# cmul_issue_ctrl

**src/rtl/posit_stft_pkg.sv**
```systemverilog
// Shared definitions for the posit STFT datapath: posit constants and the
// complex-multiply issue controller state encoding.
package posit_stft_pkg;

    localparam int POSIT_W = 32;
    localparam logic [POSIT_W-1:0] POSIT_NAR = 32'h8000_0000;
    localparam logic [POSIT_W-1:0] POSIT_ONE = 32'h4000_0000;

    typedef enum logic [2:0] {
        ST_IDLE  = 3'd0,
        ST_FETCH = 3'd1,
        ST_LATCH = 3'd2,
        ST_CALC  = 3'd3,
        ST_OUT   = 3'd4
    } cmul_state_e;

endpackage

```
**src/rtl/cmul_wdog.sv**
```systemverilog
// Watchdog for the multiplier: counts enabled cycles and flags the cycle that
// is the TIMEOUT-th one since the last clear.
module cmul_wdog #(
    parameter int TIMEOUT = 8
) (
    input  logic clk,
    input  logic rst_n,
    input  logic enable,
    input  logic clear,
    output logic expired
);

    localparam int CW = (TIMEOUT > 1) ? $clog2(TIMEOUT) : 1;

    logic [CW-1:0] cnt_q;

    // Counts completed cycles, so the current cycle is number cnt_q+1.
    assign expired = enable && (cnt_q == CW'(TIMEOUT - 1));

    always_ff @(posedge clk or negedge rst_n) begin
        if (!rst_n) begin
            cnt_q <= '0;
        end else if (clear) begin
            cnt_q <= '0;
        end else if (enable && !expired) begin
            cnt_q <= cnt_q + CW'(1);
        end
    end

endmodule

```
**src/rtl/cmul_issue_ctrl.sv**
```systemverilog
// Issue controller: pairs each input sample with its twiddle, hands both to an
// external complex posit multiplier and returns the product, one at a time.
module cmul_issue_ctrl
    import posit_stft_pkg::*;
#(
    parameter int N_POINTS = 16,
    parameter int TIMEOUT  = 8
) (
    input  logic                        clk,
    input  logic                        rst_n,
    // Both streams use valid/ready: a transfer happens on a rising edge where
    // valid and ready are both high; the sender holds data stable until then.
    input  logic                        s_valid,
    output logic                        s_ready,
    input  logic [POSIT_W-1:0]          s_re,
    input  logic [POSIT_W-1:0]          s_im,
    output logic [$clog2(N_POINTS)-1:0] tw_addr,
    output logic                        tw_en,
    input  logic [POSIT_W-1:0]          tw_re,
    input  logic [POSIT_W-1:0]          tw_im,
    output logic                        cmul_valid_in,
    output logic [POSIT_W-1:0]          cmul_re1,
    output logic [POSIT_W-1:0]          cmul_im1,
    output logic [POSIT_W-1:0]          cmul_re2,
    output logic [POSIT_W-1:0]          cmul_im2,
    input  logic [POSIT_W-1:0]          cmul_re_out,
    input  logic [POSIT_W-1:0]          cmul_im_out,
    input  logic                        cmul_valid_out,
    output logic                        m_valid,
    input  logic                        m_ready,
    output logic [POSIT_W-1:0]          m_re,
    output logic [POSIT_W-1:0]          m_im,
    output logic                        m_last,
    output logic                        err,
    output cmul_state_e                 dbg_state
);

    localparam int AW = $clog2(N_POINTS);

    cmul_state_e        state_q;
    logic [AW-1:0]      idx_q;
    logic [AW-1:0]      idx_d;
    logic [POSIT_W-1:0] smp_re_q, smp_im_q;
    logic               s_ready_q, tw_en_q, cmul_valid_in_q;
    logic [AW-1:0]      tw_addr_q;
    logic [POSIT_W-1:0] op_re1_q, op_im1_q, op_re2_q, op_im2_q;
    logic               m_valid_q, m_last_q, err_q;
    logic [POSIT_W-1:0] m_re_q, m_im_q;
    logic               in_calc;
    logic               wd_expired;

    assign in_calc = (state_q == ST_CALC);
    assign idx_d   = (idx_q == AW'(N_POINTS - 1)) ? '0 : idx_q + AW'(1);

    cmul_wdog #(.TIMEOUT(TIMEOUT)) u_wdog (
        .clk     (clk),
        .rst_n   (rst_n),
        .enable  (in_calc),
        .clear   (!in_calc),
        .expired (wd_expired)
    );

    always_ff @(posedge clk or negedge rst_n) begin
        if (!rst_n) begin
            state_q         <= ST_IDLE;
            idx_q           <= '0;
            smp_re_q        <= '0;
            smp_im_q        <= '0;
            s_ready_q       <= 1'b0;
            tw_en_q         <= 1'b0;
            tw_addr_q       <= '0;
            cmul_valid_in_q <= 1'b0;
            op_re1_q        <= '0;
            op_im1_q        <= '0;
            op_re2_q        <= '0;
            op_im2_q        <= '0;
            m_valid_q       <= 1'b0;
            m_last_q        <= 1'b0;
            m_re_q          <= '0;
            m_im_q          <= '0;
            err_q           <= 1'b0;
        end else begin
            case (state_q)
                ST_IDLE: begin
                    s_ready_q <= 1'b1;
                    if (s_valid && s_ready_q) begin
                        smp_re_q  <= s_re;
                        smp_im_q  <= s_im;
                        s_ready_q <= 1'b0;
                        tw_en_q   <= 1'b1;
                        tw_addr_q <= idx_q;
                        state_q   <= ST_FETCH;
                    end
                end
                ST_FETCH: begin
                    tw_en_q <= 1'b0;
                    state_q <= ST_LATCH;
                end
                ST_LATCH: begin
                    // Operands only change here so they are stable for all of CALC.
                    op_re1_q        <= smp_re_q;
                    op_im1_q        <= smp_im_q;
                    op_re2_q        <= tw_re;
                    op_im2_q        <= tw_im;
                    cmul_valid_in_q <= 1'b1;
                    state_q         <= ST_CALC;
                end
                ST_CALC: begin
                    if (cmul_valid_out || wd_expired) begin
                        cmul_valid_in_q <= 1'b0;
                        m_valid_q       <= 1'b1;
                        m_last_q        <= (idx_q == AW'(N_POINTS - 1));
                        state_q         <= ST_OUT;
                        if (cmul_valid_out) begin
                            m_re_q <= cmul_re_out;
                            m_im_q <= cmul_im_out;
                        end else begin
                            m_re_q <= POSIT_NAR;
                            m_im_q <= POSIT_NAR;
                            err_q  <= 1'b1;
                        end
                    end
                end
                ST_OUT: begin
                    if (m_ready) begin
                        m_valid_q <= 1'b0;
                        m_last_q  <= 1'b0;
                        idx_q     <= idx_d;
                        s_ready_q <= 1'b1;
                        state_q   <= ST_IDLE;
                    end
                end
                default: begin
                    state_q <= ST_IDLE;
                end
            endcase
        end
    end

    assign s_ready       = s_ready_q;
    assign tw_en         = tw_en_q;
    assign tw_addr       = tw_addr_q;
    assign cmul_valid_in = cmul_valid_in_q;
    assign cmul_re1      = op_re1_q;
    assign cmul_im1      = op_im1_q;
    assign cmul_re2      = op_re2_q;
    assign cmul_im2      = op_im2_q;
    assign m_valid       = m_valid_q;
    assign m_last        = m_last_q;
    assign m_re          = m_re_q;
    assign m_im          = m_im_q;
    assign err           = err_q;
    assign dbg_state     = state_q;

endmodule

```
**config.mk**
```make
export PLATFORM = sky130hd
export DESIGN_NAME = cmul_issue_ctrl
export DESIGN_NICKNAME = d
export VERILOG_FILES = /design/src/rtl/posit_stft_pkg.sv /design/src/rtl/cmul_wdog.sv /design/src/rtl/cmul_issue_ctrl.sv
export SDC_FILE = /design/constraint.sdc
export NUM_CORES = 1
export LEC_CHECK = 0
export ABC_AREA = 1
export CAP_MARGIN = 0
export CELL_PAD_IN_SITES_DETAIL_PLACEMENT = 1
export CELL_PAD_IN_SITES_GLOBAL_PLACEMENT = 2
export CORE_MARGIN = 2
export CORE_UTILIZATION = 26
export DETAILED_ROUTE_END_ITERATION = 10
export HOLD_SLACK_MARGIN = 0.12
export PLACE_DENSITY = 0.92
export SETUP_SLACK_MARGIN = 0.1
export SLEW_MARGIN = 5
export SYNTH_ARGS = -nofsm -noshare
export SYNTH_HDL_FRONTEND = slang
export SYNTH_HIERARCHICAL = 1
export SYNTH_SLANG_ARGS = --single-unit
```
**constraint.sdc**
```tcl
create_clock -name clk -period 2.1 [get_ports clk]
set_clock_uncertainty 0.1 [all_clocks]
set_input_delay 0.315 -clock clk [delete_from_list [all_inputs] [get_ports clk]]
set_output_delay 0.315 -clock clk [all_outputs]
set_load 0.1 [all_outputs]
```
# hazard_scoreboard

**src/rtl/hazard_scoreboard.sv**
```systemverilog
// Hazard controller for the 5-stage core: operand forwarding, load-use and long-op
// stalls, branch flushes, a one-entry long-op scoreboard and a stall-cycle counter.
module hazard_scoreboard #(
  parameter int unsigned RFIDX_W = 5,
  parameter int unsigned NSRC    = 2,
  parameter int unsigned CNT_W   = 16
) (
  input  logic                      i_clk,
  input  logic                      i_rst_n,
  input  logic [NSRC*RFIDX_W-1:0]   i_id_rs,
  input  logic [NSRC-1:0]           i_id_rs_used,
  input  logic [RFIDX_W-1:0]        i_id_rd,
  input  logic                      i_id_rd_we,
  input  logic                      i_id_is_long,
  input  logic [NSRC*RFIDX_W-1:0]   i_ex_rs,
  input  logic [RFIDX_W-1:0]        i_ex_rd,
  input  logic                      i_ex_regwrite,
  input  logic                      i_ex_memtoreg,
  input  logic                      i_ex_is_long,
  input  logic                      i_ex_br_taken,
  input  logic [RFIDX_W-1:0]        i_mem_rd,
  input  logic [RFIDX_W-1:0]        i_wb_rd,
  input  logic                      i_mem_regwrite,
  input  logic                      i_wb_regwrite,
  input  logic                      i_lu_done,
  output logic [2*NSRC-1:0]         o_fwd_sel,
  output logic                      o_stall_f,
  output logic                      o_stall_d,
  output logic                      o_flush_d,
  output logic                      o_flush_e,
  output logic                      o_lu_busy,
  output logic [RFIDX_W-1:0]        o_lu_rd,
  output logic [CNT_W-1:0]          o_stall_cnt
);

  localparam logic [0:0] S_IDLE = 1'b0;
  localparam logic [0:0] S_BUSY = 1'b1;

  logic [0:0]         r_state;
  logic [0:0]         w_state_nxt;
  logic [RFIDX_W-1:0] r_lu_rd;
  logic [RFIDX_W-1:0] w_lu_rd_nxt;
  logic [CNT_W-1:0]   r_stall_cnt;

  logic w_lu_busy;
  logic w_issue;
  logic w_match_ex;
  logic w_match_lu;
  logic w_load_use;
  logic w_ex_long_raw;
  logic w_lu_raw;
  logic w_lu_waw;
  logic w_lu_struct;
  logic w_hz;

  assign w_lu_busy = (r_state == S_BUSY);
  assign w_issue   = i_ex_is_long & i_ex_regwrite;

  // Does any live ID source read the EX destination or the outstanding long-op destination
  always_comb begin
    w_match_ex = 1'b0;
    w_match_lu = 1'b0;
    for (int unsigned i = 0; i < NSRC; i++) begin
      if (i_id_rs_used[i] && (i_id_rs[i*RFIDX_W +: RFIDX_W] == i_ex_rd)) w_match_ex = 1'b1;
      if (i_id_rs_used[i] && (i_id_rs[i*RFIDX_W +: RFIDX_W] == r_lu_rd)) w_match_lu = 1'b1;
    end
    w_match_ex = w_match_ex & (i_ex_rd != '0);
    w_match_lu = w_match_lu & (r_lu_rd != '0);
  end

  assign w_load_use    = i_ex_memtoreg & i_ex_regwrite & w_match_ex;
  assign w_ex_long_raw = i_ex_is_long & i_ex_regwrite & w_match_ex;
  assign w_lu_raw      = w_lu_busy & w_match_lu;
  assign w_lu_waw      = w_lu_busy & i_id_rd_we & (i_id_rd == r_lu_rd) & (r_lu_rd != '0);
  assign w_lu_struct   = i_id_is_long & (w_lu_busy | i_ex_is_long);
  assign w_hz          = w_load_use | w_ex_long_raw | w_lu_raw | w_lu_waw | w_lu_struct;

  // A taken branch squashes the ID instruction, so a flush overrides any stall
  always_comb begin
    o_stall_f = 1'b0;
    o_stall_d = 1'b0;
    o_flush_d = 1'b1;
    o_flush_e = 1'b1;
    if (i_rst_n) begin
      o_stall_f = w_hz & ~i_ex_br_taken;
      o_stall_d = w_hz & ~i_ex_br_taken;
      o_flush_d = i_ex_br_taken;
      o_flush_e = w_hz | i_ex_br_taken;
    end
  end

  // Per-source bypass select: MEM (10) has priority over WB (01)
  always_comb begin
    o_fwd_sel = '0;
    if (i_rst_n) begin
      for (int unsigned i = 0; i < NSRC; i++) begin
        if (i_mem_regwrite && (i_mem_rd != '0) && (i_mem_rd == i_ex_rs[i*RFIDX_W +: RFIDX_W])) begin
          o_fwd_sel[2*i+1] = 1'b1;
        end else if (i_wb_regwrite && (i_wb_rd != '0) && (i_wb_rd == i_ex_rs[i*RFIDX_W +: RFIDX_W])) begin
          o_fwd_sel[2*i] = 1'b1;
        end
      end
    end
  end

  always_ff @(posedge i_clk) begin
    if (!i_rst_n) begin
      r_state <= S_IDLE;
      r_lu_rd <= '0;
    end else begin
      r_state <= w_state_nxt;
      r_lu_rd <= w_lu_rd_nxt;
    end
  end

  // A new issue takes precedence over a completion landing in the same cycle
  always_comb begin
    w_state_nxt = r_state;
    w_lu_rd_nxt = r_lu_rd;
    case (r_state)
      S_IDLE: begin
        if (w_issue) begin
          w_state_nxt = S_BUSY;
          w_lu_rd_nxt = i_ex_rd;
        end
      end
      S_BUSY: begin
        if (w_issue) begin
          w_lu_rd_nxt = i_ex_rd;
        end else if (i_lu_done) begin
          w_state_nxt = S_IDLE;
          w_lu_rd_nxt = '0;
        end
      end
      default: begin
        w_state_nxt = S_IDLE;
        w_lu_rd_nxt = '0;
      end
    endcase
  end

  always_ff @(posedge i_clk) begin
    if (!i_rst_n) begin
      r_stall_cnt <= '0;
    end else if (o_stall_d && (r_stall_cnt != '1)) begin
      r_stall_cnt <= r_stall_cnt + CNT_W'(1);
    end
  end

  assign o_lu_busy   = w_lu_busy;
  assign o_lu_rd     = r_lu_rd;
  assign o_stall_cnt = r_stall_cnt;

endmodule

```
**config.mk**
```make
export PLATFORM = sky130hd
export DESIGN_NAME = hazard_scoreboard
export DESIGN_NICKNAME = d
export VERILOG_FILES = /design/src/rtl/hazard_scoreboard.sv
export SDC_FILE = /design/constraint.sdc
export NUM_CORES = 1
export LEC_CHECK = 0
export ABC_AREA = 1
export CAP_MARGIN = 20
export CELL_PAD_IN_SITES_DETAIL_PLACEMENT = 1
export CELL_PAD_IN_SITES_GLOBAL_PLACEMENT = 2
export CORE_MARGIN = 2
export CORE_UTILIZATION = 23
export DETAILED_ROUTE_END_ITERATION = 8
export MAX_ROUTING_LAYER = met4
export PLACE_DENSITY_LB_ADDON = 0.1
export SYNTH_ARGS = -nofsm -noshare
export SYNTH_HDL_FRONTEND = slang
export SYNTH_SLANG_ARGS = --single-unit
export TNS_END_PERCENT = 100
```
**constraint.sdc**
```tcl
create_clock -name i_clk -period 2.8 [get_ports i_clk]
set_input_delay 0.56 -clock i_clk [delete_from_list [all_inputs] [get_ports i_clk]]
set_output_delay 0.56 -clock i_clk [all_outputs]
set_load 0.1 [all_outputs]
```
# host_instr_feeder

`config.mk`:
```
export PLATFORM = sky130hd
export DESIGN_NAME = host_instr_feeder
export DESIGN_NICKNAME = d
export VERILOG_FILES = /design/src/rtl/host_instr_feeder.sv
export SDC_FILE = /design/constraint.sdc
export NUM_CORES = 1
export LEC_CHECK = 0
export CAP_MARGIN = 20
export CORE_ASPECT_RATIO = 0.8
export CORE_MARGIN = 5
export CORE_UTILIZATION = 25
export DETAILED_ROUTE_END_ITERATION = 16
export GPL_ROUTABILITY_DRIVEN = 0
export GPL_TIMING_DRIVEN = 0
export PLACE_DENSITY = 0.49
export SYNTH_ARGS = -nofsm -noshare
export SYNTH_HDL_FRONTEND = slang
export SYNTH_SLANG_ARGS = --single-unit
```
`constraint.sdc`:
```
create_clock -name clk -period 21.1 [get_ports clk]
set_input_delay 4.22 -clock clk [delete_from_list [all_inputs] [get_ports clk]]
set_output_delay 4.22 -clock clk [all_outputs]
set_load 0.01 [all_outputs]
```
`src/rtl/host_instr_feeder.sv`:
```
// Host-side instruction feeder: packs 32-bit host writes into 64-bit words, queues them, and issues them to the array.
// Optional macro HOST_INSTR_FEEDER_STATS_EN adds issued_count / stall_count counters.
module host_instr_feeder #(
  parameter int FIFO_DEPTH = 8,
  parameter int HOST_W     = 32,
  parameter int LVL_W      = $clog2(FIFO_DEPTH) + 1
) (
  input  logic              clk,
  input  logic              rst,
  input  logic              flush,
  input  logic              host_wr_valid,
  input  logic [HOST_W-1:0] host_wr_data,
  output logic              host_wr_ready,
  input  logic              buffer_full,
  output logic [63:0]       accel_instr,
  output logic              accel_instr_issued,
  output logic [LVL_W-1:0]  fifo_level,
`ifdef HOST_INSTR_FEEDER_STATS_EN
  output logic [15:0]       issued_count,
  output logic [15:0]       stall_count,
`endif
  output logic              pack_pending
);

  localparam int PTR_W = $clog2(FIFO_DEPTH);

  typedef enum logic [0:0] {
    WAIT_LO = 1'b0,
    WAIT_HI = 1'b1
  } pack_state_t;

  pack_state_t            state_r;
  pack_state_t            state_s;
  logic [HOST_W-1:0]      lo_r;
  logic [63:0]            mem_r [FIFO_DEPTH];
  logic [PTR_W-1:0]       wr_ptr_r;
  logic [PTR_W-1:0]       rd_ptr_r;
  logic [LVL_W-1:0]       count_r;
  logic [LVL_W-1:0]       count_s;
  logic                   fifo_full_s;
  logic                   fifo_empty_s;
  logic                   beat_s;
  logic                   push_s;
  logic                   pop_s;
  logic [63:0]            accel_instr_r;
  logic                   accel_instr_issued_r;

  // Handshake and FIFO control decode
  always_comb begin
    fifo_full_s   = (count_r == LVL_W'(FIFO_DEPTH));
    fifo_empty_s  = (count_r == {LVL_W{1'b0}});
    host_wr_ready = !fifo_full_s && !flush;
    beat_s        = host_wr_valid && host_wr_ready;
    push_s        = beat_s && (state_r == WAIT_HI);
    // ready already excludes flush for pushes; pops must be blocked explicitly
    pop_s         = !fifo_empty_s && !buffer_full && !flush;
  end

  // Pack FSM next-state logic
  always_comb begin
    state_s = state_r;
    if (flush) begin
      state_s = WAIT_LO;
    end else if (beat_s) begin
      case (state_r)
        WAIT_LO: state_s = WAIT_HI;
        WAIT_HI: state_s = WAIT_LO;
        default: state_s = WAIT_LO;
      endcase
    end else begin
      state_s = state_r;
    end
  end

  // Pack FSM state register
  always_ff @(posedge clk or posedge rst) begin
    if (rst) begin
      state_r <= WAIT_LO;
    end else begin
      state_r <= state_s;
    end
  end

  // Low-half holding register
  always_ff @(posedge clk or posedge rst) begin
    if (rst) begin
      lo_r <= {HOST_W{1'b0}};
    end else if (beat_s && (state_r == WAIT_LO)) begin
      lo_r <= host_wr_data;
    end
  end

  // FIFO storage; contents are qualified by the occupancy count so no reset is needed
  always_ff @(posedge clk) begin
    if (push_s) begin
      mem_r[wr_ptr_r] <= {host_wr_data, lo_r};
    end
  end

  // Occupancy next-value logic
  always_comb begin
    count_s = count_r;
    case ({push_s, pop_s})
      2'b10:   count_s = count_r + LVL_W'(1);
      2'b01:   count_s = count_r - LVL_W'(1);
      default: count_s = count_r;
    endcase
  end

  // FIFO pointers and occupancy
  always_ff @(posedge clk or posedge rst) begin
    if (rst) begin
      wr_ptr_r <= {PTR_W{1'b0}};
      rd_ptr_r <= {PTR_W{1'b0}};
      count_r  <= {LVL_W{1'b0}};
    end else if (flush) begin
      wr_ptr_r <= {PTR_W{1'b0}};
      rd_ptr_r <= {PTR_W{1'b0}};
      count_r  <= {LVL_W{1'b0}};
    end else begin
      if (push_s) begin
        wr_ptr_r <= wr_ptr_r + PTR_W'(1);
      end
      if (pop_s) begin
        rd_ptr_r <= rd_ptr_r + PTR_W'(1);
      end
      count_r <= count_s;
    end
  end

  // Issue register; NOP whenever nothing can be issued
  always_ff @(posedge clk or posedge rst) begin
    if (rst) begin
      accel_instr_r        <= 64'h0;
      accel_instr_issued_r <= 1'b0;
    end else if (pop_s) begin
      accel_instr_r        <= mem_r[rd_ptr_r];
      accel_instr_issued_r <= 1'b1;
    end else begin
      accel_instr_r        <= 64'h0;
      accel_instr_issued_r <= 1'b0;
    end
  end

`ifdef HOST_INSTR_FEEDER_STATS_EN
  logic [15:0] issued_count_r;
  logic [15:0] stall_count_r;

  // Saturating issue/stall statistics
  always_ff @(posedge clk or posedge rst) begin
    if (rst) begin
      issued_count_r <= 16'h0;
      stall_count_r  <= 16'h0;
    end else if (flush) begin
      issued_count_r <= 16'h0;
      stall_count_r  <= 16'h0;
    end else begin
      if (pop_s && (issued_count_r != 16'hFFFF)) begin
        issued_count_r <= issued_count_r + 16'd1;
      end
      if (!fifo_empty_s && buffer_full && (stall_count_r != 16'hFFFF)) begin
        stall_count_r <= stall_count_r + 16'd1;
      end
    end
  end

  assign issued_count = issued_count_r;
  assign stall_count  = stall_count_r;
`endif

  assign accel_instr        = accel_instr_r;
  assign accel_instr_issued = accel_instr_issued_r;
  assign fifo_level         = count_r;
  assign pack_pending       = (state_r == WAIT_HI);

endmodule

```
# adc_sample_conditioner_flat

[config.mk]
export PLATFORM = sky130hd
export DESIGN_NAME = adc_sample_conditioner_flat
export DESIGN_NICKNAME = d
export VERILOG_FILES = /design/src/rtl/adc_sample_conditioner_if.sv /design/src/rtl/adc_sample_conditioner.sv /design/src/flat_wrapper.sv
export SDC_FILE = /design/constraint.sdc
export NUM_CORES = 1
export LEC_CHECK = 0
export CAP_MARGIN = 25
export CORE_UTILIZATION = 53
export DETAILED_ROUTE_END_ITERATION = 10
export PLACE_DENSITY = 0.72
export SYNTH_ARGS = -nofsm -noshare
export SYNTH_HDL_FRONTEND = slang
export SYNTH_SLANG_ARGS = --single-unit
export TNS_END_PERCENT = 1
[constraint.sdc]
create_clock -name clk_i -period 3.5 [get_ports clk_i]
set_input_delay 0.7 -clock clk_i [delete_from_list [all_inputs] [get_ports clk_i]]
set_output_delay 0.7 -clock clk_i [all_outputs]
set_load 0.01 [all_outputs]
[src/rtl/adc_sample_conditioner_if.sv]
// Bus between the ADC source and the sample conditioner, plus the FSM debug view.
// Strobe/valid semantics: strb_i is asynchronous and only its rising edge matters.
// data_i must be stable from that edge until the sample is accepted.
// dataVaild_STRB_o is high for one enabled cycle exactly when value_o is new.
// There is no back-pressure.
// state_dbg_o encoding: 0 = FILL, 1 = RUN, 2 = CFG.
interface adc_sample_conditioner_if #(
  parameter int IN_BITWIDTH  = 8,
  parameter int ADC_BITWIDTH = 6
);
  logic [IN_BITWIDTH-1:0]  data_i;
  logic                    strb_i;
  logic                    config_en_i;
  logic [ADC_BITWIDTH-1:0] value_o;
  logic                    dataVaild_STRB_o;
  logic                    stale_o;
  logic [1:0]              state_dbg_o;

  modport master (
    output data_i, strb_i, config_en_i,
    input  value_o, dataVaild_STRB_o, stale_o, state_dbg_o
  );

  modport slave (
    input  data_i, strb_i, config_en_i,
    output value_o, dataVaild_STRB_o, stale_o, state_dbg_o
  );
endinterface

[src/rtl/adc_sample_conditioner.sv]
// Synchronizes the ADC strobe, truncates the raw sample and then either
// boxcar-averages it (run mode) or bypasses it (config mode). Also flags a stale sensor.
module adc_sample_conditioner #(
  parameter int IN_BITWIDTH    = 8,
  parameter int ADC_BITWIDTH   = 6,
  parameter int AVG_LOG2       = 2,
  parameter int TIMEOUT_CYCLES = 20000000
) (
  input  logic                      clk_i,
  input  logic                      rst_i,
  input  logic                      clk_en_i,
  adc_sample_conditioner_if.slave   bus
);
  localparam int DEPTH = 1 << AVG_LOG2;
  localparam int SUM_W = ADC_BITWIDTH + AVG_LOG2;
  localparam int CNT_W = $clog2(TIMEOUT_CYCLES + 1);

  typedef enum logic [1:0] {
    ST_FILL = 2'd0,
    ST_RUN  = 2'd1,
    ST_CFG  = 2'd2
  } state_t;

  state_t                  r_state;
  state_t                  w_state_next;
  logic                    r_s1;
  logic                    r_s2;
  logic                    r_s3;
  logic                    w_accept;
  logic [ADC_BITWIDTH-1:0] w_sample;
  logic [ADC_BITWIDTH-1:0] r_buf [DEPTH];
  logic [AVG_LOG2-1:0]     r_ptr;
  logic [SUM_W-1:0]        r_sum;
  logic [SUM_W-1:0]        w_sum_next;
  logic [AVG_LOG2:0]       r_fill;
  logic                    w_fill_last;
  logic [ADC_BITWIDTH-1:0] r_value;
  logic                    r_valid;
  logic [CNT_W-1:0]        r_stale_cnt;

  assign w_accept    = r_s2 & ~r_s3;
  assign w_sample    = bus.data_i[IN_BITWIDTH-1 -: ADC_BITWIDTH];
  // The oldest entry leaves the window as the new sample enters, so the sum never overflows.
  assign w_sum_next  = r_sum - SUM_W'(r_buf[r_ptr]) + SUM_W'(w_sample);
  assign w_fill_last = (r_fill == (AVG_LOG2+1)'(DEPTH - 1));

  always_ff @(posedge clk_i) begin
    if (rst_i) begin
      r_s1 <= 1'b0;
      r_s2 <= 1'b0;
      r_s3 <= 1'b0;
    end else if (clk_en_i) begin
      r_s1 <= bus.strb_i;
      r_s2 <= r_s1;
      r_s3 <= r_s2;
    end
  end

  always_ff @(posedge clk_i) begin
    if (rst_i) begin
      r_state <= ST_FILL;
    end else if (clk_en_i) begin
      r_state <= w_state_next;
    end
  end

  always_comb begin
    w_state_next = r_state;
    case (r_state)
      ST_FILL: begin
        if (bus.config_en_i)            w_state_next = ST_CFG;
        else if (w_accept && w_fill_last) w_state_next = ST_RUN;
      end
      ST_RUN: begin
        if (bus.config_en_i) w_state_next = ST_CFG;
      end
      ST_CFG: begin
        if (!bus.config_en_i) w_state_next = ST_FILL;
      end
      default: w_state_next = ST_FILL;
    endcase
  end

  // The CFG state keeps the window empty, so leaving CFG is the same as starting a fresh fill.
  always_ff @(posedge clk_i) begin
    if (rst_i) begin
      for (int i = 0; i < DEPTH; i++) r_buf[i] <= '0;
      r_ptr   <= '0;
      r_sum   <= '0;
      r_fill  <= '0;
      r_value <= '0;
      r_valid <= 1'b0;
    end else if (clk_en_i) begin
      r_valid <= 1'b0;
      if (bus.config_en_i) begin
        for (int i = 0; i < DEPTH; i++) r_buf[i] <= '0;
        r_ptr  <= '0;
        r_sum  <= '0;
        r_fill <= '0;
        if (w_accept) begin
          r_value <= w_sample;
          r_valid <= 1'b1;
        end
      end else if (w_accept) begin
        r_buf[r_ptr] <= w_sample;
        r_sum        <= w_sum_next;
        r_ptr        <= r_ptr + AVG_LOG2'(1);
        if (r_state == ST_RUN) begin
          r_value <= w_sum_next[SUM_W-1:AVG_LOG2];
          r_valid <= 1'b1;
        end else begin
          r_fill <= r_fill + (AVG_LOG2+1)'(1);
          if (w_fill_last) begin
            r_value <= w_sum_next[SUM_W-1:AVG_LOG2];
            r_valid <= 1'b1;
          end
        end
      end
    end
  end

  // An accept wins over the increment, so stale drops on the accept edge itself.
  always_ff @(posedge clk_i) begin
    if (rst_i) begin
      r_stale_cnt <= '0;
    end else if (clk_en_i) begin
      if (w_accept) begin
        r_stale_cnt <= '0;
      end else if (r_stale_cnt != CNT_W'(TIMEOUT_CYCLES)) begin
        r_stale_cnt <= r_stale_cnt + CNT_W'(1);
      end
    end
  end

  assign bus.value_o          = r_value;
  assign bus.dataVaild_STRB_o = r_valid;
  assign bus.stale_o          = (r_stale_cnt == CNT_W'(TIMEOUT_CYCLES));
  assign bus.state_dbg_o      = r_state;
endmodule
[src/flat_wrapper.sv]
// flat-port wrapper written by rule: the top's interface ports become plain ports
module adc_sample_conditioner_flat 
#(
  parameter int IN_BITWIDTH    = 8,
  parameter int ADC_BITWIDTH   = 6,
  parameter int AVG_LOG2       = 2,
  parameter int TIMEOUT_CYCLES = 20000000
)
  (clk_i, rst_i, clk_en_i, bus_data_i, bus_strb_i, bus_config_en_i, bus_value_o, bus_dataVaild_STRB_o, bus_stale_o, bus_state_dbg_o);
  adc_sample_conditioner_if #(.IN_BITWIDTH(IN_BITWIDTH), .ADC_BITWIDTH(ADC_BITWIDTH)) bus_i ();
  input  logic clk_i;
  input  logic rst_i;
  input  logic clk_en_i;
  input wire logic [$bits(bus_i.data_i)-1:0] bus_data_i;
  input wire logic [$bits(bus_i.strb_i)-1:0] bus_strb_i;
  input wire logic [$bits(bus_i.config_en_i)-1:0] bus_config_en_i;
  output wire logic [$bits(bus_i.value_o)-1:0] bus_value_o;
  output wire logic [$bits(bus_i.dataVaild_STRB_o)-1:0] bus_dataVaild_STRB_o;
  output wire logic [$bits(bus_i.stale_o)-1:0] bus_stale_o;
  output wire logic [$bits(bus_i.state_dbg_o)-1:0] bus_state_dbg_o;
  assign bus_i.data_i = bus_data_i;
  assign bus_i.strb_i = bus_strb_i;
  assign bus_i.config_en_i = bus_config_en_i;
  assign bus_value_o = bus_i.value_o;
  assign bus_dataVaild_STRB_o = bus_i.dataVaild_STRB_o;
  assign bus_stale_o = bus_i.stale_o;
  assign bus_state_dbg_o = bus_i.state_dbg_o;
  adc_sample_conditioner #(.IN_BITWIDTH(IN_BITWIDTH), .ADC_BITWIDTH(ADC_BITWIDTH), .AVG_LOG2(AVG_LOG2), .TIMEOUT_CYCLES(TIMEOUT_CYCLES)) u_core (.clk_i(clk_i), .rst_i(rst_i), .clk_en_i(clk_en_i), .bus(bus_i));
endmodule
hazard_scoreboard/zoom.png
Scale bar: 5 µm. Window x 64 to 84, y 64 to 84 µm. Cells in grey, sequential cells in the stronger grey; small squares are vias.
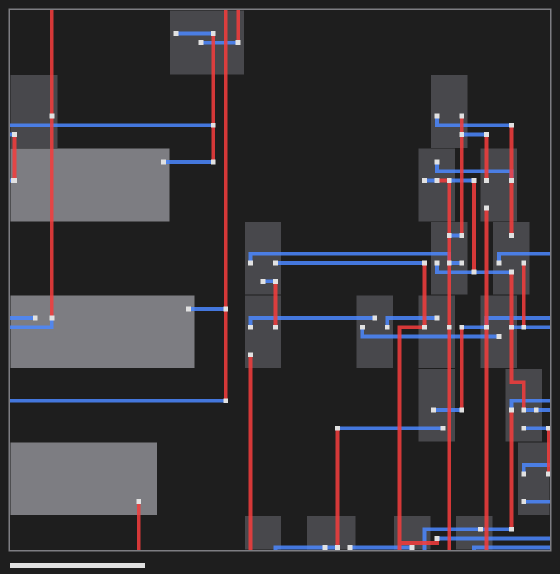
Key: red = met2; blue = met1
Most frequent: nor2_1 (6), nand2_1 (6), dfxtp_1 (2). Sequential cells in the window: 3. Netlist names of flops here include o_stall_cnt (2), o_lu_rd (1). 18 logic cells have their middle in the window.

==> impl_metrics.ini, hazard_scoreboard <==
; physical design summary
[final_timing]
slew_headroom_pct = 75.27
worst_hold_slack_ns = 0.4839

[status]
outcome = completed

[drt]
drc = 0

[grt]
grt_antenna_before_repair = 0

[final_layout]
post-route-util_pct = 36.63
sh_seq_area_pct = 14.00
clockNetworkAreaShare_pct = 2.255
sh_comb_area_pct = 45.85

[synth]
syn_inst = 332
enable_flop_cells = 0
number_of_cells_in_yosys_stat = 332
netlist_top_cells_area = sky130_fd_sc_hd__dfxtp_1 (22%), sky130_fd_sc_hd__nand2_1 (19%), sky130_fd_sc_hd__xor2_1 (7.7%)

[clock_tree]
clock_pin_slew_on_the_worst_setup_and_hold_paths_ns = 0.09

[setup_path]
cell_family_with_the_largest_share_of_critical_path_delay = buffers and inverters
setup.reg_to_reg.worst_slack_ns = 0.90

[flow_run]
tool_warnings = 27

[floorplan]
tapcell.inserted = 108
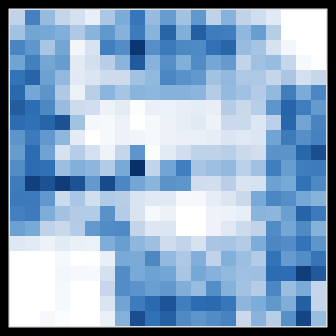
cmul_issue_ctrl/wire_density.png
21 x 21 tiles, from white (low) to dark blue (high), scaled to the fullest tile. Values are wire area over tile area, all layers added.
9.1% of the tiles are nearly empty. The emptiest ninth of the die: bottom left. 37% of the tiles are over half the peak.
Vias: 9697
post-detailed-routing wire length: 37.68 mm
routed wirelength normalized by instance count: 17.39 µm

==> impl_metrics.ini, cmul_issue_ctrl <==
; physical design summary
[synth]
synth.lib_cells_used.distinct = 21
yosys-stat-area_mm2 = 0.01094
asyncSetResetFlopFracSynth_pct = 100.0
yosys.area_share.xor_xnor_pct = 0
netlist_top_cells_area = sky130_fd_sc_hd__dfrtp_1 (63%), sky130_fd_sc_hd__nand2_1 (16%), sky130_fd_sc_hd__nand3_1 (9.3%)
synth.yosys.warnings = 6
synthesis.nets = 1413
syn_inst = 1213
enable_flop_cells = 0
top_area_cell_type_share_of_the_netlist_area_pct = 63.11
synthAoiAreaFrac_pct = 3.567

[clock_tree]
cts-root-to-sink-buffers = 3
clock_pin_slew_on_the_worst_setup_and_hold_paths_ns = 0.06
cts-hold-fix-buffers = 2
numClockSinks = 276
cts_post_setup_buffers_inserted = 0
ctsHtreeMaxLevel = 2

[grt]
global_route.usage.met3_pct = 6.402
grt-ovfl-total = 0
grt_start_max_net_pins = 74
grt_use_total_pct = 17.12

[place]
numPortBuffers = 401
post-place-cells = 2104
dp_hpwl_mm = 26.61

[final_layout]
mostFrequentLayoutCells = sky130_fd_sc_hd__nand2_1 (475), sky130_fd_sc_hd__dfrtp_1 (273), sky130_fd_sc_hd__buf_4 (216)
layout_top_cell_excl_fill_tap = sky130_fd_sc_hd__nand2_1
clockNetworkAreaShare_pct = 6.742
layout.cells.largest_class = sequential cells
area_share_nonclk_buffers_pct = 24.12
diodes = 2
sh_seq_area_pct = 42.49
sh_comb_area_pct = 20.54

[hold_path]
whs_endpoint = m_re[30]
hold_depth = 3
hold_path_class = in2reg

[final_timing]
timing.final.setup_violations = 0
slew_headroom_pct = 52.20
tightest_slew_ns = 0.7169

[floorplan]
tapcell.inserted = 539
floorplan.die_area_mm2 = 0.04375

[setup_path]
rr_endpoint = m_im[30]
crit_path_top_delay_cell = sky130_fd_sc_hd__dfrtp_1
bufs_and_invs_on_worst_path = 3
required_ns = 2.46
cell_family_with_the_largest_share_of_critical_path_delay = simple AND/OR/NAND/NOR gates
setup.worst_path.class = reg2reg

[status]
outcome = completed

[drt]
ant_nets = 0
wl_met1_mm = 15.78
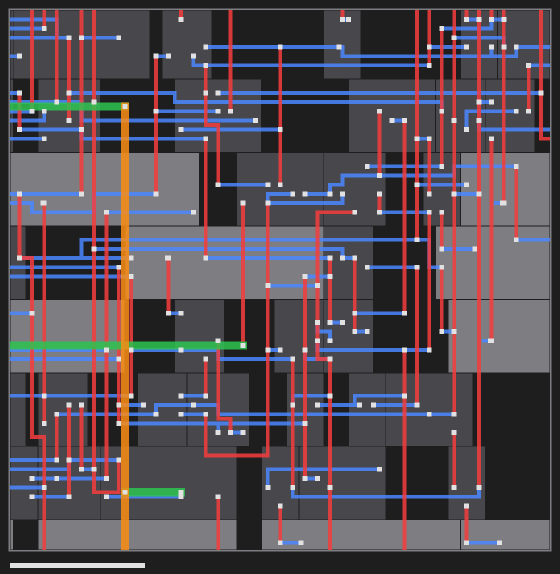
adc_sample_conditioner_flat/zoom.png
Scale bar: 5 µm. Window x 56 to 76, y 56 to 76 µm. Cells in grey, sequential cells in the stronger grey; small squares are vias.
Key: blue = met1; red = met2; orange = met4; green = met3
Most frequent: dfxtp_1 (5). 34 logic cells have their middle in the window. Sequential cells in the window: 5. Netlist names of flops here include u_core.r_stale_cnt (5).

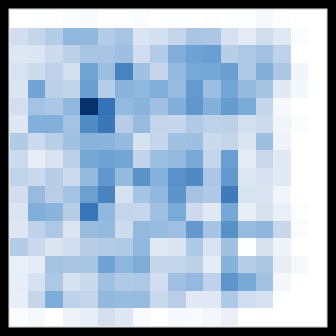
adc_sample_conditioner_flat/wire_density.png
18 x 18 tiles, from white (low) to dark blue (high), scaled to the fullest tile. Values are wire area over tile area, all layers added.
16% of the tiles are nearly empty. The fullest tile reaches 0.60. 11% of the tiles are over half the peak. The mean over all tiles is 0.16.
post-detailed-routing wire length: 7.844 mm
Vias: 3013
routed wirelength normalized by instance count: 14.61 µm
total global routing track utilization: 22.46%

==> impl_metrics.ini, adc_sample_conditioner_flat <==
; physical design summary
[final_layout]
layout.cells.largest_class = multi-input combinational cells
fraction_of_layout_cells_with_a_size_suffix_above_1_pct = 8.617
area_share_nonclk_buffers_pct = 6.334
top_reg_by_flops = u_core.r_stale_cnt
biggest_regs = u_core.r_stale_cnt (25), u_core.r_buf (24), u_core.r_sum (8)

[drt]
drc = 0

[floorplan]
tapcell.inserted = 96
floorplan.initialDensity_pct = 56.13
design.core.area_mm2 = 0.006982

[synth]
most_common_cell = sky130_fd_sc_hd__nor2_1
synth_logic_family = simple AND/OR/NAND/NOR gates
synth_seq_share_pct = 44.96
synthesized_area_divided_by_synthesized_cell_count_um2 = 9.581
top_area_cell_type_share_of_the_netlist_area_pct = 26.56
synth.lib_cells_used.distinct = 47

[setup_path]
crit_path_end = u_core.r_sum[6]
number_of_cell_instances_on_the_worst_register_to_register_path = 9

[status]
outcome = completed

[clock_tree]
numCtsBuffers = 9

[final_timing]
timing.final.setup_violations = 0

[grt]
grt_util_met2_pct = 34.88

[flow_run]
tool_warnings = 32
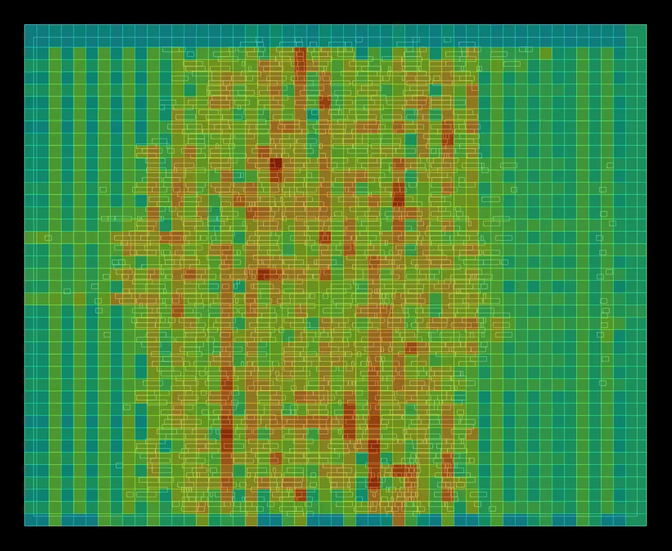
host_instr_feeder/final_congestion.png
routed wirelength normalized by instance count: 21.35 µm
global routing usage on met1: 15.27%

==> impl_metrics.ini, host_instr_feeder <==
; physical design summary
[status]
outcome = completed

[synth]
yosys-top-cells-count = sky130_fd_sc_hd__edfxtp_1 (512), sky130_fd_sc_hd__mux4_2 (128), sky130_fd_sc_hd__dfrtp_1 (108)
yosys-stat-area_mm2 = 0.02309
most_common_cell = sky130_fd_sc_hd__edfxtp_1
yosys.area_share.xor_xnor_pct = 0.3034
synth_flop_count = 620
synth.yosys.warnings = 0
synthesized_area_divided_by_synthesized_cell_count_um2 = 22.35

[setup_path]
cp_cell_sequence = clkbuf_1 > clkbuf_1 > nor2_1 > clkdlybuf4s50_1
cell_family_with_the_largest_share_of_critical_path_delay = buffers and inverters
arrival_ns = 5.69

[grt]
grt_start_max_net_pins = 56

[drt]
ant_nets = 0

[final_timing]
max_clock_freq_ghz = 0.1009
finalHoldViolCount = 0
timing.final.setup_violations = 0

[place]
dp_hpwl_mm = 37.00

[final_layout]
seq_area_mm2 = 0.01808
post-route-util_pct = 31.29

[floorplan]
floorplan.initialDensity_pct = 25.26

## Gallery

Metal 1.
picture 1
Scale bar: 100 µm. Cells faint in the background.
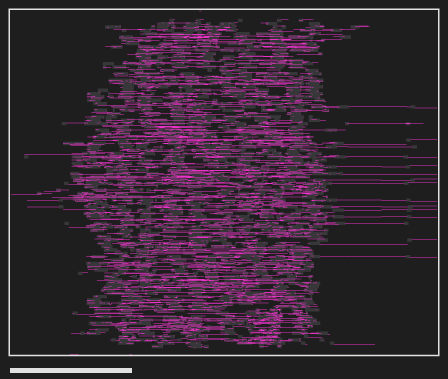
picture 2
Scale bar: 20 µm. Cells faint in the background.
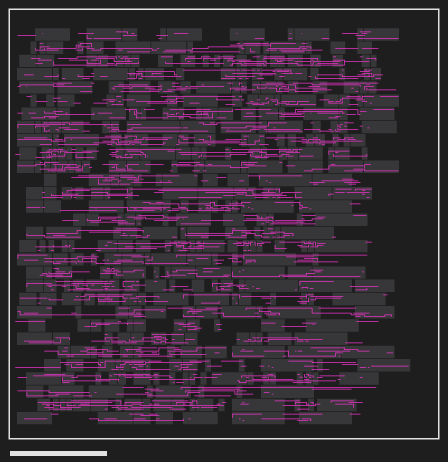
picture 3
Scale bar: 50 µm. Cells faint in the background.
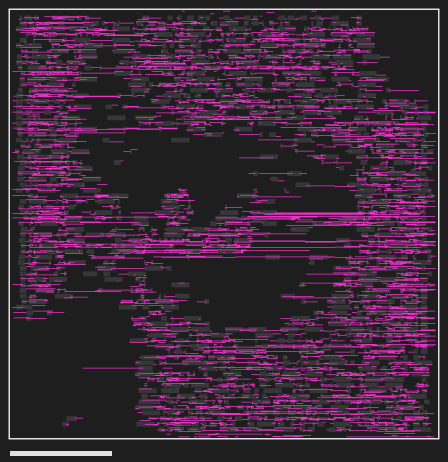
picture 4
Scale bar: 20 µm. Cells faint in the background.
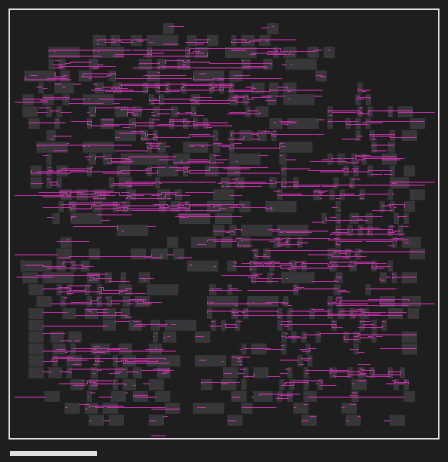
- hazard_scoreboard = picture 4
- adc_sample_conditioner_flat = picture 2
- cmul_issue_ctrl = picture 3
- host_instr_feeder = picture 1
- largest die: picture 1


# mem_test_ctrl

[config.mk]
export PLATFORM = sky130hd
export DESIGN_NAME = mem_test_ctrl
export DESIGN_NICKNAME = d
export VERILOG_FILES = /design/src/rtl/mem_test_pkg.sv /design/src/rtl/mem_pattern_gen.sv /design/src/rtl/mem_test_ctrl.sv
export SDC_FILE = /design/constraint.sdc
export NUM_CORES = 1
export LEC_CHECK = 0
export CAP_MARGIN = 20
export CORE_ASPECT_RATIO = 0.8
export CORE_MARGIN = 3
export CORE_UTILIZATION = 47
export DETAILED_ROUTE_END_ITERATION = 6
export GPL_ROUTABILITY_DRIVEN = 0
export HOLD_SLACK_MARGIN = 0.02
export PLACE_DENSITY_LB_ADDON = 0.15
export SETUP_SLACK_MARGIN = 0.4
export SLEW_MARGIN = 10
export SYNTH_ARGS = -nofsm -noshare
export SYNTH_HDL_FRONTEND = slang
export SYNTH_SLANG_ARGS = --single-unit
[constraint.sdc]
create_clock -name clk -period 5 [get_ports clk]
set_clock_uncertainty 0.2 [all_clocks]
set_input_delay 0.75 -clock clk [delete_from_list [all_inputs] [get_ports clk]]
set_output_delay 0.75 -clock clk [all_outputs]
set_load 0.02 [all_outputs]
[src/rtl/mem_test_pkg.sv]
// Shared types and constants for the memory-test sequencer and its pattern generator.
package mem_test_pkg;

   typedef enum logic [2:0] {
      S_IDLE  = 3'd0,
      S_WRITE = 3'd1,
      S_READ  = 3'd2,
      S_DRAIN = 3'd3,
      S_DONE  = 3'd4
   } state_e;

   localparam logic PH_TRUE = 1'b0;
   localparam logic PH_INV  = 1'b1;

   // Two phases of DEPTH compares each need ADDR_W+1 bits; one spare keeps the
   // counter clear of wrap even at the maximum count.
   function automatic int err_cnt_w(input int addr_w);
      return addr_w + 2;
   endfunction

endpackage

[src/rtl/mem_pattern_gen.sv]
// Test pattern P(a, ph) = zero-extended address XOR seed, inverted in the complement phase.
module mem_pattern_gen #(
   parameter int DATA_W = 8,
   parameter int ADDR_W = 4
) (
   input  logic [ADDR_W-1:0] addr_i,
   input  logic              ph_i,
   input  logic [DATA_W-1:0] seed_i,
   output logic [DATA_W-1:0] pat_o
);

   logic [DATA_W-1:0] addr_ext;

   assign addr_ext = DATA_W'(addr_i);
   assign pat_o    = (addr_ext ^ seed_i) ^ {DATA_W{ph_i}};

endmodule

[src/rtl/mem_test_ctrl.sv]
// Write/read-back memory test sequencer: two pattern phases, mismatch counting and
// first-failure capture, with expected words presented to an external comparator.
module mem_test_ctrl
   import mem_test_pkg::*;
#(
   parameter int DATA_W = 8,
   parameter int ADDR_W = 4
) (
   input  logic                         clk,
   input  logic                         rst,
   input  logic                         start,
   input  logic [DATA_W-1:0]            seed,
   output logic                         busy,
   output logic                         done,
   output logic                         pass,
   output logic [err_cnt_w(ADDR_W)-1:0] err_cnt,
   output logic [ADDR_W-1:0]            fail_addr,
   output logic                         fail_phase,
   output logic [ADDR_W-1:0]            mem_addr,
   output logic                         mem_we,
   output logic                         mem_re,
   output logic [DATA_W-1:0]            mem_wdata,
   output logic [DATA_W-1:0]            data_gen,
   input  logic                         is_equal
);

   localparam int                ERR_W     = err_cnt_w(ADDR_W);
   localparam logic [ADDR_W-1:0] ADDR_LAST = {ADDR_W{1'b1}};

   state_e              state_q, state_d;
   logic                ph_q, ph_d;
   logic [ADDR_W-1:0]   addr_q, addr_d;
   logic [DATA_W-1:0]   seed_q, seed_d;
   logic [ADDR_W-1:0]   cmp_addr_q, cmp_addr_d;
   logic                cmp_vld_q, cmp_vld_d;
   logic [DATA_W-1:0]   gen_hold_q;
   logic [ERR_W-1:0]    err_q, err_d;
   logic [ADDR_W-1:0]   fail_addr_q, fail_addr_d;
   logic                fail_phase_q, fail_phase_d;
   logic                pass_q, pass_d;
   logic [DATA_W-1:0]   wr_pat;
   logic [DATA_W-1:0]   cmp_pat;

   mem_pattern_gen #(.DATA_W(DATA_W), .ADDR_W(ADDR_W)) u_wr_pat (
      .addr_i (addr_q),
      .ph_i   (ph_q),
      .seed_i (seed_q),
      .pat_o  (wr_pat)
   );

   mem_pattern_gen #(.DATA_W(DATA_W), .ADDR_W(ADDR_W)) u_cmp_pat (
      .addr_i (cmp_addr_q),
      .ph_i   (ph_q),
      .seed_i (seed_q),
      .pat_o  (cmp_pat)
   );

   always_ff @(posedge clk) begin
      if (rst) begin
         state_q      <= S_IDLE;
         ph_q         <= PH_TRUE;
         addr_q       <= '0;
         seed_q       <= '0;
         cmp_addr_q   <= '0;
         cmp_vld_q    <= 1'b0;
         gen_hold_q   <= '0;
         err_q        <= '0;
         fail_addr_q  <= '0;
         fail_phase_q <= PH_TRUE;
         pass_q       <= 1'b0;
      end else begin
         state_q      <= state_d;
         ph_q         <= ph_d;
         addr_q       <= addr_d;
         seed_q       <= seed_d;
         cmp_addr_q   <= cmp_addr_d;
         cmp_vld_q    <= cmp_vld_d;
         gen_hold_q   <= data_gen;
         err_q        <= err_d;
         fail_addr_q  <= fail_addr_d;
         fail_phase_q <= fail_phase_d;
         pass_q       <= pass_d;
      end
   end

   always_comb begin
      state_d      = state_q;
      ph_d         = ph_q;
      addr_d       = addr_q;
      seed_d       = seed_q;
      cmp_addr_d   = addr_q;
      cmp_vld_d    = 1'b0;
      err_d        = err_q;
      fail_addr_d  = fail_addr_q;
      fail_phase_d = fail_phase_q;
      pass_d       = pass_q;
      busy         = 1'b0;
      done         = 1'b0;
      mem_we       = 1'b0;
      mem_re       = 1'b0;
      mem_wdata    = '0;

      // A compare slot always trails the read that fed it by one cycle.
      if (cmp_vld_q && !is_equal) begin
         err_d = err_q + ERR_W'(1);
         if (err_q == '0) begin
            fail_addr_d  = cmp_addr_q;
            fail_phase_d = ph_q;
         end
      end

      case (state_q)
         S_IDLE: begin
            if (start) begin
               seed_d       = seed;
               err_d        = '0;
               fail_addr_d  = '0;
               fail_phase_d = PH_TRUE;
               pass_d       = 1'b0;
               ph_d         = PH_TRUE;
               addr_d       = '0;
               state_d      = S_WRITE;
            end
         end
         S_WRITE: begin
            busy      = 1'b1;
            mem_we    = 1'b1;
            mem_wdata = wr_pat;
            addr_d    = addr_q + 1'b1;
            if (addr_q == ADDR_LAST) state_d = S_READ;
         end
         S_READ: begin
            busy      = 1'b1;
            mem_re    = 1'b1;
            cmp_vld_d = 1'b1;
            addr_d    = addr_q + 1'b1;
            if (addr_q == ADDR_LAST) state_d = S_DRAIN;
         end
         S_DRAIN: begin
            busy = 1'b1;
            if (ph_q == PH_TRUE) begin
               ph_d    = PH_INV;
               addr_d  = '0;
               state_d = S_WRITE;
            end else begin
               // err_d already folds in the final compare made this cycle.
               pass_d  = (err_d == '0);
               state_d = S_DONE;
            end
         end
         S_DONE: begin
            done    = 1'b1;
            state_d = S_IDLE;
         end
         default: state_d = S_IDLE;
      endcase
   end

   assign mem_addr   = addr_q;
   assign data_gen   = cmp_vld_q ? cmp_pat : gen_hold_q;
   assign err_cnt    = err_q;
   assign fail_addr  = fail_addr_q;
   assign fail_phase = fail_phase_q;
   assign pass       = pass_q;

endmodule
# counter_sequencer

$ cat src/rtl/counter_seq_pkg.sv
// Shared state encoding for the counter run-control sequencer.
package counter_seq_pkg;

  localparam int STATE_W = 2;

  typedef enum logic [STATE_W-1:0] {
    ST_IDLE = 2'b00,
    ST_RUN  = 2'b01,
    ST_HOLD = 2'b10,
    ST_DONE = 2'b11
  } state_t;

endpackage

$ cat src/rtl/counter_sequencer_core.sv
// Up-counter with synchronous clear, load-to-zero and count enable.
module counter_core #(
  parameter int W = 4
) (
  input  logic         clock,
  input  logic         clear,
  input  logic         load_zero,
  input  logic         enable,
  output logic [W-1:0] cnt
);

  // Count register: clear and load-zero both win over enable.
  always_ff @(posedge clock) begin
    if (clear) begin
      cnt <= {W{1'b0}};
    end else if (load_zero) begin
      cnt <= {W{1'b0}};
    end else if (enable) begin
      cnt <= cnt + {{(W-1){1'b0}}, 1'b1};
    end else begin
      cnt <= cnt;
    end
  end

endmodule

$ cat src/rtl/counter_sequencer.sv
// Run-control sequencer: start/stop/pause, prescaled counting, one-shot or periodic runs.
module counter_sequencer
  import counter_seq_pkg::*;
#(
  parameter int WIDTH      = 4,
  parameter int PRESCALE_W = 4
) (
  input  logic                  clock,
  input  logic                  clear,
  input  logic                  start,
  input  logic                  stop,
  input  logic                  pause,
  input  logic                  periodic,
  input  logic [WIDTH-1:0]      terminal,
  input  logic [PRESCALE_W-1:0] prescale,
  output logic [WIDTH-1:0]      counterOut,
  output logic                  busy,
  output logic                  done
);

  state_t                state_r;
  logic [WIDTH-1:0]      term_r;
  logic [PRESCALE_W-1:0] prescale_r;
  logic                  periodic_r;
  logic                  done_r;
  logic                  busy_r;

  logic [PRESCALE_W-1:0] presc_cnt_s;
  logic                  tick_s;
  logic                  at_term_s;
  logic                  main_load_s;
  logic                  main_en_s;
  logic                  presc_load_s;
  logic                  presc_en_s;

  // Tick and counter control decode; stop and start dominate any tick.
  always_comb begin
    tick_s       = 1'b0;
    at_term_s    = 1'b0;
    main_load_s  = 1'b0;
    main_en_s    = 1'b0;
    presc_load_s = 1'b0;
    presc_en_s   = 1'b0;
    at_term_s    = (counterOut == term_r);
    tick_s       = (state_r == ST_RUN) && !pause && (presc_cnt_s == prescale_r);
    if (stop || start) begin
      main_load_s  = 1'b1;
      presc_load_s = 1'b1;
    end else begin
      main_load_s  = tick_s && at_term_s && periodic_r;
      main_en_s    = tick_s && !at_term_s;
      presc_load_s = tick_s;
      presc_en_s   = (state_r == ST_RUN) && !pause;
    end
  end

  counter_core #(.W(WIDTH)) u_main (
    .clock     (clock),
    .clear     (clear),
    .load_zero (main_load_s),
    .enable    (main_en_s),
    .cnt       (counterOut)
  );

  counter_core #(.W(PRESCALE_W)) u_presc (
    .clock     (clock),
    .clear     (clear),
    .load_zero (presc_load_s),
    .enable    (presc_en_s),
    .cnt       (presc_cnt_s)
  );

  // Sequencer FSM with capture registers; busy tracks the state being entered.
  always_ff @(posedge clock) begin
    if (clear) begin
      state_r    <= ST_IDLE;
      term_r     <= {WIDTH{1'b0}};
      prescale_r <= {PRESCALE_W{1'b0}};
      periodic_r <= 1'b0;
      done_r     <= 1'b0;
      busy_r     <= 1'b0;
    end else if (stop) begin
      state_r <= ST_IDLE;
      done_r  <= 1'b0;
      busy_r  <= 1'b0;
    end else if (start) begin
      state_r    <= ST_RUN;
      term_r     <= terminal;
      prescale_r <= prescale;
      periodic_r <= periodic;
      done_r     <= 1'b0;
      busy_r     <= 1'b1;
    end else begin
      done_r <= 1'b0;
      case (state_r)
        ST_RUN: begin
          if (pause) begin
            state_r <= ST_HOLD;
          end else if (tick_s && at_term_s) begin
            done_r <= 1'b1;
            if (!periodic_r) begin
              state_r <= ST_DONE;
              busy_r  <= 1'b0;
            end else begin
              state_r <= ST_RUN;
            end
          end else begin
            state_r <= ST_RUN;
          end
        end
        ST_HOLD: begin
          if (!pause) begin
            state_r <= ST_RUN;
          end else begin
            state_r <= ST_HOLD;
          end
        end
        ST_IDLE: state_r <= ST_IDLE;
        ST_DONE: state_r <= ST_DONE;
        default: begin
          state_r <= ST_IDLE;
          busy_r  <= 1'b0;
        end
      endcase
    end
  end

  assign busy = busy_r;
  assign done = done_r;

endmodule
$ cat config.mk
export PLATFORM = sky130hd
export DESIGN_NAME = counter_sequencer
export DESIGN_NICKNAME = d
export VERILOG_FILES = /design/src/rtl/counter_seq_pkg.sv /design/src/rtl/counter_sequencer_core.sv /design/src/rtl/counter_sequencer.sv
export SDC_FILE = /design/constraint.sdc
export NUM_CORES = 1
export LEC_CHECK = 0
export ABC_AREA = 0
export CAP_MARGIN = 25
export CORE_MARGIN = 10
export CORE_UTILIZATION = 33
export CTS_CLUSTER_DIAMETER = 40
export CTS_CLUSTER_SIZE = 20
export DETAILED_ROUTE_END_ITERATION = 6
export PLACE_DENSITY_LB_ADDON = 0.15
export SYNTH_ARGS = -nofsm -noshare
export SYNTH_HDL_FRONTEND = slang
export SYNTH_HIERARCHICAL = 1
export SYNTH_SLANG_ARGS = --single-unit
$ cat constraint.sdc
create_clock -name clock -period 6.3 [get_ports clock]
set_clock_uncertainty 0.1 [all_clocks]
set_input_delay 0.63 -clock clock [delete_from_list [all_inputs] [get_ports clock]]
set_output_delay 0.63 -clock clock [all_outputs]
set_load 0.03 [all_outputs]
# lsu_ctrl

### src/rtl/lsu_ctrl.sv
// lsu_ctrl: load/store sequencer between execute and a word-aligned memory bus.
// It aligns and masks stores, aligns and extends load data, flags illegal and
// misaligned requests, and enforces an ack timeout on the req/ack handshake.
module lsu_ctrl #(
  parameter int XLEN    = 64,
  parameter int TIMEOUT = 16
) (
  input  logic                clk,
  input  logic                rst,
  input  logic                req_valid,
  output logic                req_ready,
  input  logic                req_load,
  input  logic                req_store,
  input  logic [6:0]          rd_mem_op,
  input  logic [1:0]          st_size,
  input  logic [XLEN-1:0]     req_addr,
  input  logic [XLEN-1:0]     req_wdata,
  input  logic [4:0]          req_rd,
  output logic                mem_req,
  output logic                mem_we,
  output logic [XLEN-1:0]     mem_addr,
  output logic [XLEN-1:0]     mem_wdata,
  output logic [XLEN/8-1:0]   mem_wmask,
  input  logic                mem_ack,
  input  logic [XLEN-1:0]     mem_rdata,
  output logic                wb_valid,
  output logic [4:0]          wb_rd,
  output logic [XLEN-1:0]     wb_data,
  output logic                st_done,
  output logic                err,
  output logic [1:0]          err_code
);

  localparam int NB  = XLEN / 8;
  localparam int LSB = $clog2(NB);
  localparam int CW  = $clog2(TIMEOUT + 1);

  localparam logic [1:0] S_IDLE = 2'd0;
  localparam logic [1:0] S_REQ  = 2'd1;
  localparam logic [1:0] S_RESP = 2'd2;
  localparam logic [1:0] S_ERR  = 2'd3;

  localparam logic [1:0] E_MISALIGN = 2'b01;
  localparam logic [1:0] E_TIMEOUT  = 2'b10;
  localparam logic [1:0] E_ILLEGAL  = 2'b11;

  // True when exactly one bit of the load-type vector is set.
  function automatic logic is_onehot7(input logic [6:0] v);
    return (v != 7'd0) && ((v & (v - 7'd1)) == 7'd0);
  endfunction

  logic [1:0]      r_state;
  logic [CW-1:0]   r_cnt;
  logic [6:0]      r_op;
  logic [LSB-1:0]  r_lane;
  logic            r_is_load;
  logic [4:0]      r_rd;

  logic            r_req_ready;
  logic            r_mem_req;
  logic            r_mem_we;
  logic [XLEN-1:0] r_mem_addr;
  logic [XLEN-1:0] r_mem_wdata;
  logic [NB-1:0]   r_mem_wmask;
  logic            r_wb_valid;
  logic [4:0]      r_wb_rd;
  logic [XLEN-1:0] r_wb_data;
  logic            r_st_done;
  logic            r_err;
  logic [1:0]      r_err_code;

  logic [1:0]      w_size;
  logic            w_illegal;
  logic            w_misaligned;
  logic [XLEN-1:0] w_wdata;
  logic [NB-1:0]   w_mask_base;
  logic [NB-1:0]   w_wmask;
  logic [LSB-1:0]  w_lane;
  logic [XLEN-1:0] w_shifted;
  logic [XLEN-1:0] w_ld_data;

  // Decode the incoming request: access size, legality, alignment, store lanes.
  always_comb begin
    w_size       = 2'd0;
    w_illegal    = 1'b0;
    w_misaligned = 1'b0;
    w_wdata      = '0;
    w_mask_base  = '0;
    w_wmask      = '0;
    w_lane       = req_addr[LSB-1:0];

    if (req_load == req_store) begin
      w_illegal = 1'b1;
    end else if (req_load) begin
      if (!is_onehot7(rd_mem_op)) begin
        w_illegal = 1'b1;
      end else if ((rd_mem_op[0] || rd_mem_op[4]) && (XLEN == 32)) begin
        w_illegal = 1'b1;
      end else begin
        w_illegal = 1'b0;
      end
      if (rd_mem_op[0]) begin
        w_size = 2'd3;
      end else if (rd_mem_op[1] || rd_mem_op[4]) begin
        w_size = 2'd2;
      end else if (rd_mem_op[2] || rd_mem_op[5]) begin
        w_size = 2'd1;
      end else begin
        w_size = 2'd0;
      end
    end else begin
      w_size = st_size;
      if ((st_size == 2'd3) && (XLEN == 32)) begin
        w_illegal = 1'b1;
      end else begin
        w_illegal = 1'b0;
      end
    end

    case (w_size)
      2'd1:    w_misaligned = req_addr[0];
      2'd2:    w_misaligned = (req_addr[1:0] != 2'b00);
      2'd3:    w_misaligned = (req_addr[2:0] != 3'b000);
      default: w_misaligned = 1'b0;
    endcase

    // Store data is replicated so every lane of its size carries the value.
    case (st_size)
      2'd0: begin
        w_wdata     = {NB{req_wdata[7:0]}};
        w_mask_base = NB'(8'h01);
      end
      2'd1: begin
        w_wdata     = {(NB/2){req_wdata[15:0]}};
        w_mask_base = NB'(8'h03);
      end
      2'd2: begin
        w_wdata     = {(NB/4){req_wdata[31:0]}};
        w_mask_base = NB'(8'h0F);
      end
      default: begin
        w_wdata     = req_wdata;
        w_mask_base = {NB{1'b1}};
      end
    endcase

    if (req_store) begin
      w_wmask = w_mask_base << w_lane;
    end else begin
      w_wmask = '0;
      w_wdata = '0;
    end
  end

  // Align returned read data to bit 0 and extend it according to the load type.
  always_comb begin
    w_shifted = mem_rdata >> {r_lane, 3'b000};
    w_ld_data = '0;
    if (r_op[0]) begin
      w_ld_data = w_shifted;
    end else if (r_op[1]) begin
      w_ld_data = XLEN'($signed(w_shifted[31:0]));
    end else if (r_op[2]) begin
      w_ld_data = XLEN'($signed(w_shifted[15:0]));
    end else if (r_op[3]) begin
      w_ld_data = XLEN'($signed(w_shifted[7:0]));
    end else if (r_op[4]) begin
      w_ld_data = XLEN'(w_shifted[31:0]);
    end else if (r_op[5]) begin
      w_ld_data = XLEN'(w_shifted[15:0]);
    end else if (r_op[6]) begin
      w_ld_data = XLEN'(w_shifted[7:0]);
    end else begin
      w_ld_data = '0;
    end
  end

  // Sequencer: accept, hold the bus request until ack or timeout, then report.
  always_ff @(posedge clk) begin
    if (rst) begin
      r_state     <= S_IDLE;
      r_cnt       <= '0;
      r_op        <= 7'd0;
      r_lane      <= '0;
      r_is_load   <= 1'b0;
      r_rd        <= 5'd0;
      r_req_ready <= 1'b1;
      r_mem_req   <= 1'b0;
      r_mem_we    <= 1'b0;
      r_mem_addr  <= '0;
      r_mem_wdata <= '0;
      r_mem_wmask <= '0;
      r_wb_valid  <= 1'b0;
      r_wb_rd     <= 5'd0;
      r_wb_data   <= '0;
      r_st_done   <= 1'b0;
      r_err       <= 1'b0;
      r_err_code  <= 2'b00;
    end else begin
      // Status outputs are single-cycle pulses unless re-armed below.
      r_wb_valid <= 1'b0;
      r_st_done  <= 1'b0;
      r_err      <= 1'b0;
      r_err_code <= 2'b00;

      case (r_state)
        S_IDLE: begin
          if (req_valid) begin
            r_req_ready <= 1'b0;
            r_op        <= rd_mem_op;
            r_lane      <= w_lane;
            r_is_load   <= req_load;
            r_rd        <= req_rd;
            r_cnt       <= '0;
            if (w_illegal) begin
              r_state    <= S_ERR;
              r_err      <= 1'b1;
              r_err_code <= E_ILLEGAL;
            end else if (w_misaligned) begin
              r_state    <= S_ERR;
              r_err      <= 1'b1;
              r_err_code <= E_MISALIGN;
            end else begin
              r_state     <= S_REQ;
              r_mem_req   <= 1'b1;
              r_mem_we    <= req_store;
              r_mem_addr  <= {req_addr[XLEN-1:LSB], {LSB{1'b0}}};
              r_mem_wdata <= w_wdata;
              r_mem_wmask <= w_wmask;
            end
          end else begin
            r_req_ready <= 1'b1;
          end
        end

        S_REQ: begin
          if (mem_ack) begin
            r_state     <= S_RESP;
            r_mem_req   <= 1'b0;
            r_mem_we    <= 1'b0;
            r_mem_wmask <= '0;
            r_cnt       <= '0;
            if (r_is_load) begin
              r_wb_valid <= 1'b1;
              r_wb_rd    <= r_rd;
              r_wb_data  <= w_ld_data;
            end else begin
              r_st_done <= 1'b1;
            end
          end else if (r_cnt == CW'(TIMEOUT - 1)) begin
            // Last allowed cycle passed without ack: give up the bus.
            r_state     <= S_ERR;
            r_mem_req   <= 1'b0;
            r_mem_we    <= 1'b0;
            r_mem_wmask <= '0;
            r_cnt       <= '0;
            r_err       <= 1'b1;
            r_err_code  <= E_TIMEOUT;
          end else begin
            r_cnt <= r_cnt + CW'(1);
          end
        end

        S_RESP: begin
          r_state     <= S_IDLE;
          r_req_ready <= 1'b1;
        end

        S_ERR: begin
          r_state     <= S_IDLE;
          r_req_ready <= 1'b1;
        end

        default: begin
          r_state     <= S_IDLE;
          r_req_ready <= 1'b1;
          r_mem_req   <= 1'b0;
        end
      endcase
    end
  end

  assign req_ready = r_req_ready;
  assign mem_req   = r_mem_req;
  assign mem_we    = r_mem_we;
  assign mem_addr  = r_mem_addr;
  assign mem_wdata = r_mem_wdata;
  assign mem_wmask = r_mem_wmask;
  assign wb_valid  = r_wb_valid;
  assign wb_rd     = r_wb_rd;
  assign wb_data   = r_wb_data;
  assign st_done   = r_st_done;
  assign err       = r_err;
  assign err_code  = r_err_code;

endmodule

### config.mk
export PLATFORM = sky130hd
export DESIGN_NAME = lsu_ctrl
export DESIGN_NICKNAME = d
export VERILOG_FILES = /design/src/rtl/lsu_ctrl.sv
export SDC_FILE = /design/constraint.sdc
export NUM_CORES = 1
export LEC_CHECK = 0
export CORE_MARGIN = 8
export CORE_UTILIZATION = 41
export CTS_CLUSTER_SIZE = 8
export DETAILED_ROUTE_END_ITERATION = 10
export PLACE_DENSITY_LB_ADDON = 0.05
export SLEW_MARGIN = 20
export SYNTH_ARGS = -nofsm -noshare
export SYNTH_HDL_FRONTEND = slang
export SYNTH_SLANG_ARGS = --single-unit
### constraint.sdc
create_clock -name clk -period 2.4 [get_ports clk]
set_clock_uncertainty 0.05 [all_clocks]
set_input_delay 0.48 -clock clk [delete_from_list [all_inputs] [get_ports clk]]
set_output_delay 0.48 -clock clk [all_outputs]
set_load 0.02 [all_outputs]
# pp_row_sequencer

`src/rtl/pp_pkg.sv`:
```
// Shared definitions for the partial-product row sequencer: state encoding
// and row-index width helper.
package pp_pkg;

  typedef logic [0:0] state_t;

  localparam logic [0:0] IDLE = 1'b0;
  localparam logic [0:0] EMIT = 1'b1;

  // Row-index width; never below one bit so a 2-bit operand still indexes.
  function automatic int unsigned idx_width(input int unsigned w);
    return (w <= 2) ? 1 : $clog2(w);
  endfunction

endpackage

```
`src/rtl/pp_row_gen.sv`:
```
// Combinational row former: the multiplicand gated by one multiplier bit.
module pp_row_gen #(
  parameter int unsigned WIDTH = 8
) (
  input  logic [WIDTH-1:0] b,
  input  logic             sel,
  output logic [WIDTH-1:0] row
);

  assign row = b & {WIDTH{sel}};

endmodule

```
`src/rtl/pp_row_sequencer.sv`:
```
// Streams the partial-product rows of a*b, one row per handshake.
// Build option: define PP_SKIP_ZERO_EN to emit only rows where a[idx]=1.
module pp_row_sequencer
  import pp_pkg::*;
#(
  parameter int unsigned WIDTH = 8,
  parameter int unsigned IDX_W = idx_width(WIDTH)
) (
  input  logic             clk,
  input  logic             rst,
  input  logic             in_valid,
  output logic             in_ready,
  input  logic [WIDTH-1:0] a,
  input  logic [WIDTH-1:0] b,
  output logic             pp_valid,
  input  logic             pp_ready,
  output logic [WIDTH-1:0] pp_row,
  output logic [IDX_W-1:0] pp_idx,
  output logic             pp_last,
  output logic             busy
);

  state_t           state_q, state_d;
  logic [WIDTH-1:0] a_q, a_d;
  logic [WIDTH-1:0] b_q, b_d;
  logic [IDX_W-1:0] idx_q, idx_d;

  logic             accept_c;
  logic             take_row_c;
  logic             last_c;
  logic [IDX_W-1:0] first_idx_c;
  logic [IDX_W-1:0] next_idx_c;
  logic             sel_c;

`ifdef PP_SKIP_ZERO_EN
  logic [WIDTH-1:0] rest_c;

  // Priority encoder: index of the lowest set bit, 0 when none is set.
  function automatic logic [IDX_W-1:0] lowest_set(input logic [WIDTH-1:0] v);
    logic [IDX_W-1:0] r;
    r = '0;
    for (int i = int'(WIDTH) - 1; i >= 0; i--) begin
      if (v[i]) r = IDX_W'(i);
    end
    return r;
  endfunction

  // Bits of a still to be emitted, strictly above the current row.
  always_comb begin
    rest_c = '0;
    for (int i = 0; i < int'(WIDTH); i++) begin
      rest_c[i] = a_q[i] & (IDX_W'(i) > idx_q);
    end
  end

  assign first_idx_c = lowest_set(a);
  assign next_idx_c  = lowest_set(rest_c);
  assign last_c      = (rest_c == '0);
`else
  assign first_idx_c = '0;
  assign next_idx_c  = idx_q + IDX_W'(1);
  assign last_c      = (idx_q == IDX_W'(WIDTH - 1));
`endif

  assign pp_valid   = (state_q == EMIT);
  assign busy       = (state_q == EMIT);
  assign take_row_c = pp_valid & pp_ready;
  assign in_ready   = (state_q == IDLE) | (take_row_c & last_c);
  assign accept_c   = in_valid & in_ready;
  assign pp_idx     = idx_q;
  assign pp_last    = busy & last_c;
  assign sel_c      = busy & a_q[idx_q];

  pp_row_gen #(
    .WIDTH (WIDTH)
  ) u_row_gen (
    .b   (b_q),
    .sel (sel_c),
    .row (pp_row)
  );

  // Next-state logic; operand and index registers are cleared on return to IDLE.
  always_comb begin
    state_d = state_q;
    a_d     = a_q;
    b_d     = b_q;
    idx_d   = idx_q;
    case (state_q)
      IDLE: begin
        if (accept_c) begin
          state_d = EMIT;
          a_d     = a;
          b_d     = b;
          idx_d   = first_idx_c;
        end
      end
      EMIT: begin
        if (take_row_c) begin
          if (last_c) begin
            if (accept_c) begin
              a_d   = a;
              b_d   = b;
              idx_d = first_idx_c;
            end else begin
              state_d = IDLE;
              a_d     = '0;
              b_d     = '0;
              idx_d   = '0;
            end
          end else begin
            idx_d = next_idx_c;
          end
        end
      end
      default: begin
        state_d = IDLE;
        a_d     = '0;
        b_d     = '0;
        idx_d   = '0;
      end
    endcase
  end

  always_ff @(posedge clk or posedge rst) begin
    if (rst) begin
      state_q <= IDLE;
      a_q     <= '0;
      b_q     <= '0;
      idx_q   <= '0;
    end else begin
      state_q <= state_d;
      a_q     <= a_d;
      b_q     <= b_d;
      idx_q   <= idx_d;
    end
  end

endmodule

```
`config.mk`:
```
export PLATFORM = sky130hd
export DESIGN_NAME = pp_row_sequencer
export DESIGN_NICKNAME = d
export VERILOG_FILES = /design/src/rtl/pp_pkg.sv /design/src/rtl/pp_row_gen.sv /design/src/rtl/pp_row_sequencer.sv
export SDC_FILE = /design/constraint.sdc
export NUM_CORES = 1
export LEC_CHECK = 0
export CORE_MARGIN = 2
export CORE_UTILIZATION = 40
export DETAILED_ROUTE_END_ITERATION = 6
export PLACE_DENSITY_LB_ADDON = 0.25
export REMOVE_ABC_BUFFERS = 1
export SYNTH_ARGS = -nofsm -noshare
export SYNTH_HDL_FRONTEND = slang
export SYNTH_SLANG_ARGS = --single-unit
```
`constraint.sdc`:
```
create_clock -name clk -period 3.5 [get_ports clk]
set_clock_uncertainty 0.1 [all_clocks]
set_input_delay 0.7 -clock clk [delete_from_list [all_inputs] [get_ports clk]]
set_output_delay 0.7 -clock clk [all_outputs]
set_load 0.1 [all_outputs]
```
mem_test_ctrl/final_congestion.png
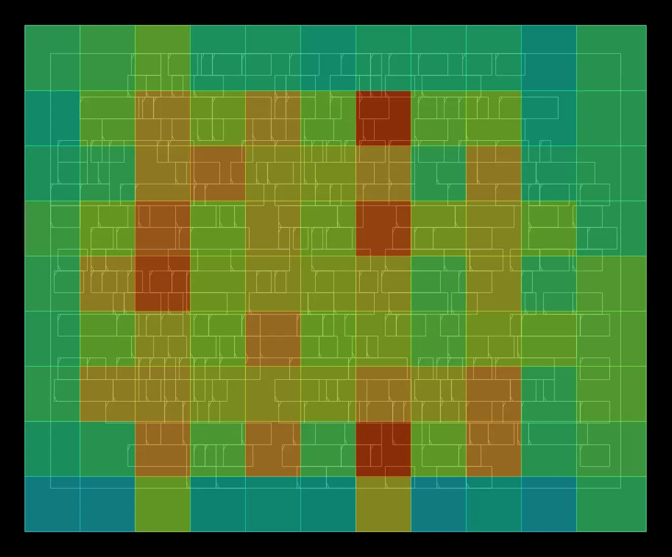
total global routing track utilization: 16.89%
utilization after layout: 64.13%
most used routing layer in global routing: met2

==> impl_metrics.ini, mem_test_ctrl <==
; physical design summary
[grt]
wire_length_of_the_first_global_routing_pass_mm = 6.617
grt_antenna_before_repair = 0
grt_util_met2_pct = 26.39
first_global_vias = 1418

[setup_path]
worstSetupStartpointType = register
setup.reg_to_reg.worst_slack_ns = 2.76
crit_fanout = 13
crit_path_end_kind = output port
timing.critical_path.slowest_cell_delay_ns = 0.72
number_of_cell_instances_on_the_worst_register_to_register_path = 4
cell_family_with_the_largest_share_of_critical_path_delay = flip-flops
setup.worst_path.class = reg2out
bufs_and_invs_on_worst_path = 1

[floorplan]
floorplan.initialDensity_pct = 49.87
io_pins = 48
design.core.area_mm2 = 0.003879
placement_rows = 20
floorplan.die.height_um = 63.38

[final_layout]
inverters_excl_clock = 5
gate_area_mm2 = 0.001011
diodes = 0
seq_area_um2 = 820.8
post_synthesis_to_final_layout_area_growth_pct = 28.59
flops = 41
clockNetworkAreaShare_pct = 3.320

[synth]
synth_top_flop_cell = sky130_fd_sc_hd__dfxtp_1
mappedNetlistArea_mm2 = 0.001934
synth.lib_cells_used.distinct = 38
synth_flop_count = 41
muxShareOfSynthArea_pct = 5.951
netlist_top_cells_area = sky130_fd_sc_hd__dfxtp_1 (42%), sky130_fd_sc_hd__nor2_1 (6.6%), sky130_fd_sc_hd__a21oi_1 (5.2%)
most_common_cell = sky130_fd_sc_hd__dfxtp_1
number_of_cells_in_yosys_stat = 219
yosys.area_share.xor_xnor_pct = 9.961

[status]
outcome = completed

[flow_run]
max_cap_violations = 0
tool_warnings = 27

[drt]
drc = 0
vias_per_cell = 4.924
drt_iter0_markers = 66

[final_timing]
slew_headroom_pct = 45.12
fin_tns_setup_ns = 0
rsz0062_at_grt = no
max_clock_freq_ghz = 0.3089
timing.final.ws_setup_ns = 1.762
final_period_minus_worst_setup_slack_ns = 3.238
timing.final.setup_violations = 0

[clock_tree]
numClockSinks = 41
post_cts_resize_count = 0
cts_post_setup_buffers_inserted = 0
cts.root.buffer_cell = sky130_fd_sc_hd__clkbuf_8

[place]
dp_hpwl_mm = 2.897
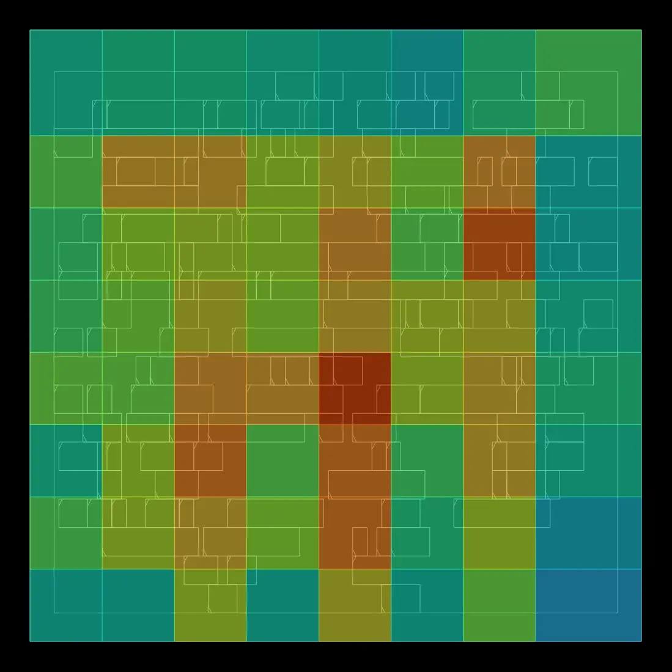
pp_row_sequencer/final_congestion.png
total global routing track utilization: 15.34%
global-route track usage on met3: 4.615%
most used routing layer in global routing: met2
utilization after layout: 54.39%
routed wirelength normalized by instance count: 12.95 µm

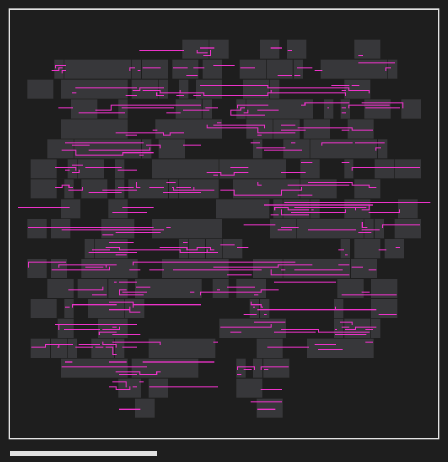
pp_row_sequencer/met1.png
Scale bar: 20 µm. Cells faint in the background.
The longest straight run is 22.1 µm. The layer holds 44% of the routed length. 126 nets have wire on it. The layer carries 978 µm of wire. The wires run mostly horizontal.
global routing usage on met1: 18.99%
Vias: 857

==> impl_metrics.ini, pp_row_sequencer <==
; physical design summary
[setup_path]
reg2reg_from = pp_idx[0]
timing.critical_path.slowest_cell_delay_ns = 0.56
required_ns = 2.70
crit_fanout = 8
rr_endpoint = a_q[2]

[final_timing]
timing.final.ws_setup_ns = 0.7461
fin_tns_setup_ns = 0
tightest_slew_ns = 0.7508

[clock_tree]
clock_pin_slew_on_the_worst_setup_and_hold_paths_ns = 0.10
ctsHtreeMaxLevel = 1
numClockSinks = 20

[status]
outcome = completed

[floorplan]
design.core.area_mm2 = 0.002781
floorplan.die_area_mm2 = 0.003410

[final_layout]
non_clock_buffer_count = 34

[grt]
grt_start_max_net_pins = 21

[place]
dp_hpwl_mm = 1.600

[drt]
drc = 0
met2_length_mm = 1.096
firstDrtPassIters = 3

[synth]
yosys-top-cells-count = sky130_fd_sc_hd__dfrtp_1 (20), sky130_fd_sc_hd__nand2_1 (20), sky130_fd_sc_hd__inv_1 (17)
mappedNetlistArea_mm2 = 0.001184
synth_flop_count = 20
syn_inst = 109

[hold_path]
hold_path_class = reg2reg

[flow_run]
tool_warnings = 25
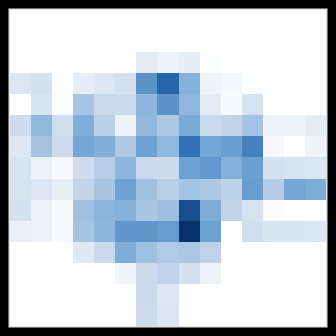
counter_sequencer/wire_density.png
15 x 15 tiles, from white (low) to dark blue (high), scaled to the fullest tile. Values are wire area over tile area, all layers added.
The densest ninth of the die: middle. The fullest tile reaches 0.35. 44% of the tiles are nearly empty. 9.3% of the tiles are over half the peak. The mean over all tiles is 0.060.

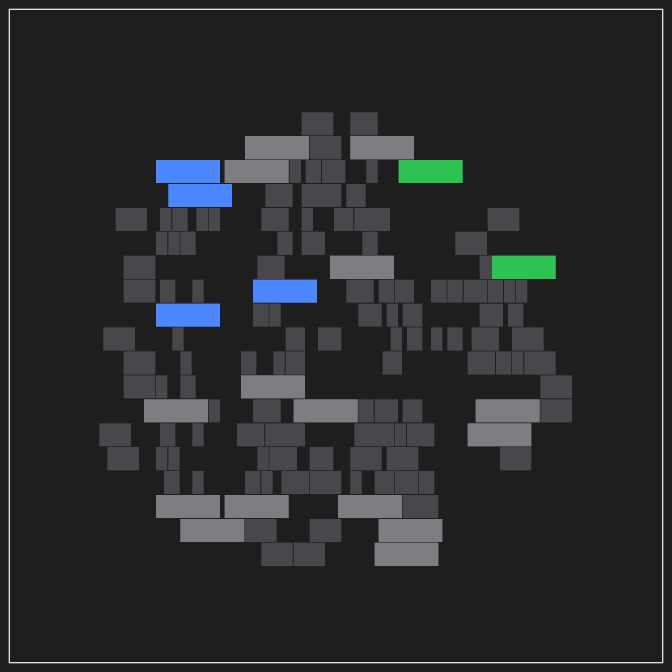
counter_sequencer/registers.png
Key: blue = prescale_r [sequential cells 4]; green = state_r [sequential cells 2]

==> impl_metrics.ini, counter_sequencer <==
; physical design summary
[synth]
syn_inst = 112
fa_ha_area_share_pct = 3.622
synth.lib_cells_used.distinct = 28
enable_flop_cells = 0
muxShareOfSynthArea_pct = 4.398
synthesis.nets = 128
mappedNetlistArea_um2 = 967.2

[final_layout]
seq_area_um2 = 420.4
finalNetCount = 149
flops = 21
non_clock_buffer_count = 19

[drt]
detail_route_met3_wl_um = 122
drt_iter0_markers = 19
routed_wirelength_normalized_by_instance_count_um = 12.74

[final_timing]
tightest_slew_ns = 0.8575
worst_hold_slack_ns = 0.3740
finalHoldViolCount = 0

[floorplan]
floorplan.die.height_um = 74.14
placement_rows = 19
floorplan.die_area_mm2 = 0.005496

[clock_tree]
cts_post_setup_buffers_inserted = 0

[place]
place_worst_setup_slack_ns = 3.283
placed_cell_area_mm2 = 0.001185

[setup_path]
cp_cell_sequence = clkdlybuf4s50_1 > nor3b_1 > nand3_1 > nor4_1 > nand4_1 > mux2_1

[status]
outcome = completed

[grt]
wire_length_of_the_first_global_routing_pass_mm = 3.484
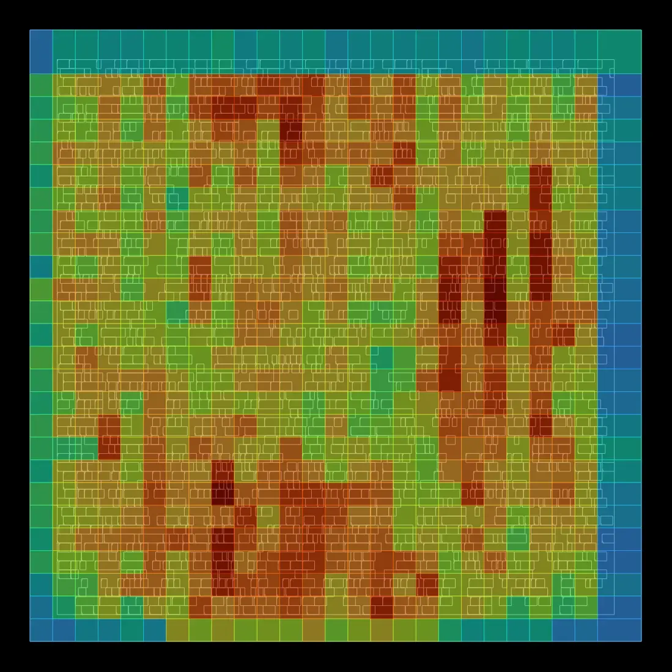
lsu_ctrl/final_congestion.png
global-route track usage on met3: 7.827%
utilization after layout: 63.30%
most used routing layer in global routing: met2

==> impl_metrics.ini, lsu_ctrl <==
; physical design summary
[drt]
wl_met1_mm = 19.15
routed_wirelength_normalized_by_instance_count_um = 21.06
detail_route_met3_wl_mm = 4.148
ant_nets = 0
met2_length_mm = 22.75
top_layer = met5
vias = 12420
firstDrtPassIters = 7
drt_iter0_markers = 983

[setup_path]
worst_path_most_repeated_cell = sky130_fd_sc_hd__buf_12
timing.critical_path.slowest_cell_delay_ns = 0.42
setup.worst_path.class = in2reg
bufs_and_invs_on_worst_path = 4
crit_path_top_delay_cell = sky130_fd_sc_hd__clkdlybuf4s50_1
crit_path_end = mem_wdata[45]
crit_path_end_kind = register

[hold_path]
hold_path.startpoint = rst

[final_timing]
timing.final.setup_violations = 0
worst_hold_slack_ns = 0.3154
final_period_minus_worst_setup_slack_ns = 2.373

[grt]
grt_start_max_net_pins = 79
grt-ovfl-total = 0
global_route.usage.met1_pct = 31.63
grt_antenna_before_repair = 7
wire_length_of_the_first_global_routing_pass_mm = 70.16
grt_util_met2_pct = 42.54

[synth]
asyncSetResetFlopFracSynth_pct = 0
yosys.area_share.xor_xnor_pct = 0.1482
fa_ha_area_share_pct = 0.1905
mappedNetlistArea_mm2 = 0.01182
syn_inst = 1453
synth_area_leader_cell = sky130_fd_sc_hd__dfxtp_1
synth_top_flop_cell = sky130_fd_sc_hd__dfxtp_1
synth_simple_gate_area_share_pct = 19.24

[place]
gp_congestion = 0.9396
numPortBuffers = 421
placed_cell_area_mm2 = 0.01695

[final_layout]
mostFrequentLayoutCells = sky130_fd_sc_hd__clkdlybuf4s50_1 (416), sky130_fd_sc_hd__dfxtp_1 (231), sky130_fd_sc_hd__nand2_1 (136)
finalNetCount = 2091
clockNetworkAreaShare_pct = 5.304
fill_count = 2543
gate_area_mm2 = 0.006474
area_share_nonclk_buffers_pct = 29.74
finish.cell_count_without_fillers = 2267
sh_seq_area_pct = 25.84
inverters_excl_clock = 29

[clock_tree]
cts-hold-fix-buffers = 0
post_cts_resize_count = 2
cts.root.buffer_cell = sky130_fd_sc_hd__clkbuf_16
tritoncts = done
numCtsBuffers = 35
cts_post_setup_buffers_inserted = 0

[floorplan]
tapcell.inserted = 384

[status]
outcome = completed

==> screenshots <==
Metal layers overlaid.
panel A
Scale bar: 20 µm. Two of the layers only.
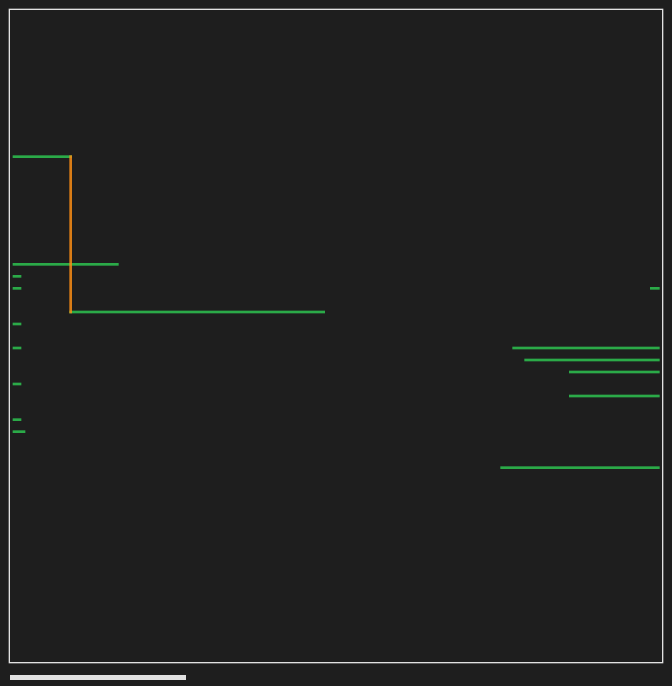
panel B
Scale bar: 20 µm. Two of the layers only.
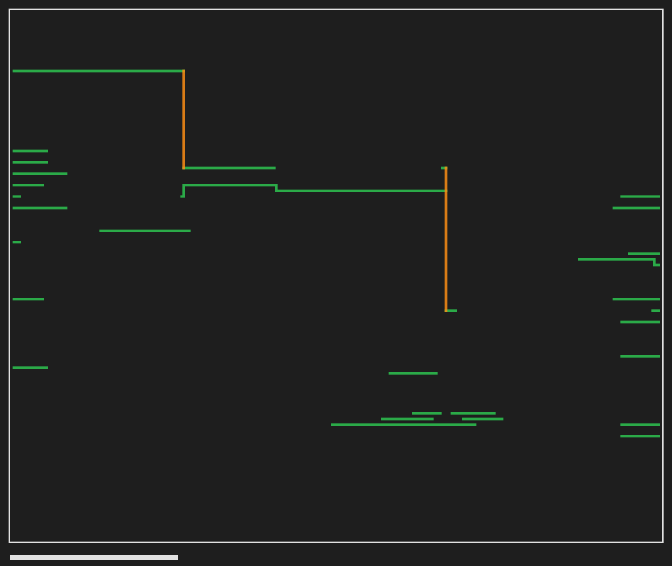
panel C
Scale bar: 20 µm. Two of the layers only.
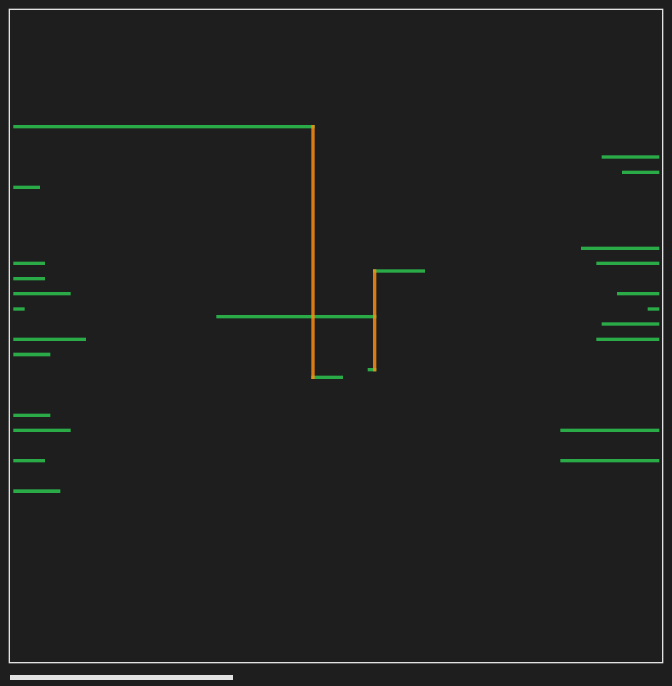
panel D
Scale bar: 50 µm. Two of the layers only.
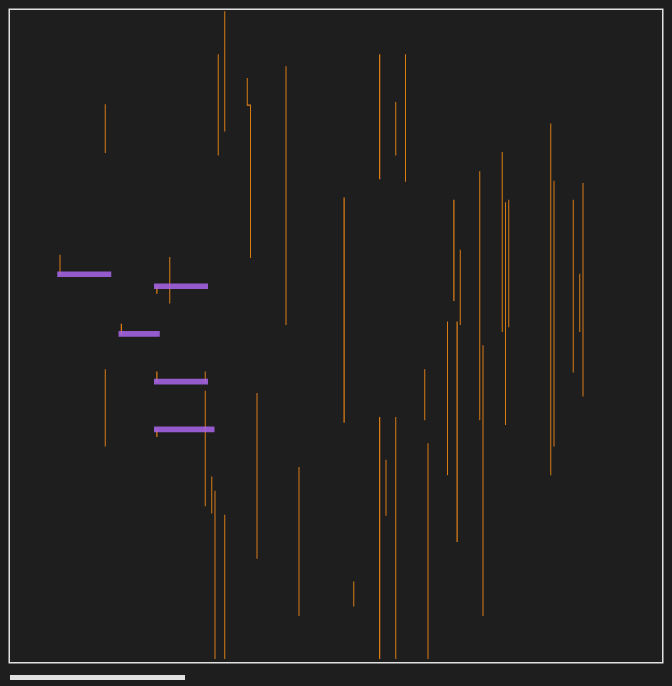
The one with the smallest die is panel C.
The one with the largest die is panel D.
| from | picture |
|---|---|
| counter_sequencer | panel A |
| mem_test_ctrl | panel B |
| pp_row_sequencer | panel C |
| lsu_ctrl | panel D |



==> screenshots <==
Layout detail.
Plate I
Scale bar: 5 µm. Window x 147 to 167, y 147 to 167 µm. Cells in grey, sequential cells in the stronger grey; small squares are vias.
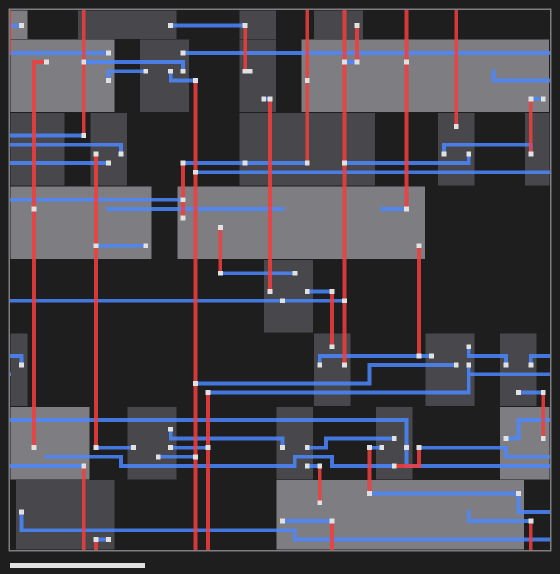
Plate II
Scale bar: 5 µm. Window x 129 to 149, y 129 to 149 µm. Cells in grey, sequential cells in the stronger grey; small squares are vias.
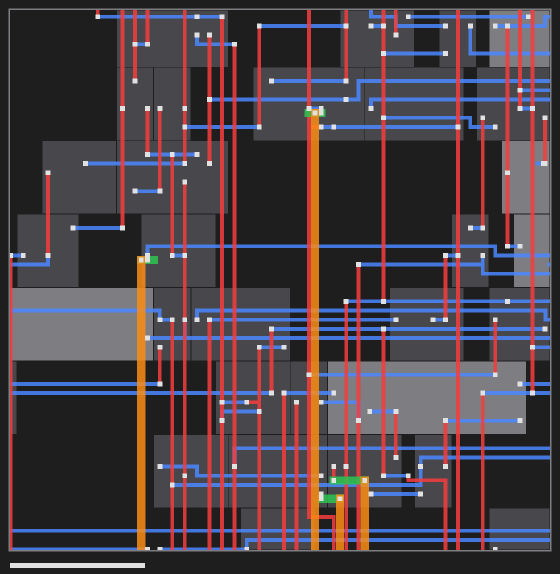
Plate III
Scale bar: 5 µm. Window x 34 to 54, y 34 to 54 µm. Cells in grey, sequential cells in the stronger grey; small squares are vias.
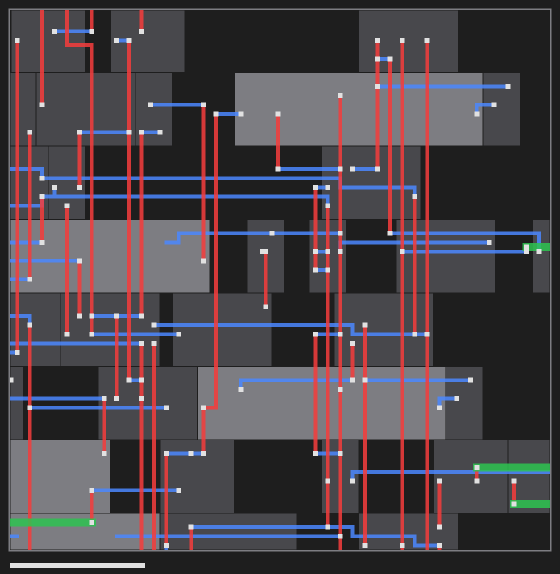
Plate IV
Scale bar: 5 µm. Window x 48 to 68, y 38 to 58 µm. Cells in grey, sequential cells in the stronger grey; small squares are vias.
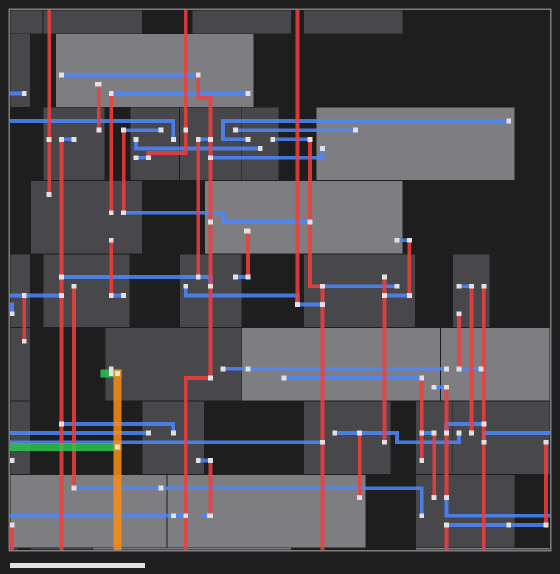
- cmul_issue_ctrl = Plate I
- lsu_ctrl = Plate II
- pp_row_sequencer = Plate III
- mem_test_ctrl = Plate IV
- largest die: Plate I
- smallest die: Plate III


==> gallery <==
Wire density map.
image #1
35 x 28 tiles, from white (low) to dark blue (high), scaled to the fullest tile. Values are wire area over tile area, all layers added.
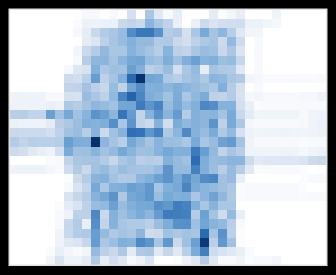
image #2
16 x 13 tiles, from white (low) to dark blue (high), scaled to the fullest tile. Values are wire area over tile area, all layers added.
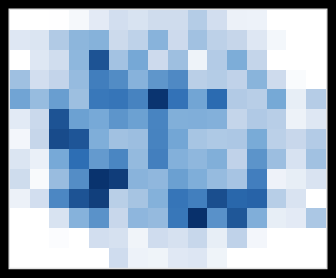
image #3
20 x 20 tiles, from white (low) to dark blue (high), scaled to the fullest tile. Values are wire area over tile area, all layers added.
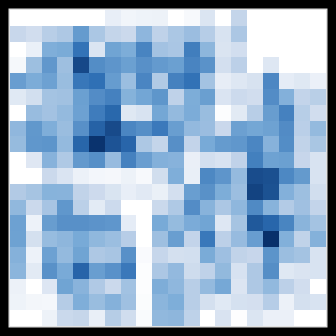
image #4
37 x 37 tiles, from white (low) to dark blue (high), scaled to the fullest tile. Values are wire area over tile area, all layers added.
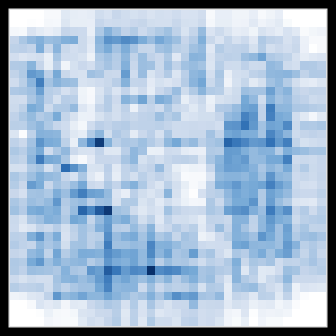
image #5
12 x 12 tiles, from white (low) to dark blue (high), scaled to the fullest tile. Values are wire area over tile area, all layers added.
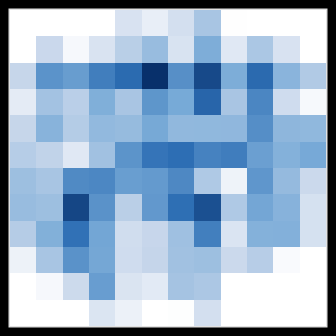
| from | picture |
|---|---|
| host_instr_feeder | image #1 |
| pp_row_sequencer | image #5 |
| lsu_ctrl | image #4 |
| hazard_scoreboard | image #3 |
| mem_test_ctrl | image #2 |

